######## block 1 ########
File: src/rtl/sync_fifo.sv
`default_nettype none
// ============================================================================
// Module   : sync_fifo
// Purpose  : Single-clock first-word-fall-through FIFO that uses all
//            FIFO_DEPTH entries. It provides an occupancy count,
//            programmable almost-full/almost-empty flags and a synchronous
//            flush.
// Options  : Define SYNC_FIFO_ERR_FLAGS_EN to build the sticky
//            overflow/underflow flags. When it is not defined, both outputs
//            are tied low and no flag registers are built.
// Revision : 1.0 - initial release
// ============================================================================
module sync_fifo #(
  parameter int DATA_WIDTH      = 8,
  parameter int FIFO_DEPTH      = 32,
  parameter int ADDR_WIDTH      = $clog2(FIFO_DEPTH),
  parameter int ALMOST_FULL_TH  = FIFO_DEPTH - 4,
  parameter int ALMOST_EMPTY_TH = 4
) (
  input  logic                  clk,
  input  logic                  reset,
  input  logic                  flush,
  input  logic                  wr_en,
  input  logic [DATA_WIDTH-1:0] din,
  output logic                  full,
  output logic                  almost_full,
  input  logic                  rd_en,
  output logic [DATA_WIDTH-1:0] dout,
  output logic                  empty,
  output logic                  almost_empty,
  output logic [ADDR_WIDTH:0]   count,
  output logic                  overflow,
  output logic                  underflow
);

  localparam logic [ADDR_WIDTH:0]   C_DEPTH   = (ADDR_WIDTH+1)'(FIFO_DEPTH);
  localparam logic [ADDR_WIDTH-1:0] C_PTR_ONE = ADDR_WIDTH'(1);
  localparam logic [ADDR_WIDTH:0]   C_CNT_ONE = (ADDR_WIDTH+1)'(1);

  // Storage has no reset. Only the pointers and count decide which entries are valid.
  logic [DATA_WIDTH-1:0] mem_q [FIFO_DEPTH];

  logic [ADDR_WIDTH-1:0] wp_q, wp_d;
  logic [ADDR_WIDTH-1:0] rp_q, rp_d;
  logic [ADDR_WIDTH:0]   count_q, count_d;
  logic                  push, pop, mem_we;

  // Status flags decode from the registered count only. This keeps
  // wr_en and rd_en off every output path.
  assign full         = (count_q == C_DEPTH);
  assign empty        = (count_q == '0);
  assign almost_full  = (int'(count_q) >= ALMOST_FULL_TH);
  assign almost_empty = (int'(count_q) <= ALMOST_EMPTY_TH);
  assign count        = count_q;
  assign dout         = empty ? '0 : mem_q[rp_q];

  // Qualify requests, then compute the next pointer and count state. Flush overrides both.
  always_comb begin
    push    = wr_en & ~full;
    pop     = rd_en & ~empty;
    wp_d    = wp_q;
    rp_d    = rp_q;
    count_d = count_q;
    mem_we  = 1'b0;
    if (flush) begin
      wp_d    = '0;
      rp_d    = '0;
      count_d = '0;
    end else begin
      mem_we = push & reset;
      if (push) wp_d = wp_q + C_PTR_ONE;
      if (pop)  rp_d = rp_q + C_PTR_ONE;
      case ({push, pop})
        2'b10:   count_d = count_q + C_CNT_ONE;
        2'b01:   count_d = count_q - C_CNT_ONE;
        default: count_d = count_q;
      endcase
    end
  end

  // Register the pointers and count. Active-low reset is synchronous.
  always_ff @(posedge clk) begin
    if (!reset) begin
      wp_q    <= '0;
      rp_q    <= '0;
      count_q <= '0;
    end else begin
      wp_q    <= wp_d;
      rp_q    <= rp_d;
      count_q <= count_d;
    end
  end

  // Write the accepted push data into storage at the write pointer.
  always_ff @(posedge clk) begin
    if (mem_we) mem_q[wp_q] <= din;
  end

`ifdef SYNC_FIFO_ERR_FLAGS_EN
  logic overflow_q, overflow_d;
  logic underflow_q, underflow_d;

  // Sticky error flags. Each one sets on a request made against a full or empty FIFO.
  always_comb begin
    overflow_d  = overflow_q  | (wr_en & full);
    underflow_d = underflow_q | (rd_en & empty);
    if (flush) begin
      overflow_d  = 1'b0;
      underflow_d = 1'b0;
    end
  end

  // Register the error flags. Reset clears them.
  always_ff @(posedge clk) begin
    if (!reset) begin
      overflow_q  <= 1'b0;
      underflow_q <= 1'b0;
    end else begin
      overflow_q  <= overflow_d;
      underflow_q <= underflow_d;
    end
  end

  assign overflow  = overflow_q;
  assign underflow = underflow_q;
`else
  assign overflow  = 1'b0;
  assign underflow = 1'b0;
`endif

endmodule
`default_nettype wire

File: config.mk
export PLATFORM = sky130hd
export DESIGN_NAME = sync_fifo
export DESIGN_NICKNAME = d
export VERILOG_FILES = /design/src/rtl/sync_fifo.sv
export SDC_FILE = /design/constraint.sdc
export NUM_CORES = 1
export LEC_CHECK = 0
export CAP_MARGIN = 40
export CORE_ASPECT_RATIO = 1.2
export CORE_MARGIN = 4
export CORE_UTILIZATION = 35
export DETAILED_ROUTE_END_ITERATION = 16
export GPL_ROUTABILITY_DRIVEN = 0
export PLACE_DENSITY_LB_ADDON = 0.12
export SKIP_LAST_GASP = 1
export SLEW_MARGIN = 20
export SYNTH_ARGS = -nofsm -noshare
export SYNTH_HDL_FRONTEND = slang
export SYNTH_SLANG_ARGS = --single-unit
File: constraint.sdc
create_clock -name clk -period 2.7 [get_ports clk]
set_clock_uncertainty 0.15 [all_clocks]
set_input_delay 0.27 -clock clk [delete_from_list [all_inputs] [get_ports clk]]
set_output_delay 0.27 -clock clk [all_outputs]
set_load 0.01 [all_outputs]
######## block 2 ########
[src/rtl/instr_fetch_unit.sv]
// Instruction fetch front end: PC/ABUS owner, wait-state sampler, {pc,instr} FIFO.
// Optional HALT-on-8'hFF behaviour is enabled by defining IFU_HALT_EN.
module instr_fetch_unit #(
  parameter int              ADDR_W      = 8,
  parameter int              DATA_W      = 8,
  parameter int              WAIT_CYCLES = 1,
  parameter int              FIFO_DEPTH  = 2,
  parameter logic [ADDR_W-1:0] RESET_PC  = 8'h00
) (
  input  logic              CLK,
  input  logic              RST,
  output logic [ADDR_W-1:0] ABUS,
  input  logic [DATA_W-1:0] DATABUS,
  output logic [DATA_W-1:0] INSTR,
  output logic [ADDR_W-1:0] INSTR_PC,
  output logic              INSTR_VALID,
  input  logic              INSTR_READY,
  input  logic              BR_TAKEN,
  input  logic [ADDR_W-1:0] BR_TARGET,
  output logic              HALTED
);

  localparam int CW = (WAIT_CYCLES < 2) ? 1 : $clog2(WAIT_CYCLES + 1);
  localparam int PW = $clog2(FIFO_DEPTH);

  localparam logic [CW-1:0] CNT_RST = CW'(WAIT_CYCLES);
  localparam logic [PW:0]   DEPTH_C = (PW+1)'(FIFO_DEPTH);

  localparam logic [1:0] S_FETCH = 2'd0;
  localparam logic [1:0] S_FULL  = 2'd1;
`ifdef IFU_HALT_EN
  localparam logic [1:0] S_HALT  = 2'd2;
`endif

  logic [1:0]        state_q, state_d;
  logic [ADDR_W-1:0] abus_q, abus_d;
  logic [CW-1:0]     cnt_q, cnt_d;

  logic [PW-1:0]     rd_q, rd_d;
  logic [PW-1:0]     wr_q, wr_d;
  logic [PW:0]       count_q, count_d;

  logic [ADDR_W-1:0] pc_mem  [FIFO_DEPTH];
  logic [DATA_W-1:0] ins_mem [FIFO_DEPTH];

  logic valid;
  logic pop;
  logic room;
  logic push;
  logic flush;

  assign valid = (count_q != '0);
  assign pop   = valid && INSTR_READY;
  assign room  = (count_q < DEPTH_C) || pop;
  assign flush = BR_TAKEN;

  always_comb begin
    state_d = state_q;
    abus_d  = abus_q;
    cnt_d   = cnt_q;
    push    = 1'b0;
    if (BR_TAKEN) begin
      state_d = S_FETCH;
      abus_d  = BR_TARGET;
      cnt_d   = CNT_RST;
    end else begin
      unique case (1'b1)
        (state_q == S_FETCH): begin
          if (cnt_q != '0) begin
            cnt_d = cnt_q - 1'b1;
          end else if (room) begin
            push   = 1'b1;
            abus_d = abus_q + 1'b1;
            cnt_d  = CNT_RST;
`ifdef IFU_HALT_EN
            // The HALT opcode itself is still delivered to decode.
            if (DATABUS == 8'hFF) begin
              state_d = S_HALT;
            end
`endif
          end else begin
            state_d = S_FULL;
          end
        end
        (state_q == S_FULL): begin
          // Re-read memory at the held address on the cycle after a pop.
          if (pop) begin
            state_d = S_FETCH;
            cnt_d   = '0;
          end
        end
        default: begin
          state_d = state_q;
        end
      endcase
    end
  end

  always_comb begin
    rd_d    = rd_q;
    wr_d    = wr_q;
    count_d = count_q;
    if (flush) begin
      rd_d    = '0;
      wr_d    = '0;
      count_d = '0;
    end else begin
      if (push) begin
        wr_d = wr_q + 1'b1;
      end
      if (pop) begin
        rd_d = rd_q + 1'b1;
      end
      count_d = count_q + {{PW{1'b0}}, push} - {{PW{1'b0}}, pop};
    end
  end

  always_ff @(posedge CLK) begin
    if (RST) begin
      state_q <= S_FETCH;
      abus_q  <= RESET_PC;
      cnt_q   <= CNT_RST;
      rd_q    <= '0;
      wr_q    <= '0;
      count_q <= '0;
    end else begin
      state_q <= state_d;
      abus_q  <= abus_d;
      cnt_q   <= cnt_d;
      rd_q    <= rd_d;
      wr_q    <= wr_d;
      count_q <= count_d;
    end
  end

  always_ff @(posedge CLK) begin
    if (!RST && push) begin
      pc_mem[wr_q]  <= abus_q;
      ins_mem[wr_q] <= DATABUS;
    end
  end

  assign ABUS        = abus_q;
  assign INSTR_VALID = valid;
  assign INSTR       = valid ? ins_mem[rd_q] : '0;
  assign INSTR_PC    = valid ? pc_mem[rd_q] : '0;

`ifdef IFU_HALT_EN
  assign HALTED = (state_q == S_HALT);
`else
  assign HALTED = 1'b0;
`endif

endmodule

[config.mk]
export PLATFORM = sky130hd
export DESIGN_NAME = instr_fetch_unit
export DESIGN_NICKNAME = d
export VERILOG_FILES = /design/src/rtl/instr_fetch_unit.sv
export SDC_FILE = /design/constraint.sdc
export NUM_CORES = 1
export LEC_CHECK = 0
export CAP_MARGIN = 20
export CELL_PAD_IN_SITES_DETAIL_PLACEMENT = 2
export CELL_PAD_IN_SITES_GLOBAL_PLACEMENT = 2
export CORE_MARGIN = 1.5
export CORE_UTILIZATION = 35
export DETAILED_ROUTE_END_ITERATION = 8
export GPL_ROUTABILITY_DRIVEN = 0
export HOLD_SLACK_MARGIN = 0.08
export PLACE_DENSITY = 0.91
export SETUP_SLACK_MARGIN = 0.5
export SLEW_MARGIN = 20
export SYNTH_ARGS = -nofsm -noshare
export SYNTH_HDL_FRONTEND = slang
export SYNTH_SLANG_ARGS = --single-unit
[constraint.sdc]
create_clock -name CLK -period 5.2 [get_ports CLK]
set_clock_uncertainty 0.15 [all_clocks]
set_input_delay 1.04 -clock CLK [delete_from_list [all_inputs] [get_ports CLK]]
set_output_delay 1.04 -clock CLK [all_outputs]
set_load 0.1 [all_outputs]
######## block 3 ########
$ cat src/rtl/fifo_read_prefetcher.sv
// fifo_read_prefetcher
// Turns the access-enable read port of an upstream FIFO into a registered
// valid/ready stream. Two entries of storage (output register plus one skid
// register) let the upstream keep popping while downstream stalls for one
// cycle, giving full throughput with out_data driven straight from a flop.
module fifo_read_prefetcher #(
  parameter int WIDTH = 8
) (
  input  logic             clock,
  input  logic             resetn,
  input  logic             flush,
  input  logic             fifo_empty,
  input  logic [WIDTH-1:0] fifo_read_data,
  output logic             fifo_read_enable,
  output logic             out_valid,
  input  logic             out_ready,
  output logic [WIDTH-1:0] out_data,
  output logic [1:0]       level
);

  typedef enum logic [1:0] {
    ST_EMPTY = 2'd0,
    ST_ONE   = 2'd1,
    ST_TWO   = 2'd2
  } state_t;

  state_t           state_reg;
  logic [WIDTH-1:0] out_data_reg;
  logic [WIDTH-1:0] skid_reg;
  logic             out_valid_reg;
  logic [1:0]       level_reg;

  logic pop;
  logic take;

  // Pop only when there is room now or room is being made by a transfer this
  // cycle; flush and reset suppress the upstream read entirely.
  assign pop  = resetn && !fifo_empty && !flush && ((state_reg != ST_TWO) || out_ready);
  assign take = out_valid_reg && out_ready;

  assign fifo_read_enable = pop;
  assign out_valid        = out_valid_reg;
  assign out_data         = out_data_reg;
  assign level            = level_reg;

  // Occupancy FSM: moves data between upstream, skid register and output register.
  always_ff @(posedge clock or negedge resetn) begin
    if (!resetn) begin
      state_reg     <= ST_EMPTY;
      out_data_reg  <= '0;
      skid_reg      <= '0;
      out_valid_reg <= 1'b0;
      level_reg     <= 2'd0;
    end else if (flush) begin
      // Stored data is left in place; only occupancy is discarded.
      state_reg     <= ST_EMPTY;
      out_valid_reg <= 1'b0;
      level_reg     <= 2'd0;
    end else begin
      case (state_reg)
        ST_EMPTY: begin
          if (pop) begin
            out_data_reg  <= fifo_read_data;
            out_valid_reg <= 1'b1;
            level_reg     <= 2'd1;
            state_reg     <= ST_ONE;
          end
        end
        ST_ONE: begin
          if (pop && !take) begin
            skid_reg  <= fifo_read_data;
            level_reg <= 2'd2;
            state_reg <= ST_TWO;
          end else if (pop && take) begin
            out_data_reg <= fifo_read_data;
          end else if (take) begin
            out_valid_reg <= 1'b0;
            level_reg     <= 2'd0;
            state_reg     <= ST_EMPTY;
          end
        end
        ST_TWO: begin
          if (take) begin
            out_data_reg <= skid_reg;
            if (pop) begin
              skid_reg <= fifo_read_data;
            end else begin
              level_reg <= 2'd1;
              state_reg <= ST_ONE;
            end
          end
        end
        default: begin
          state_reg     <= ST_EMPTY;
          out_valid_reg <= 1'b0;
          level_reg     <= 2'd0;
        end
      endcase
    end
  end

endmodule
$ cat config.mk
export PLATFORM = sky130hd
export DESIGN_NAME = fifo_read_prefetcher
export DESIGN_NICKNAME = d
export VERILOG_FILES = /design/src/rtl/fifo_read_prefetcher.sv
export SDC_FILE = /design/constraint.sdc
export NUM_CORES = 1
export LEC_CHECK = 0
export CAP_MARGIN = 10
export CORE_ASPECT_RATIO = 0.75
export CORE_MARGIN = 4
export CORE_UTILIZATION = 46
export CTS_CLUSTER_DIAMETER = 60
export DETAILED_ROUTE_END_ITERATION = 6
export GPL_TIMING_DRIVEN = 0
export PLACE_DENSITY = 0.88
export SLEW_MARGIN = 20
export SYNTH_ARGS = -nofsm -noshare
export SYNTH_HDL_FRONTEND = slang
export SYNTH_SLANG_ARGS = --single-unit
$ cat constraint.sdc
create_clock -name clock -period 2 [get_ports clock]
set_input_delay 0.4 -clock clock [delete_from_list [all_inputs] [get_ports clock]]
set_output_delay 0.4 -clock clock [all_outputs]
set_load 0.02 [all_outputs]
######## block 4 ########
[src/rtl/alm_div_pipe_if.sv]
`default_nettype none
// ============================================================================
// Module      : alm_div_pipe_if
// Description : Handshake and data bundle for the approximate log divider.
//               Operand side: in_valid_i/in_ready_o, a_i, b_i, tag_i.
//               Result side : out_valid_o/out_ready_i, q_mag_o, q_sign_o,
//                             dz_o, tag_o.
//               slave  = divider view, master = producer/consumer view.
// Revision    : 1.0 - initial release
// ============================================================================
interface alm_div_pipe_if #(
    parameter int TAG_W = 4
);
    logic             in_valid_i;
    logic             in_ready_o;
    logic [15:0]      a_i;
    logic [15:0]      b_i;
    logic [TAG_W-1:0] tag_i;
    logic             out_valid_o;
    logic             out_ready_i;
    logic [31:0]      q_mag_o;
    logic             q_sign_o;
    logic             dz_o;
    logic [TAG_W-1:0] tag_o;

    modport slave (
        input  in_valid_i, a_i, b_i, tag_i, out_ready_i,
        output in_ready_o, out_valid_o, q_mag_o, q_sign_o, dz_o, tag_o
    );

    modport master (
        output in_valid_i, a_i, b_i, tag_i, out_ready_i,
        input  in_ready_o, out_valid_o, q_mag_o, q_sign_o, dz_o, tag_o
    );
endinterface
`default_nettype wire

[src/rtl/alm_div_pipe.sv]
`default_nettype none
// ============================================================================
// Module      : alm_div_pipe
// Description : Three-stage Mitchell-style approximate signed divider.
//               S1 encodes |a|,|b| as leading-one position plus truncated
//               mantissa, S2 subtracts the logarithms, S3 applies the
//               shift-based antilog into an unsigned Q16.16 magnitude.
//               Valid/ready on both sides with bubble collapsing.
// Ports       : clk_i, rst_i (sync, active high)
//               bus (slave) : operand and result handshakes, see interface.
// Revision    : 1.0 - initial release
// ============================================================================
module alm_div_pipe #(
    parameter int MANT_W = 6,
    parameter int TAG_W  = 4
) (
    input  wire logic          clk_i,
    input  wire logic          rst_i,
    alm_div_pipe_if.slave      bus
);
    localparam int c_LW = 4 + MANT_W + 1;

    function automatic logic [3:0] lead_one(input logic [15:0] x);
        lead_one = 4'd0;
        for (int i = 0; i < 16; i++) begin
            if (x[i]) lead_one = 4'(i);
        end
    endfunction

    // Shifting the leading one up to bit 15 leaves the mantissa right below
    // it, already zero-padded on the right when k is small.
    function automatic logic [MANT_W-1:0] mant(input logic [15:0] x, input logic [3:0] k);
        logic [15:0] norm;
        norm = x << (4'd15 - k);
        mant = norm[14 -: MANT_W];
    endfunction

    // ---------------- pipeline control ----------------
    logic s1_v_q, s2_v_q, s3_v_q;
    logic w_s1_ld, w_s2_ld, w_s3_ld;

    assign w_s3_ld = ~s3_v_q | bus.out_ready_i;
    assign w_s2_ld = ~s2_v_q | w_s3_ld;
    assign w_s1_ld = ~s1_v_q | w_s2_ld;

    assign bus.in_ready_o = w_s1_ld;

    // ---------------- S1: log encode ----------------
    logic [15:0]       w_abs_a_d, w_abs_b_d;
    logic [3:0]        w_ka_d, w_kb_d;
    logic [MANT_W-1:0] w_fa_d, w_fb_d;

    always_comb begin
        w_abs_a_d = bus.a_i[15] ? (~bus.a_i + 16'd1) : bus.a_i;
        w_abs_b_d = bus.b_i[15] ? (~bus.b_i + 16'd1) : bus.b_i;
        w_ka_d    = lead_one(w_abs_a_d);
        w_kb_d    = lead_one(w_abs_b_d);
        w_fa_d    = mant(w_abs_a_d, w_ka_d);
        w_fb_d    = mant(w_abs_b_d, w_kb_d);
    end

    logic              s1_sign_q, s1_za_q, s1_zb_q;
    logic [3:0]        s1_ka_q, s1_kb_q;
    logic [MANT_W-1:0] s1_fa_q, s1_fb_q;
    logic [TAG_W-1:0]  s1_tag_q;

    always_ff @(posedge clk_i) begin
        if (rst_i) begin
            s1_v_q    <= 1'b0;
            s1_sign_q <= 1'b0;
            s1_za_q   <= 1'b0;
            s1_zb_q   <= 1'b0;
            s1_ka_q   <= '0;
            s1_kb_q   <= '0;
            s1_fa_q   <= '0;
            s1_fb_q   <= '0;
            s1_tag_q  <= '0;
        end else if (w_s1_ld) begin
            s1_v_q <= bus.in_valid_i;
            if (bus.in_valid_i) begin
                s1_sign_q <= bus.a_i[15] ^ bus.b_i[15];
                s1_za_q   <= (bus.a_i == 16'd0);
                s1_zb_q   <= (bus.b_i == 16'd0);
                s1_ka_q   <= w_ka_d;
                s1_kb_q   <= w_kb_d;
                s1_fa_q   <= w_fa_d;
                s1_fb_q   <= w_fb_d;
                s1_tag_q  <= bus.tag_i;
            end
        end
    end

    // ---------------- S2: log subtract ----------------
    // Two's-complement difference; its top bits are floor(L / 2^MANT_W).
    logic [c_LW-1:0] w_l_d;
    assign w_l_d = {1'b0, s1_ka_q, s1_fa_q} - {1'b0, s1_kb_q, s1_fb_q};

    logic              s2_sign_q, s2_za_q, s2_zb_q;
    logic [4:0]        s2_n_q;
    logic [MANT_W-1:0] s2_r_q;
    logic [TAG_W-1:0]  s2_tag_q;

    always_ff @(posedge clk_i) begin
        if (rst_i) begin
            s2_v_q    <= 1'b0;
            s2_sign_q <= 1'b0;
            s2_za_q   <= 1'b0;
            s2_zb_q   <= 1'b0;
            s2_n_q    <= '0;
            s2_r_q    <= '0;
            s2_tag_q  <= '0;
        end else if (w_s2_ld) begin
            s2_v_q <= s1_v_q;
            if (s1_v_q) begin
                s2_sign_q <= s1_sign_q;
                s2_za_q   <= s1_za_q;
                s2_zb_q   <= s1_zb_q;
                s2_n_q    <= w_l_d[c_LW-1:MANT_W];
                s2_r_q    <= w_l_d[MANT_W-1:0];
                s2_tag_q  <= s1_tag_q;
            end
        end
    end

    // ---------------- S3: antilog ----------------
    // n+16 for a 5-bit signed n in -16..15 is just n with its MSB flipped.
    logic [4:0]         w_sh_d;
    logic [MANT_W+31:0] w_wide_d;
    logic [31:0]        w_mag_d;
    logic               w_sign_d, w_dz_d;

    always_comb begin
        w_sh_d   = {~s2_n_q[4], s2_n_q[3:0]};
        w_wide_d = {31'd0, 1'b1, s2_r_q} << w_sh_d;
        w_mag_d  = w_wide_d[MANT_W+31:MANT_W];
        w_sign_d = s2_sign_q;
        w_dz_d   = 1'b0;
        if (s2_zb_q) begin
            w_mag_d  = 32'hFFFF_FFFF;
            w_sign_d = 1'b0;
            w_dz_d   = 1'b1;
        end else if (s2_za_q) begin
            w_mag_d  = 32'd0;
            w_sign_d = 1'b0;
        end
    end

    logic [31:0]      s3_mag_q;
    logic             s3_sign_q, s3_dz_q;
    logic [TAG_W-1:0] s3_tag_q;

    // Result fields only change when a new operation lands, so they hold
    // steady through any stall.
    always_ff @(posedge clk_i) begin
        if (rst_i) begin
            s3_v_q    <= 1'b0;
            s3_mag_q  <= '0;
            s3_sign_q <= 1'b0;
            s3_dz_q   <= 1'b0;
            s3_tag_q  <= '0;
        end else if (w_s3_ld) begin
            s3_v_q <= s2_v_q;
            if (s2_v_q) begin
                s3_mag_q  <= w_mag_d;
                s3_sign_q <= w_sign_d;
                s3_dz_q   <= w_dz_d;
                s3_tag_q  <= s2_tag_q;
            end
        end
    end

    assign bus.out_valid_o = s3_v_q;
    assign bus.q_mag_o     = s3_mag_q;
    assign bus.q_sign_o    = s3_sign_q;
    assign bus.dz_o        = s3_dz_q;
    assign bus.tag_o       = s3_tag_q;
endmodule
`default_nettype wire

[src/flat_wrapper.sv]
// flat-port wrapper written by rule: the top's interface ports become plain ports
module alm_div_pipe_flat 
#(
    parameter int MANT_W = 6,
    parameter int TAG_W  = 4
)
  (clk_i, rst_i, bus_in_valid_i, bus_a_i, bus_b_i, bus_tag_i, bus_out_ready_i, bus_in_ready_o, bus_out_valid_o, bus_q_mag_o, bus_q_sign_o, bus_dz_o, bus_tag_o);
  alm_div_pipe_if #(.TAG_W(TAG_W)) bus_i ();
  input  wire logic clk_i;
  input  wire logic rst_i;
  input wire logic [$bits(bus_i.in_valid_i)-1:0] bus_in_valid_i;
  input wire logic [$bits(bus_i.a_i)-1:0] bus_a_i;
  input wire logic [$bits(bus_i.b_i)-1:0] bus_b_i;
  input wire logic [$bits(bus_i.tag_i)-1:0] bus_tag_i;
  input wire logic [$bits(bus_i.out_ready_i)-1:0] bus_out_ready_i;
  output wire logic [$bits(bus_i.in_ready_o)-1:0] bus_in_ready_o;
  output wire logic [$bits(bus_i.out_valid_o)-1:0] bus_out_valid_o;
  output wire logic [$bits(bus_i.q_mag_o)-1:0] bus_q_mag_o;
  output wire logic [$bits(bus_i.q_sign_o)-1:0] bus_q_sign_o;
  output wire logic [$bits(bus_i.dz_o)-1:0] bus_dz_o;
  output wire logic [$bits(bus_i.tag_o)-1:0] bus_tag_o;
  assign bus_i.in_valid_i = bus_in_valid_i;
  assign bus_i.a_i = bus_a_i;
  assign bus_i.b_i = bus_b_i;
  assign bus_i.tag_i = bus_tag_i;
  assign bus_i.out_ready_i = bus_out_ready_i;
  assign bus_in_ready_o = bus_i.in_ready_o;
  assign bus_out_valid_o = bus_i.out_valid_o;
  assign bus_q_mag_o = bus_i.q_mag_o;
  assign bus_q_sign_o = bus_i.q_sign_o;
  assign bus_dz_o = bus_i.dz_o;
  assign bus_tag_o = bus_i.tag_o;
  alm_div_pipe #(.MANT_W(MANT_W), .TAG_W(TAG_W)) u_core (.clk_i(clk_i), .rst_i(rst_i), .bus(bus_i));
endmodule
[config.mk]
export PLATFORM = sky130hd
export DESIGN_NAME = alm_div_pipe_flat
export DESIGN_NICKNAME = d
export VERILOG_FILES = /design/src/rtl/alm_div_pipe_if.sv /design/src/rtl/alm_div_pipe.sv /design/src/flat_wrapper.sv
export SDC_FILE = /design/constraint.sdc
export NUM_CORES = 1
export LEC_CHECK = 0
export CORE_MARGIN = 2
export CORE_UTILIZATION = 65
export DETAILED_ROUTE_END_ITERATION = 10
export DONT_BUFFER_PORTS = 1
export HOLD_SLACK_MARGIN = 0.06
export PLACE_DENSITY = 0.93
export SLEW_MARGIN = 10
export SYNTH_ARGS = -nofsm -noshare
export SYNTH_HDL_FRONTEND = slang
export SYNTH_SLANG_ARGS = --single-unit
[constraint.sdc]
create_clock -name clk_i -period 13.3 [get_ports clk_i]
set_clock_uncertainty 0.15 [all_clocks]
set_input_delay 2.66 -clock clk_i [delete_from_list [all_inputs] [get_ports clk_i]]
set_output_delay 2.66 -clock clk_i [all_outputs]
set_load 0.05 [all_outputs]
**Block 2: clock nets**

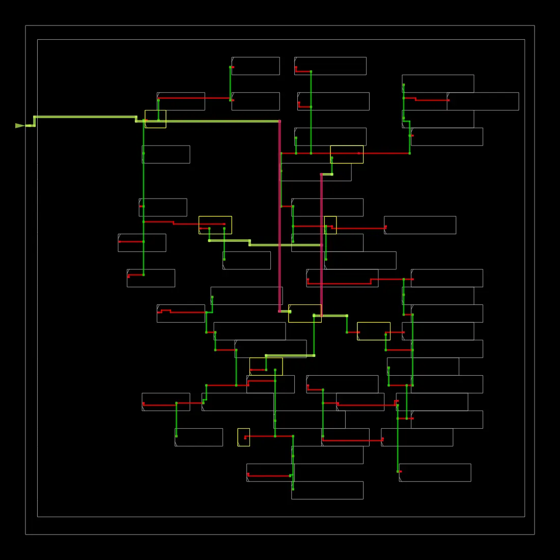
clkbuf count: 5
Latency at later pin: 0.30 ns
CTS Sinks: 47
P_clk: 216 uW

==> flow_summary.yaml, block 2 <==
# implementation run metrics
finish:
  sh_comb_area_pct: 26.2
  layout_top_cell: "clkdlybuf4s50_1"
  ff_latch_area_um2: 1260
  drive_gt1_share_pct: 10.3
worst_setup_path:
  crit_cells: 3
  critPathMaxFanout: 16
  ff2ff_path_depth: 8
  max_stage_delay_ns: 1.15
  r2r_start: "count_q[1]$_SDFF_PP0_"
pwr:
  p_leak_uw: 0.000859
yosys:
  synthCells: 157
  edf_count: 32
route:
  via_per_inst: 4.87
die:
  fp.dieH_um: 78.3
outcome:
  status: "finished, final reports clean"
final_timing:
  rsz0062_at_grt: "no"
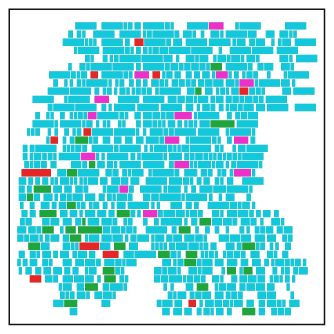
**Above:** block 4 (drive-strength map).
(3 px per um)
_0 and _1 cells: shown in cyan, cells 778, share 93%. _3 and _4 cells: shown in red, cells 11, share 1.3%. _2 cells: shown in green, cells 32, share 3.8%. _6 and larger: shown in magenta, cells 14, share 1.7%.
Final Cell Area: 6700 um^2
Area growth syn-to-layout: 1.88%
bufs w/o clock: 5

==> flow_summary.yaml, block 4 <==
# implementation run metrics
pwr:
  power_per_cell_area_nw_per_um2: 98.3
  p_sw_uw: 239
route:
  dr.pass1.iters: 6
  via_per_inst: 6.74
  wl_mm: 16.3
yosys:
  common_cells: "93 x nand2_1, 87 x nor2_1, 86 x dfxtp_1"
  mux_area_share_pct: 7.88
  top_logic_kind: "AND-OR/OR-AND gates"
  syn_area_um2: 6580
  most_common_cell: "nand2_1"
  synthArstFlopShare_pct: 0
  top_cells_by_area: "dfxtp_1 26%, nand2_1 5.3%, nor2_1 5.0%"
  ys.flops: 86
worst_setup_path:
  cpMaxStageDelayCell: "nand3_1"
  crit_path_end: "bus_in_ready_o"
finish:
  buf_share_pct: 0.560
  final_cell_mix: "93 x nand2_1, 87 x nor2_1, 86 x dfxtp_1, 63 x a21oi_1, 58 x o21ai_0"
final_timing:
  finalClockPeriodUsage_pct: 48.5
run:
  warning_count: 26
outcome:
  status: "finished, final reports clean"
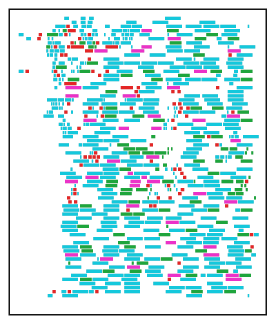
**Above:** block 1 (drive-strength map).
(1.5 px per um)
_0 and _1 cells: shown in cyan, cells 452, share 65%. _6 and larger: shown in magenta, cells 40, share 5.8%. _3 and _4 cells: shown in red, cells 87, share 13%. _2 cells: shown in green, cells 113, share 16%.

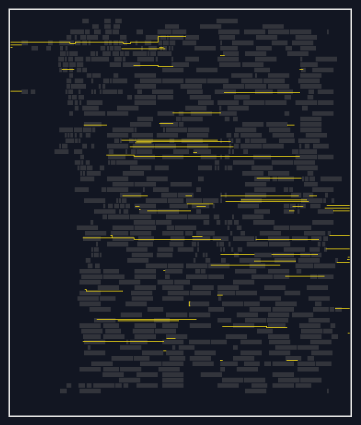
**Above:** block 1 (signal wires on met3).
(2 px per um) Cells faint in the background.
The layer holds 4.6% of the routed length. The layer carries 1,180 um of wire. The wires run mostly horizontal. The longest straight run is 82.6 um.

==> flow_summary.yaml, block 1 <==
# implementation run metrics
outcome:
  status: "finished, violations left"
  failed_checks: "setup timing"
global_route:
  grt.busiest_layer: "met2"
final_timing:
  worst_slack_ns: -0.231
  setup_viol: 8
  maxSlewViolCount: 0
route:
  dr.pass1.iters: 4
finish:
  clock_buffers: 32
  fill_cells: 2743
  final_nets: 697
min_path:
  hold_end: "rp_q[4]$_SDFFE_PP0N_"
pwr:
  comb-power_uw: 402
  combPwrFrac_pct: 4.6
yosys:
  adder_share_pct: 1.31
worst_setup_path:
  path_cells: "buf_12 > mux4_2 > mux4_2 > inv_2 > a221oi_2 > buf_2"
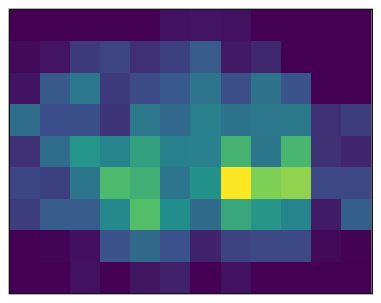
**Above:** block 3 (routed metal per tile).
(6 px per um) The die is cut into 12 by 9 equal tiles; dark purple is low, yellow is high, scaled to the fullest tile. Values are wire area over tile area, all layers added.
The densest ninth of the die: centre. 12% of the tiles are over half the peak. The fullest tile reaches 0.50. The mean over all tiles is 0.12. 23% of the tiles are nearly empty.

==> flow_summary.yaml, block 3 <==
# implementation run metrics
yosys:
  netlist.area_leader.share_pct: 50.5
  synthCells: 89
pwr:
  swShare_pct: 30.9
  p_leak_uw: 0.000564
placed_design:
  gp_congestion: 0.861
min_path:
  hold_end: "out_valid$_DFFE_PN0P_"
outcome:
  status: "finished, final reports clean"
worst_setup_path:
  ff2ff_path_depth: 4
  end_kind: "flip-flop"
finish:
  largest_cell_class: "registers"
  clock_buffers: 3
  ff_latch_area_um2: 477
final_timing:
  max_freq_mhz: 542
  holdWs_ns: 0.276
  rsz0062_at_grt: "no"
cts:
  cts_resized: 13
  tritoncts: "yes"
route:
  wl_met1_um: 926
  ant_nets: 0
run:
  maxCapViolCount: 0
global_route:
  grt_max_degree: 22

## Gallery

Cells coloured by class.
Plate I
(2 px per um)
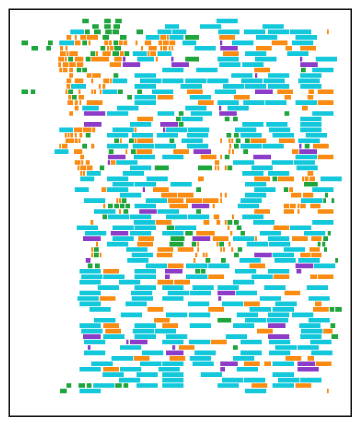
Plate II
(4 px per um)
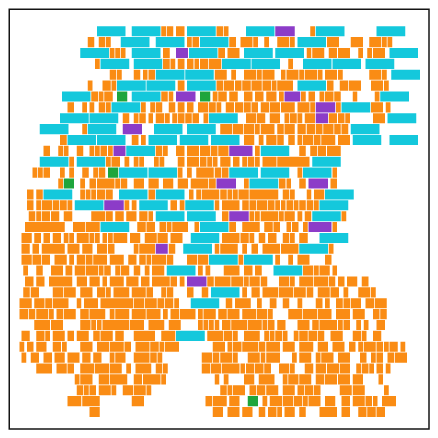
Plate III
(8 px per um)
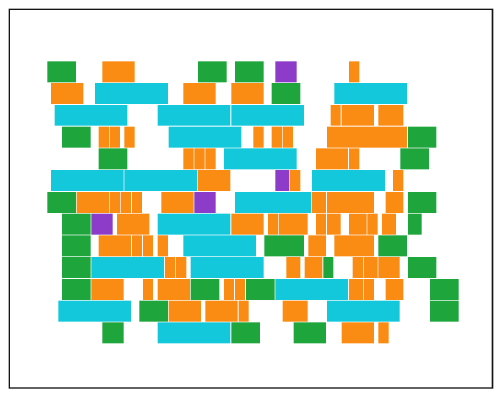
Plate IV
(6 px per um)
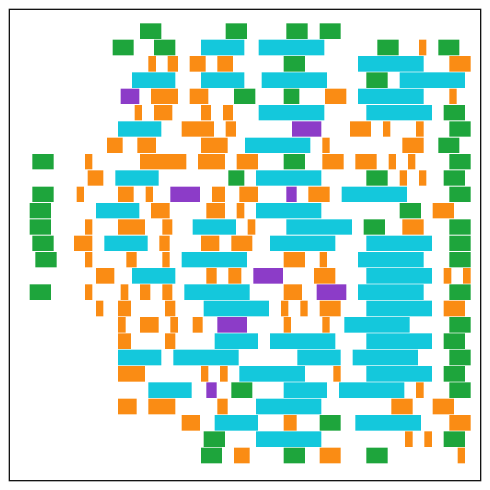
| picture | from |
|---|---|
| Plate I | block 1 |
| Plate II | block 4 |
| Plate III | block 3 |
| Plate IV | block 2 |
The one with the most sequential cells is Plate I.
The one with the fewest sequential cells is Plate III.

Key to Plate I:
clock drivers and dummy loads: shown in purple, cells 48, share of their area 6.6%. combinational and other logic: shown in orange, cells 250, share of their area 22%. other buffers and delay cells: shown in green, cells 117, share of their area 8.0%. flops: shown in cyan, cells 277, share of their area 63%.


######## block 5 ########
**Block 5: drive-strength map**

(4 px per um)
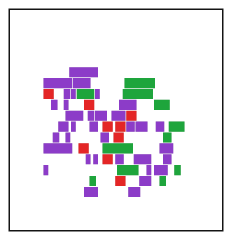

File: config.mk
export PLATFORM = sky130hd
export DESIGN_NAME = control_booth
export DESIGN_NICKNAME = d
export VERILOG_FILES = /design/src/rtl/multiplicador_pkg.sv /design/src/rtl/decod_booth.sv /design/src/rtl/control_booth.sv
export SDC_FILE = /design/constraint.sdc
export NUM_CORES = 1
export LEC_CHECK = 0
export CAP_MARGIN = 15
export CORE_AREA = 8 8 45 47
export CTS_CLUSTER_SIZE = 24
export DETAILED_ROUTE_END_ITERATION = 7
export DIE_AREA = 0 0 53 55
export PLACE_DENSITY = 0.5
export SETUP_SLACK_MARGIN = 0.1
export SLEW_MARGIN = 40
export SYNTH_ARGS = -nofsm -noshare
export SYNTH_HDL_FRONTEND = slang
export SYNTH_SLANG_ARGS = --single-unit
File: constraint.sdc
create_clock -name clk -period 1.4 [get_ports clk]
set_input_delay 0.14 -clock clk [delete_from_list [all_inputs] [get_ports clk]]
set_output_delay 0.14 -clock clk [all_outputs]
set_load 0.02 [all_outputs]
File: src/rtl/multiplicador_pkg.sv
// Shared types for the Booth multiplier controller.
// BOOTH_RADIX4_EN selects radix-4 recoding (two multiplier bits per iteration).
package multiplicador_pkg;

  typedef enum logic [2:0] {
    IDLE  = 3'd0,
    LOAD  = 3'd1,
    OPER  = 3'd2,
    SHIFT = 3'd3,
    DONE  = 3'd4
  } state_t;

  typedef enum logic [2:0] {
    ZERO,
    PLUS_M,
    PLUS_2M,
    MINUS_M,
    MINUS_2M
  } digit_t;

  // Number of add/shift iterations for an operand width of size bits.
  function automatic int iter_f(input int size);
`ifdef BOOTH_RADIX4_EN
    return size / 2;
`else
    return size;
`endif
  endfunction

endpackage

File: src/rtl/decod_booth.sv
// Combinational Booth digit decoder: multiplier bits -> {nonzero, subtract, select 2M}.
// BOOTH_RADIX4_EN selects the radix-4 table; otherwise radix-2 on {Q[0], q_1}.
module decod_booth
  import multiplicador_pkg::*;
(
  input  logic [2:0] i_q_bits,
  output logic       o_nonzero,
  output logic       o_resta,
  output logic       o_sel_m2
);

  digit_t w_digit;

  always_comb begin
    w_digit = ZERO;
`ifdef BOOTH_RADIX4_EN
    case (i_q_bits)
      3'b001, 3'b010: w_digit = PLUS_M;
      3'b011:         w_digit = PLUS_2M;
      3'b100:         w_digit = MINUS_2M;
      3'b101, 3'b110: w_digit = MINUS_M;
      default:        w_digit = ZERO;
    endcase
`else
    // Q[1] plays no part in radix-2 recoding.
    casez (i_q_bits)
      3'b?01:  w_digit = PLUS_M;
      3'b?10:  w_digit = MINUS_M;
      default: w_digit = ZERO;
    endcase
`endif
  end

  assign o_nonzero = (w_digit != ZERO);
  assign o_resta   = (w_digit == MINUS_M) || (w_digit == MINUS_2M);
`ifdef BOOTH_RADIX4_EN
  assign o_sel_m2  = (w_digit == PLUS_2M) || (w_digit == MINUS_2M);
`else
  assign o_sel_m2  = 1'b0;
`endif

endmodule

File: src/rtl/control_booth.sv
// Sequencing FSM for the Booth shift-add multiplier datapath (control lines only).
// BOOTH_RADIX4_EN selects radix-4 operation (SIZE/2 iterations, 2-bit shifts).
module control_booth
  import multiplicador_pkg::*;
#(
  parameter int SIZE = 4
) (
  input  logic       clk,
  input  logic       reset,
  input  logic       inicio,
  input  logic [2:0] q_bits,
  output logic       carga_op,
  output logic       carga_a,
  output logic       resta,
  output logic       sel_m2,
  output logic       desplaza,
  output logic       ocupado,
  output logic       fin
);

  localparam int              CNT_W  = $clog2(SIZE + 1);
  localparam int              ITER   = iter_f(SIZE);
  localparam logic [CNT_W-1:0] ITER_C = CNT_W'(ITER);
  localparam logic [CNT_W-1:0] ONE_C  = CNT_W'(1);

  state_t           r_state;
  state_t           w_state_nxt;
  logic [CNT_W-1:0] r_cnt;
  logic [CNT_W-1:0] w_cnt_nxt;

  logic w_nonzero;
  logic w_resta;
  logic w_sel_m2;

  decod_booth u_decod (
    .i_q_bits  (q_bits),
    .o_nonzero (w_nonzero),
    .o_resta   (w_resta),
    .o_sel_m2  (w_sel_m2)
  );

  always_ff @(posedge clk) begin
    if (reset) begin
      r_state <= IDLE;
      r_cnt   <= '0;
    end else begin
      r_state <= w_state_nxt;
      r_cnt   <= w_cnt_nxt;
    end
  end

  always_comb begin
    w_state_nxt = r_state;
    w_cnt_nxt   = r_cnt;
    case (r_state)
      IDLE:  if (inicio) w_state_nxt = LOAD;
      LOAD: begin
        w_cnt_nxt   = ITER_C;
        w_state_nxt = OPER;
      end
      OPER:  w_state_nxt = SHIFT;
      SHIFT: begin
        w_cnt_nxt   = r_cnt - ONE_C;
        w_state_nxt = (r_cnt == ONE_C) ? DONE : OPER;
      end
      DONE:    w_state_nxt = IDLE;
      default: w_state_nxt = IDLE;
    endcase
  end

  // Datapath strobes; the decoder is consulted only in OPER.
  always_comb begin
    carga_op = 1'b0;
    carga_a  = 1'b0;
    resta    = 1'b0;
    sel_m2   = 1'b0;
    desplaza = 1'b0;
    fin      = 1'b0;
    ocupado  = (r_state != IDLE);
    case (r_state)
      LOAD:  carga_op = 1'b1;
      OPER: begin
        carga_a = w_nonzero;
        resta   = w_nonzero & w_resta;
        sel_m2  = w_nonzero & w_sel_m2;
      end
      SHIFT: desplaza = 1'b1;
      DONE:  fin = 1'b1;
      default: ;
    endcase
  end

endmodule

######## block 6 ########
$ cat src/rtl/riscv_pkg.sv
// Shared definitions for the load/store unit.
//   F3_*        : RV32I funct3 width/sign encodings for loads and stores
//   lsu_state_t : load/store unit sequencing states
package riscv_pkg;

   localparam logic [2:0] F3_B  = 3'b000;
   localparam logic [2:0] F3_H  = 3'b001;
   localparam logic [2:0] F3_W  = 3'b010;
   localparam logic [2:0] F3_BU = 3'b100;
   localparam logic [2:0] F3_HU = 3'b101;

   typedef enum logic [1:0] {
      IDLE = 2'd0,
      BUSY = 2'd1,
      RESP = 2'd2
   } lsu_state_t;

endpackage

$ cat src/rtl/lsu_align.sv
// Byte-lane alignment for the load/store unit (purely combinational).
// Ports:
//   funct3_i   width/sign field
//   is_store_i 1 = store (BU/HU encodings are illegal for stores)
//   addr_lo_i  byte offset within the word
//   wr_data_i  raw store data (rs2)
//   rd_word_i  word read from memory
//   byte_en_o  byte-lane enables
//   wr_lane_o  store data replicated onto the lanes
//   ld_data_o  shifted and sign/zero-extended load data
//   bad_o      access is misaligned or funct3 is illegal
module lsu_align
   import riscv_pkg::*;
(
   input  logic [2:0]  funct3_i,
   input  logic        is_store_i,
   input  logic [1:0]  addr_lo_i,
   input  logic [31:0] wr_data_i,
   input  logic [31:0] rd_word_i,
   output logic [3:0]  byte_en_o,
   output logic [31:0] wr_lane_o,
   output logic [31:0] ld_data_o,
   output logic        bad_o
);

   logic [31:0] shifted;

   assign shifted = rd_word_i >> {addr_lo_i, 3'b000};

   always_comb begin
      byte_en_o = 4'b0000;
      wr_lane_o = wr_data_i;
      ld_data_o = '0;
      bad_o     = 1'b0;
      case (funct3_i)
         F3_B, F3_BU: begin
            byte_en_o = 4'b0001 << addr_lo_i;
            wr_lane_o = {4{wr_data_i[7:0]}};
            ld_data_o = (funct3_i == F3_B) ? {{24{shifted[7]}}, shifted[7:0]}
                                           : {24'b0, shifted[7:0]};
            bad_o     = is_store_i && (funct3_i == F3_BU);
         end
         F3_H, F3_HU: begin
            byte_en_o = 4'b0011 << {addr_lo_i[1], 1'b0};
            wr_lane_o = {2{wr_data_i[15:0]}};
            ld_data_o = (funct3_i == F3_H) ? {{16{shifted[15]}}, shifted[15:0]}
                                           : {16'b0, shifted[15:0]};
            bad_o     = addr_lo_i[0] || (is_store_i && (funct3_i == F3_HU));
         end
         F3_W: begin
            byte_en_o = 4'b1111;
            ld_data_o = shifted;
            bad_o     = (addr_lo_i != 2'b00);
         end
         default: bad_o = 1'b1;
      endcase
   end

endmodule

$ cat src/rtl/load_store_unit.sv
// Multi-cycle load/store engine between the execute stage and data memory.
// Ports:
//   clk, rst_n                   clock, async active-low reset
//   req_valid_i, is_store_i,
//   funct3_i, addr_i, wr_data_i  core request, held until done_o
//   stall_o, done_o, err_o,
//   load_data_o                  core response
//   mem_req_o, mem_we_o,
//   mem_addr_o, mem_byte_en_o,
//   mem_wr_data_o                memory request (driven only while BUSY)
//   mem_ready_i, mem_rd_data_i   memory completion
//
// state | meaning
// IDLE  | waiting for req_valid_i; decode and capture operands
// BUSY  | request on memory bus, waiting for mem_ready_i or timeout
// RESP  | one-cycle done_o pulse with err_o / load data
module load_store_unit
   import riscv_pkg::*;
#(
   parameter int DATA_WIDTH     = 32,
   parameter int ADDR_WIDTH     = 32,
   parameter int TIMEOUT_CYCLES = 16
) (
   input  logic                  clk,
   input  logic                  rst_n,
   input  logic                  req_valid_i,
   input  logic                  is_store_i,
   input  logic [2:0]            funct3_i,
   input  logic [ADDR_WIDTH-1:0] addr_i,
   input  logic [DATA_WIDTH-1:0] wr_data_i,
   output logic                  stall_o,
   output logic                  done_o,
   output logic [DATA_WIDTH-1:0] load_data_o,
   output logic                  err_o,
   output logic                  mem_req_o,
   output logic                  mem_we_o,
   output logic [ADDR_WIDTH-1:0] mem_addr_o,
   output logic [3:0]            mem_byte_en_o,
   output logic [DATA_WIDTH-1:0] mem_wr_data_o,
   input  logic                  mem_ready_i,
   input  logic [DATA_WIDTH-1:0] mem_rd_data_i
);

   localparam int CNT_W = $clog2(TIMEOUT_CYCLES + 1);

   lsu_state_t            state_q, state_d;
   logic [CNT_W-1:0]      cnt_q, cnt_d;
   logic                  store_q, store_d;
   logic [2:0]            funct3_q, funct3_d;
   logic [ADDR_WIDTH-1:0] addr_q, addr_d;
   logic [DATA_WIDTH-1:0] wr_data_q, wr_data_d;
   logic [DATA_WIDTH-1:0] rd_word_q, rd_word_d;
   logic                  err_q, err_d;

   // In IDLE the aligner decodes the live request so legality is known
   // before capture; afterwards it works from the registered operands.
   logic                  sel_idle;
   logic [2:0]            al_funct3;
   logic                  al_store;
   logic [1:0]            al_addr_lo;
   logic [DATA_WIDTH-1:0] al_wr_data;
   logic [3:0]            al_byte_en;
   logic [DATA_WIDTH-1:0] al_wr_lane;
   logic [DATA_WIDTH-1:0] al_ld_data;
   logic                  al_bad;

   assign sel_idle   = (state_q == IDLE);
   assign al_funct3  = sel_idle ? funct3_i    : funct3_q;
   assign al_store   = sel_idle ? is_store_i  : store_q;
   assign al_addr_lo = sel_idle ? addr_i[1:0] : addr_q[1:0];
   assign al_wr_data = sel_idle ? wr_data_i   : wr_data_q;

   lsu_align u_align (
      .funct3_i   (al_funct3),
      .is_store_i (al_store),
      .addr_lo_i  (al_addr_lo),
      .wr_data_i  (al_wr_data),
      .rd_word_i  (rd_word_q),
      .byte_en_o  (al_byte_en),
      .wr_lane_o  (al_wr_lane),
      .ld_data_o  (al_ld_data),
      .bad_o      (al_bad)
   );

   always_ff @(posedge clk or negedge rst_n) begin
      if (!rst_n) begin
         state_q   <= IDLE;
         cnt_q     <= '0;
         store_q   <= 1'b0;
         funct3_q  <= '0;
         addr_q    <= '0;
         wr_data_q <= '0;
         rd_word_q <= '0;
         err_q     <= 1'b0;
      end else begin
         state_q   <= state_d;
         cnt_q     <= cnt_d;
         store_q   <= store_d;
         funct3_q  <= funct3_d;
         addr_q    <= addr_d;
         wr_data_q <= wr_data_d;
         rd_word_q <= rd_word_d;
         err_q     <= err_d;
      end
   end

   always_comb begin
      state_d     = state_q;
      cnt_d       = cnt_q;
      store_d     = store_q;
      funct3_d    = funct3_q;
      addr_d      = addr_q;
      wr_data_d   = wr_data_q;
      rd_word_d   = rd_word_q;
      err_d       = err_q;
      stall_o     = 1'b0;
      done_o      = 1'b0;
      err_o       = 1'b0;
      mem_req_o   = 1'b0;
      load_data_o = '0;
      case (state_q)
         IDLE: begin
            stall_o = req_valid_i;
            if (req_valid_i) begin
               store_d   = is_store_i;
               funct3_d  = funct3_i;
               addr_d    = addr_i;
               wr_data_d = wr_data_i;
               rd_word_d = '0;
               err_d     = al_bad;
               cnt_d     = '0;
               state_d   = al_bad ? RESP : BUSY;
            end
         end
         BUSY: begin
            stall_o   = 1'b1;
            mem_req_o = 1'b1;
            cnt_d     = cnt_q + 1'b1;
            // ready takes priority over a timeout expiring in the same cycle
            if (mem_ready_i) begin
               rd_word_d = mem_rd_data_i;
               err_d     = 1'b0;
               cnt_d     = '0;
               state_d   = RESP;
            end else if (cnt_q == CNT_W'(TIMEOUT_CYCLES - 1)) begin
               err_d   = 1'b1;
               cnt_d   = '0;
               state_d = RESP;
            end
         end
         RESP: begin
            done_o      = 1'b1;
            err_o       = err_q;
            load_data_o = (!store_q && !err_q) ? al_ld_data : '0;
            state_d     = IDLE;
         end
         default: state_d = IDLE;
      endcase
   end

   assign mem_we_o      = mem_req_o && store_q;
   assign mem_addr_o    = mem_req_o ? {addr_q[ADDR_WIDTH-1:2], 2'b00} : '0;
   assign mem_byte_en_o = mem_req_o ? al_byte_en : 4'b0000;
   assign mem_wr_data_o = mem_req_o ? al_wr_lane : '0;

endmodule

$ cat config.mk
export PLATFORM = sky130hd
export DESIGN_NAME = load_store_unit
export DESIGN_NICKNAME = d
export VERILOG_FILES = /design/src/rtl/riscv_pkg.sv /design/src/rtl/lsu_align.sv /design/src/rtl/load_store_unit.sv
export SDC_FILE = /design/constraint.sdc
export NUM_CORES = 1
export LEC_CHECK = 0
export CAP_MARGIN = 30
export CORE_ASPECT_RATIO = 1.75
export CORE_MARGIN = 2
export CORE_UTILIZATION = 30
export CTS_CLUSTER_SIZE = 28
export DETAILED_ROUTE_END_ITERATION = 10
export PLACE_DENSITY = 0.64
export SLEW_MARGIN = 5
export SYNTH_ARGS = -nofsm -noshare
export SYNTH_HDL_FRONTEND = slang
export SYNTH_HIERARCHICAL = 1
export SYNTH_SLANG_ARGS = --single-unit
export TNS_END_PERCENT = 100
$ cat constraint.sdc
create_clock -name clk -period 2.9 [get_ports clk]
set_clock_uncertainty 0.15 [all_clocks]
set_input_delay 0.58 -clock clk [delete_from_list [all_inputs] [get_ports clk]]
set_output_delay 0.58 -clock clk [all_outputs]
set_load 0.005 [all_outputs]
######## block 7 ########
`src/rtl/gpio_irq_ctrl.sv`:
```
// gpio_irq_ctrl: APB3 GPIO with synchronised, optionally debounced inputs and maskable edge/level interrupts
module gpio_irq_ctrl #(
  parameter int GPIO_DATA_WIDTH = 16,
  parameter int DB_DIV_WIDTH = 16
) (
  input  logic pclk,
  input  logic n_p_reset,
  input  logic psel,
  input  logic penable,
  input  logic pwrite,
  input  logic [4:0] paddr,
  input  logic [31:0] pwdata,
  output logic [31:0] prdata,
  output logic pready,
  output logic pslverr,
  input  logic [GPIO_DATA_WIDTH-1:0] gpio_pin_in,
  output logic [GPIO_DATA_WIDTH-1:0] gpio_pin_out,
  output logic [GPIO_DATA_WIDTH-1:0] n_gpio_pin_oe,
  output logic gpio_irq
);
  localparam int W = GPIO_DATA_WIDTH;
  localparam int DW = DB_DIV_WIDTH;
  logic [W-1:0] data_out, oe_n, irq_mask, irq_edge, irq_pol, irq_status;
  logic [W-1:0] sync1, sync2, filt, filt_d, h1, h2, agree, ev_set, w1c;
  logic [DW-1:0] db_div, presc;
  logic [2:0] idx;
  logic [7:0] we;
  logic [31:0] rd_val;
  logic hit, tick;
  assign idx = paddr[4:2];
  assign we = {8{psel & penable & pwrite & hit}} & (8'd1 << idx);
  assign pready = 1'b1;
  assign pslverr = psel & penable & ~hit;
  assign prdata = (psel & ~pwrite) ? rd_val : 32'd0;
  assign gpio_pin_out = data_out;
  assign n_gpio_pin_oe = oe_n;
  always_comb begin
    hit = 1'b1;
    rd_val = 32'd0;
    case (idx)
      3'd0: rd_val = 32'(data_out);
      3'd1: rd_val = 32'(oe_n);
      3'd2: rd_val = 32'(filt);
      3'd3: rd_val = 32'(irq_mask);
      3'd4: rd_val = 32'(irq_edge);
      3'd5: rd_val = 32'(irq_pol);
      3'd6: rd_val = 32'(irq_status);
      3'd7: rd_val = 32'(db_div);
      default: hit = 1'b0;
    endcase
  end
  // filt only follows sync2 once three consecutive tick samples agree
  assign tick = (db_div != '0) && (presc == db_div);
  assign agree = ~(sync2 ^ h1) & ~(h1 ^ h2);
  assign ev_set = (irq_edge & ((irq_pol & filt & ~filt_d) | (~irq_pol & ~filt & filt_d)))
                | (~irq_edge & ~(filt ^ irq_pol));
  assign w1c = we[6] ? pwdata[W-1:0] : '0;
  always_ff @(posedge pclk or negedge n_p_reset) begin
    if (!n_p_reset) begin
      data_out <= '0;
      oe_n <= '1;
      irq_mask <= '0;
      irq_edge <= '0;
      irq_pol <= '0;
      irq_status <= '0;
      db_div <= '0;
      presc <= '0;
      sync1 <= '0;
      sync2 <= '0;
      filt <= '0;
      filt_d <= '0;
      h1 <= '0;
      h2 <= '0;
      gpio_irq <= 1'b0;
    end else begin
      if (we[0]) data_out <= pwdata[W-1:0];
      if (we[1]) oe_n <= pwdata[W-1:0];
      if (we[3]) irq_mask <= pwdata[W-1:0];
      if (we[4]) irq_edge <= pwdata[W-1:0];
      if (we[5]) irq_pol <= pwdata[W-1:0];
      if (we[7]) db_div <= pwdata[DW-1:0];
      presc <= (we[7] || tick || db_div == '0) ? '0 : presc + DW'(1);
      sync1 <= gpio_pin_in;
      sync2 <= sync1;
      if (tick) begin
        h1 <= sync2;
        h2 <= h1;
      end
      filt <= (db_div == '0) ? sync2 : tick ? (filt & ~agree) | (sync2 & agree) : filt;
      filt_d <= filt;
      irq_status <= (irq_status & ~w1c) | ev_set;
      gpio_irq <= |(irq_status & irq_mask);
    end
  end
endmodule

```
`config.mk`:
```
export PLATFORM = sky130hd
export DESIGN_NAME = gpio_irq_ctrl
export DESIGN_NICKNAME = d
export VERILOG_FILES = /design/src/rtl/gpio_irq_ctrl.sv
export SDC_FILE = /design/constraint.sdc
export NUM_CORES = 1
export LEC_CHECK = 0
export CORE_UTILIZATION = 60
export DETAILED_ROUTE_END_ITERATION = 10
export PLACE_DENSITY = 0.95
export SLEW_MARGIN = 20
export SYNTH_ARGS = -nofsm -noshare
export SYNTH_HDL_FRONTEND = slang
export SYNTH_SLANG_ARGS = --single-unit
```
`constraint.sdc`:
```
create_clock -name pclk -period 4.4 [get_ports pclk]
set_clock_uncertainty 0.15 [all_clocks]
set_input_delay 0.88 -clock pclk [delete_from_list [all_inputs] [get_ports pclk]]
set_output_delay 0.88 -clock pclk [all_outputs]
set_load 0.1 [all_outputs]
```
######## block 8 ########
[src/rtl/alu_uart_interface_if.sv]
// Byte bus between the UART/ALU sequencer (slave) and its UART and ALU neighbours (master).
// Carries rx/tx strobes, ALU operands/opcode and ALU result/flags.
interface alu_uart_interface_if #(
  parameter int DATA_WIDTH = 8,
  parameter int OP_WIDTH   = 6
);
  logic [DATA_WIDTH-1:0] i_rx_data;
  logic                  i_rx_done;
  logic [DATA_WIDTH-1:0] o_alu_a;
  logic [DATA_WIDTH-1:0] o_alu_b;
  logic [OP_WIDTH-1:0]   o_alu_op;
  logic [DATA_WIDTH-1:0] i_alu_result;
  logic                  i_alu_negative;
  logic                  i_alu_zero;
  logic                  i_alu_carry;
  logic [DATA_WIDTH-1:0] o_tx_data;
  logic                  o_tx_start;
  logic                  i_tx_done;
  logic                  o_busy;
  logic                  o_timeout;

  modport slave (
    input  i_rx_data, i_rx_done,
    input  i_alu_result, i_alu_negative, i_alu_zero, i_alu_carry,
    input  i_tx_done,
    output o_alu_a, o_alu_b, o_alu_op,
    output o_tx_data, o_tx_start, o_busy, o_timeout
  );

  modport master (
    output i_rx_data, i_rx_done,
    output i_alu_result, i_alu_negative, i_alu_zero, i_alu_carry,
    output i_tx_done,
    input  o_alu_a, o_alu_b, o_alu_op,
    input  o_tx_data, o_tx_start, o_busy, o_timeout
  );
endinterface

[src/rtl/alu_uart_interface.sv]
// Collects A, B, opcode bytes from the UART, drives the ALU, returns result then flags bytes.
// Result tx_start one cycle after opcode accept; tx waits on i_tx_done; partial frames time out.
module alu_uart_interface #(
  parameter int DATA_WIDTH     = 8,
  parameter int OP_WIDTH       = 6,
  parameter int TIMEOUT_CYCLES = 1000000
) (
  input  logic                i_clk,
  input  logic                i_rst_n,
  alu_uart_interface_if.slave bus
);

  localparam bit TO_EN = (TIMEOUT_CYCLES != 0);
  localparam int CNT_W = TO_EN ? $clog2(TIMEOUT_CYCLES + 1) : 1;
  localparam logic [CNT_W-1:0] CNT_LIMIT = TO_EN ? CNT_W'(TIMEOUT_CYCLES - 1) : {CNT_W{1'b0}};

  typedef enum logic [2:0] {
    S_WAIT_A,
    S_WAIT_B,
    S_WAIT_OP,
    S_EXEC,
    S_SEND_RES,
    S_WAIT_RES,
    S_SEND_FLG,
    S_WAIT_FLG
  } state_t;

  state_t                r_state;
  state_t                w_next;
  logic [CNT_W-1:0]      r_cnt;
  logic [DATA_WIDTH-1:0] r_alu_a;
  logic [DATA_WIDTH-1:0] r_alu_b;
  logic [OP_WIDTH-1:0]   r_alu_op;
  logic [DATA_WIDTH-1:0] r_flags;
  logic [DATA_WIDTH-1:0] r_tx_data;
  logic                  r_tx_start;
  logic                  r_busy;
  logic                  r_timeout;

  logic w_rx_wait;
  logic w_cnt_hit;
  logic w_timeout;
  logic w_load_a;
  logic w_load_b;
  logic w_load_op;

  // Only the mid-frame states are guarded; a byte arriving on the limit cycle still wins.
  assign w_rx_wait = (r_state == S_WAIT_B) || (r_state == S_WAIT_OP);
  assign w_cnt_hit = TO_EN && w_rx_wait && (r_cnt == CNT_LIMIT);
  assign w_timeout = w_cnt_hit && !bus.i_rx_done;

  always_ff @(posedge i_clk or negedge i_rst_n) begin
    if (!i_rst_n) begin
      r_state <= S_WAIT_A;
    end else begin
      r_state <= w_next;
    end
  end

  always_comb begin
    w_next    = r_state;
    w_load_a  = 1'b0;
    w_load_b  = 1'b0;
    w_load_op = 1'b0;
    case (r_state)
      S_WAIT_A: begin
        if (bus.i_rx_done) begin
          w_load_a = 1'b1;
          w_next   = S_WAIT_B;
        end
      end
      S_WAIT_B: begin
        if (bus.i_rx_done) begin
          w_load_b = 1'b1;
          w_next   = S_WAIT_OP;
        end else if (w_cnt_hit) begin
          w_next = S_WAIT_A;
        end
      end
      S_WAIT_OP: begin
        if (bus.i_rx_done) begin
          w_load_op = 1'b1;
          w_next    = S_EXEC;
        end else if (w_cnt_hit) begin
          w_next = S_WAIT_A;
        end
      end
      S_EXEC:     w_next = S_SEND_RES;
      S_SEND_RES: w_next = S_WAIT_RES;
      S_WAIT_RES: if (bus.i_tx_done) w_next = S_SEND_FLG;
      S_SEND_FLG: w_next = S_WAIT_FLG;
      S_WAIT_FLG: if (bus.i_tx_done) w_next = S_WAIT_A;
      default:    w_next = S_WAIT_A;
    endcase
  end

  // Any state change restarts the count, so entry to WAIT_B/WAIT_OP always starts at zero.
  always_ff @(posedge i_clk or negedge i_rst_n) begin
    if (!i_rst_n) begin
      r_cnt <= '0;
    end else if (w_next != r_state) begin
      r_cnt <= '0;
    end else if (TO_EN && w_rx_wait) begin
      r_cnt <= r_cnt + 1'b1;
    end
  end

  always_ff @(posedge i_clk or negedge i_rst_n) begin
    if (!i_rst_n) begin
      r_alu_a  <= '0;
      r_alu_b  <= '0;
      r_alu_op <= '0;
    end else begin
      if (w_load_a)  r_alu_a  <= bus.i_rx_data;
      if (w_load_b)  r_alu_b  <= bus.i_rx_data;
      if (w_load_op) r_alu_op <= bus.i_rx_data[OP_WIDTH-1:0];
    end
  end

  // r_tx_data doubles as the result register: it is loaded at the EXEC edge and held until flags go out.
  always_ff @(posedge i_clk or negedge i_rst_n) begin
    if (!i_rst_n) begin
      r_flags   <= '0;
      r_tx_data <= '0;
    end else if (r_state == S_EXEC) begin
      r_flags   <= DATA_WIDTH'({bus.i_alu_negative, bus.i_alu_zero, bus.i_alu_carry});
      r_tx_data <= bus.i_alu_result;
    end else if ((r_state == S_WAIT_RES) && bus.i_tx_done) begin
      r_tx_data <= r_flags;
    end
  end

  always_ff @(posedge i_clk or negedge i_rst_n) begin
    if (!i_rst_n) begin
      r_tx_start <= 1'b0;
      r_busy     <= 1'b0;
      r_timeout  <= 1'b0;
    end else begin
      r_tx_start <= (w_next == S_SEND_RES) || (w_next == S_SEND_FLG);
      r_busy     <= (w_next != S_WAIT_A);
      r_timeout  <= w_timeout;
    end
  end

  assign bus.o_alu_a    = r_alu_a;
  assign bus.o_alu_b    = r_alu_b;
  assign bus.o_alu_op   = r_alu_op;
  assign bus.o_tx_data  = r_tx_data;
  assign bus.o_tx_start = r_tx_start;
  assign bus.o_busy     = r_busy;
  assign bus.o_timeout  = r_timeout;

endmodule

[src/flat_wrapper.sv]
// flat-port wrapper written by rule: the top's interface ports become plain ports
module alu_uart_interface_flat 
#(
  parameter int DATA_WIDTH     = 8,
  parameter int OP_WIDTH       = 6,
  parameter int TIMEOUT_CYCLES = 1000000
)
  (i_clk, i_rst_n, bus_i_rx_data, bus_i_rx_done, bus_i_alu_result, bus_i_alu_negative, bus_i_alu_zero, bus_i_alu_carry, bus_i_tx_done, bus_o_alu_a, bus_o_alu_b, bus_o_alu_op, bus_o_tx_data, bus_o_tx_start, bus_o_busy, bus_o_timeout);
  alu_uart_interface_if #(.DATA_WIDTH(DATA_WIDTH), .OP_WIDTH(OP_WIDTH)) bus_i ();
  input  logic i_clk;
  input  logic i_rst_n;
  input wire logic [$bits(bus_i.i_rx_data)-1:0] bus_i_rx_data;
  input wire logic [$bits(bus_i.i_rx_done)-1:0] bus_i_rx_done;
  input wire logic [$bits(bus_i.i_alu_result)-1:0] bus_i_alu_result;
  input wire logic [$bits(bus_i.i_alu_negative)-1:0] bus_i_alu_negative;
  input wire logic [$bits(bus_i.i_alu_zero)-1:0] bus_i_alu_zero;
  input wire logic [$bits(bus_i.i_alu_carry)-1:0] bus_i_alu_carry;
  input wire logic [$bits(bus_i.i_tx_done)-1:0] bus_i_tx_done;
  output wire logic [$bits(bus_i.o_alu_a)-1:0] bus_o_alu_a;
  output wire logic [$bits(bus_i.o_alu_b)-1:0] bus_o_alu_b;
  output wire logic [$bits(bus_i.o_alu_op)-1:0] bus_o_alu_op;
  output wire logic [$bits(bus_i.o_tx_data)-1:0] bus_o_tx_data;
  output wire logic [$bits(bus_i.o_tx_start)-1:0] bus_o_tx_start;
  output wire logic [$bits(bus_i.o_busy)-1:0] bus_o_busy;
  output wire logic [$bits(bus_i.o_timeout)-1:0] bus_o_timeout;
  assign bus_i.i_rx_data = bus_i_rx_data;
  assign bus_i.i_rx_done = bus_i_rx_done;
  assign bus_i.i_alu_result = bus_i_alu_result;
  assign bus_i.i_alu_negative = bus_i_alu_negative;
  assign bus_i.i_alu_zero = bus_i_alu_zero;
  assign bus_i.i_alu_carry = bus_i_alu_carry;
  assign bus_i.i_tx_done = bus_i_tx_done;
  assign bus_o_alu_a = bus_i.o_alu_a;
  assign bus_o_alu_b = bus_i.o_alu_b;
  assign bus_o_alu_op = bus_i.o_alu_op;
  assign bus_o_tx_data = bus_i.o_tx_data;
  assign bus_o_tx_start = bus_i.o_tx_start;
  assign bus_o_busy = bus_i.o_busy;
  assign bus_o_timeout = bus_i.o_timeout;
  alu_uart_interface #(.DATA_WIDTH(DATA_WIDTH), .OP_WIDTH(OP_WIDTH), .TIMEOUT_CYCLES(TIMEOUT_CYCLES)) u_core (.i_clk(i_clk), .i_rst_n(i_rst_n), .bus(bus_i));
endmodule
[config.mk]
export PLATFORM = sky130hd
export DESIGN_NAME = alu_uart_interface_flat
export DESIGN_NICKNAME = d
export VERILOG_FILES = /design/src/rtl/alu_uart_interface_if.sv /design/src/rtl/alu_uart_interface.sv /design/src/flat_wrapper.sv
export SDC_FILE = /design/constraint.sdc
export NUM_CORES = 1
export LEC_CHECK = 0
export ABC_AREA = 1
export CORE_ASPECT_RATIO = 0.5
export CORE_MARGIN = 2
export CORE_UTILIZATION = 38
export DETAILED_ROUTE_END_ITERATION = 10
export DONT_BUFFER_PORTS = 1
export SLEW_MARGIN = 20
export SYNTH_ARGS = -nofsm -noshare
export SYNTH_HDL_FRONTEND = slang
export SYNTH_SLANG_ARGS = --single-unit
export TNS_END_PERCENT = 1
[constraint.sdc]
create_clock -name i_clk -period 1.6 [get_ports i_clk]
set_input_delay 0.32 -clock i_clk [delete_from_list [all_inputs] [get_ports i_clk]]
set_output_delay 0.32 -clock i_clk [all_outputs]
set_load 0.05 [all_outputs]

==> gallery <==
Signal wires on met3.
image #1
(2 px per um) Cells faint in the background.
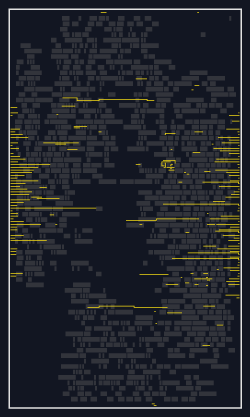
image #2
(3 px per um) Cells faint in the background.
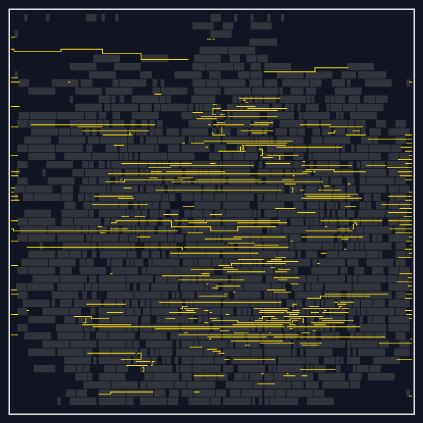
image #3
(4 px per um) Cells faint in the background.
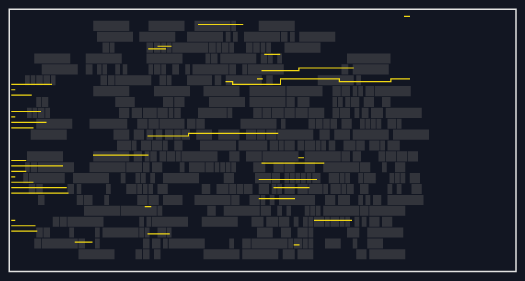
image #4
(6 px per um) Cells faint in the background.
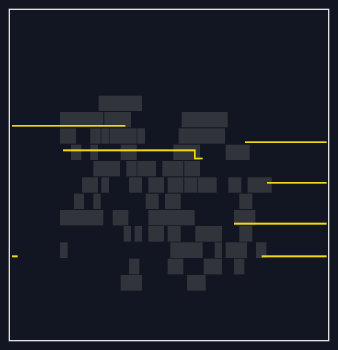
Block 6 is image #1.
Block 7 is image #2.
Block 8 is image #3.
Block 5 is image #4.

Key to image #2:
The longest straight run is 66.0 um. The layer carries 2,480 um of wire.

**Block 7: routed metal per tile**

(3 px per um) The die is cut into 27 by 27 equal tiles; dark purple is low, yellow is high, scaled to the fullest tile. Values are wire area over tile area, all layers added.
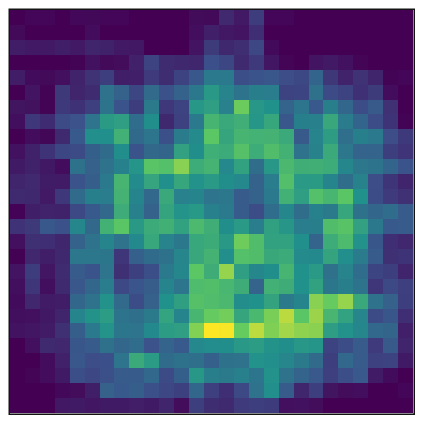
The emptiest ninth of the die: north-west. 21% of the tiles are over half the peak. The fullest tile reaches 0.82.

==> flow_summary.yaml, block 7 <==
# implementation run metrics
pwr:
  power_per_cell_area_nw_per_um2: 501
  combPwrFrac_pct: 26.4
  powerSeq_uw: 2870
  p_total_uw: 6230
cts:
  root_buffer: "clkbuf_16"
yosys:
  top_cells_by_area: "dfrtp_1 50%, mux2_2 14%, dfstp_2 4.0%"
  synthArstFlopShare_pct: 100
  mux_area_share_pct: 16.8
  ys_types: 43
global_route:
  use_met1_pct: 39.9
worst_setup_path:
  arrival_ns: 2.95
  ff2ff_path_depth: 5
  r2r_start: "db_div[5]$_DFFE_PN0P_"
  critPathMaxFanout: 10
route:
  drc: 0
finish:
  flop-count: 225
placed_design:
  dp_slack_ns: 0.500
run:
  warning_count: 63
final_timing:
  worst_slack_ns: 0.420
outcome:
  status: "finished, final reports clean"
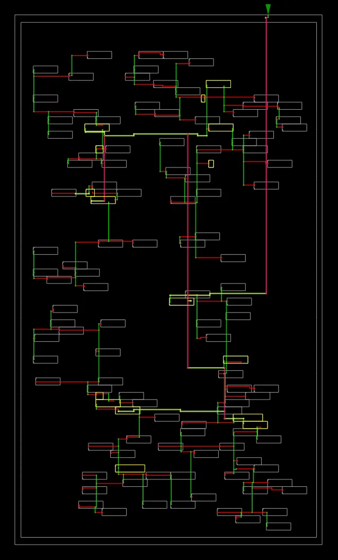
**Above:** block 6 (clock nets).
Latency at later pin: 0.36 ns
CTS buffer count: 9

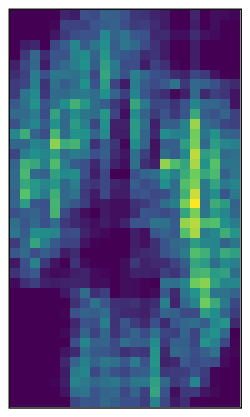
**Above:** block 6 (routed metal per tile).
(2 px per um) The die is cut into 23 by 40 equal tiles; dark purple is low, yellow is high, scaled to the fullest tile. Values are wire area over tile area, all layers added.
11% of the tiles are over half the peak. The fullest tile reaches 0.65. The mean over all tiles is 0.17. The densest ninth of the die: east. 17% of the tiles are nearly empty. The emptiest ninth of the die: south-west.

==> flow_summary.yaml, block 6 <==
# implementation run metrics
placed_design:
  placed_area_um2: 9020
route:
  via_per_inst: 4.78
worst_setup_path:
  r2r_slack_ns: 0.19
  crit_cells: 10
  startpoint: "state_q[1]$_DFFE_PN0P_"
global_route:
  use_met1_pct: 21.9
outcome:
  status: "finished, violations left"
  failed_checks: "setup timing"
cts:
  cts_resized: 383
finish:
  inverters: 2
  drive_gt1_share_pct: 34.4
  final_core_util_pct: 49.7
pwr:
  p_leak_uw: 0.00521
  swShare_pct: 38.2
final_timing:
  relSlewSlack_pct: 52.2
  worst_slack_ns: -0.551
  worst_slew_pin_slew_ns: 0.718
  setup_viol: 62
yosys:
  synthXorXnorAreaFrac_pct: 0.135
die:
  num_rows: 71
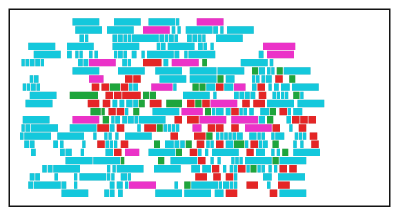
**Above:** block 8 (drive-strength map).
(3 px per um)
_6 and larger: shown in magenta, cells 18, share 4.8%. _2 cells: shown in green, cells 35, share 9.3%. _3 and _4 cells: shown in red, cells 61, share 16%. _0 and _1 cells: shown in cyan, cells 262, share 70%.
bufs w/o clock: 50
Final Cell Area: 3680 um^2

==> flow_summary.yaml, block 8 <==
# implementation run metrics
worst_setup_path:
  max_stage_delay_ns: 0.45
  startpoint: "u_core.r_state[0]$_DFF_PN0_"
final_timing:
  setup_viol: 21
  worst_slack_ns: -0.164
  hold_viol: 59
  holdWs_ns: -0.315
yosys:
  mux_area_share_pct: 0
  synthCells: 320
  yosys.area_share.aoi_pct: 6.73
  netlist.area_leader.share_pct: 51.9
  ys_cells: 320
cts:
  post_cts_buffers: 0
outcome:
  failed_checks: "hold timing, setup timing"
  status: "finished, violations left"
pwr:
  p_int_uw: 4100
finish:
  logic_gates: 210
  buf_share_pct: 11.6
  largest_cell_class: "registers"
  sh_seq_area_pct: 40.2
die:
  ios: 56
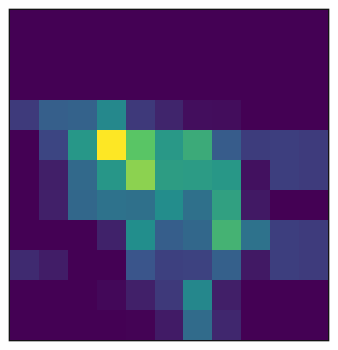
**Above:** block 5 (routed metal per tile).
(6 px per um) The die is cut into 11 by 11 equal tiles; dark purple is low, yellow is high, scaled to the fullest tile. Values are wire area over tile area, all layers added.
The mean over all tiles is 0.048. 9.9% of the tiles are over half the peak. 50% of the tiles are nearly empty. The fullest tile reaches 0.32.
WL per Instance: 11.8 um
vias: 324
total track usage: 6.50%

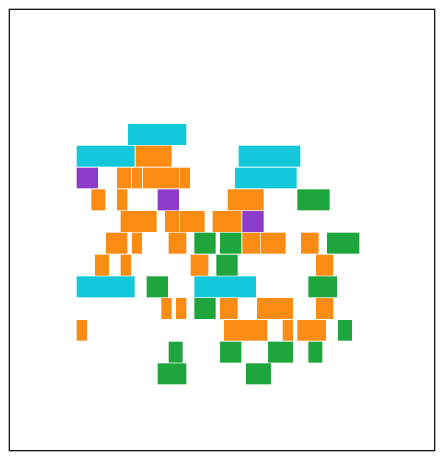
**Above:** block 5 (cells coloured by class).
(8 px per um)
other buffers and delay cells: shown in green, cells 15, share of their area 25%. combinational and other logic: shown in orange, cells 31, share of their area 45%. clock drivers: shown in purple, cells 3, share of their area 4.6%. flops: shown in cyan, cells 6, share of their area 25%.
flop share of the area: 24.4%
Core Util, Final: 36.6%

Notes on 'drive-strength map' of block 5 above:
_0 and _1 cells: shown in purple, cells 35, share 64%. _3 and _4 cells: shown in red, cells 9, share 16%. _2 cells: shown in green, cells 11, share 20%.

==> flow_summary.yaml, block 5 <==
# implementation run metrics
cts:
  htreeDepth: 1
  numCtsBuffers: 3
  ctsHoldBuffers: 0
outcome:
  status: "finished, final reports clean"
finish:
  clock_area_share_pct: 4.44
  flop-count: 6
yosys:
  ys_cells: 40
  netlist.area_leader.share_pct: 33.8
  synthArstFlopShare_pct: 0
  most_common_cell: "dfxtp_1"
  adder_share_pct: 10.6
  synthXorXnorAreaFrac_pct: 0
  ff_type: "dfxtp_1"
worst_setup_path:
  critPathTopFamily: "simple AND/OR/NAND/NOR gates"
  critPathKind: "reg2out"
final_timing:
  setup_viol: 0
  finalClockPeriodUsage_pct: 90.2
pwr:
  irDropWorstVdd_uv: 509
die:
  taps: 16


==> layout pictures side by side <==
Drive-strength map.
panel A
(2 px per um)
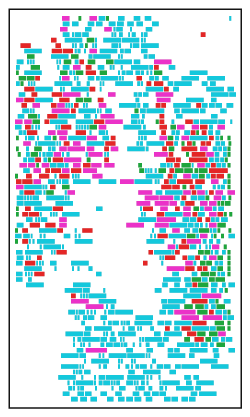
panel B
(2 px per um)
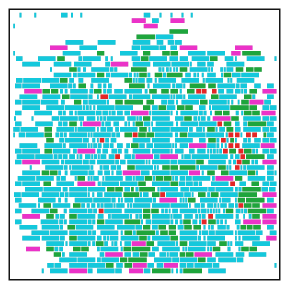
panel C
(4 px per um)
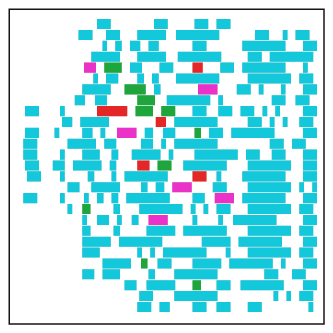
panel D
(4 px per um)
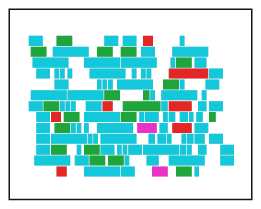
- block 7 = panel B
- block 3 = panel D
- block 6 = panel A
- block 2 = panel C
Of these, largest die: panel A


==> layout pictures side by side <==
Signal wires on met3.
shot_01.png
(4 px per um) Cells faint in the background.
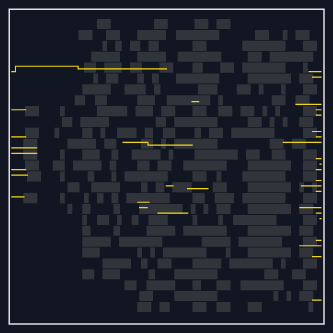
shot_02.png
(4 px per um) Cells faint in the background.
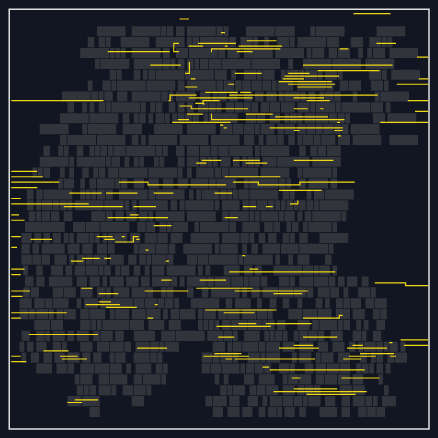
shot_03.png
(6 px per um) Cells faint in the background.
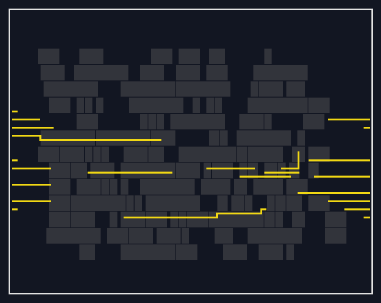
Of these, largest die: shot_02.png
Of these, smallest die: shot_03.png
| picture | from |
|---|---|
| shot_03.png | block 3 |
| shot_02.png | block 4 |
| shot_01.png | block 2 |

Power and IR drop assume default switching activity.
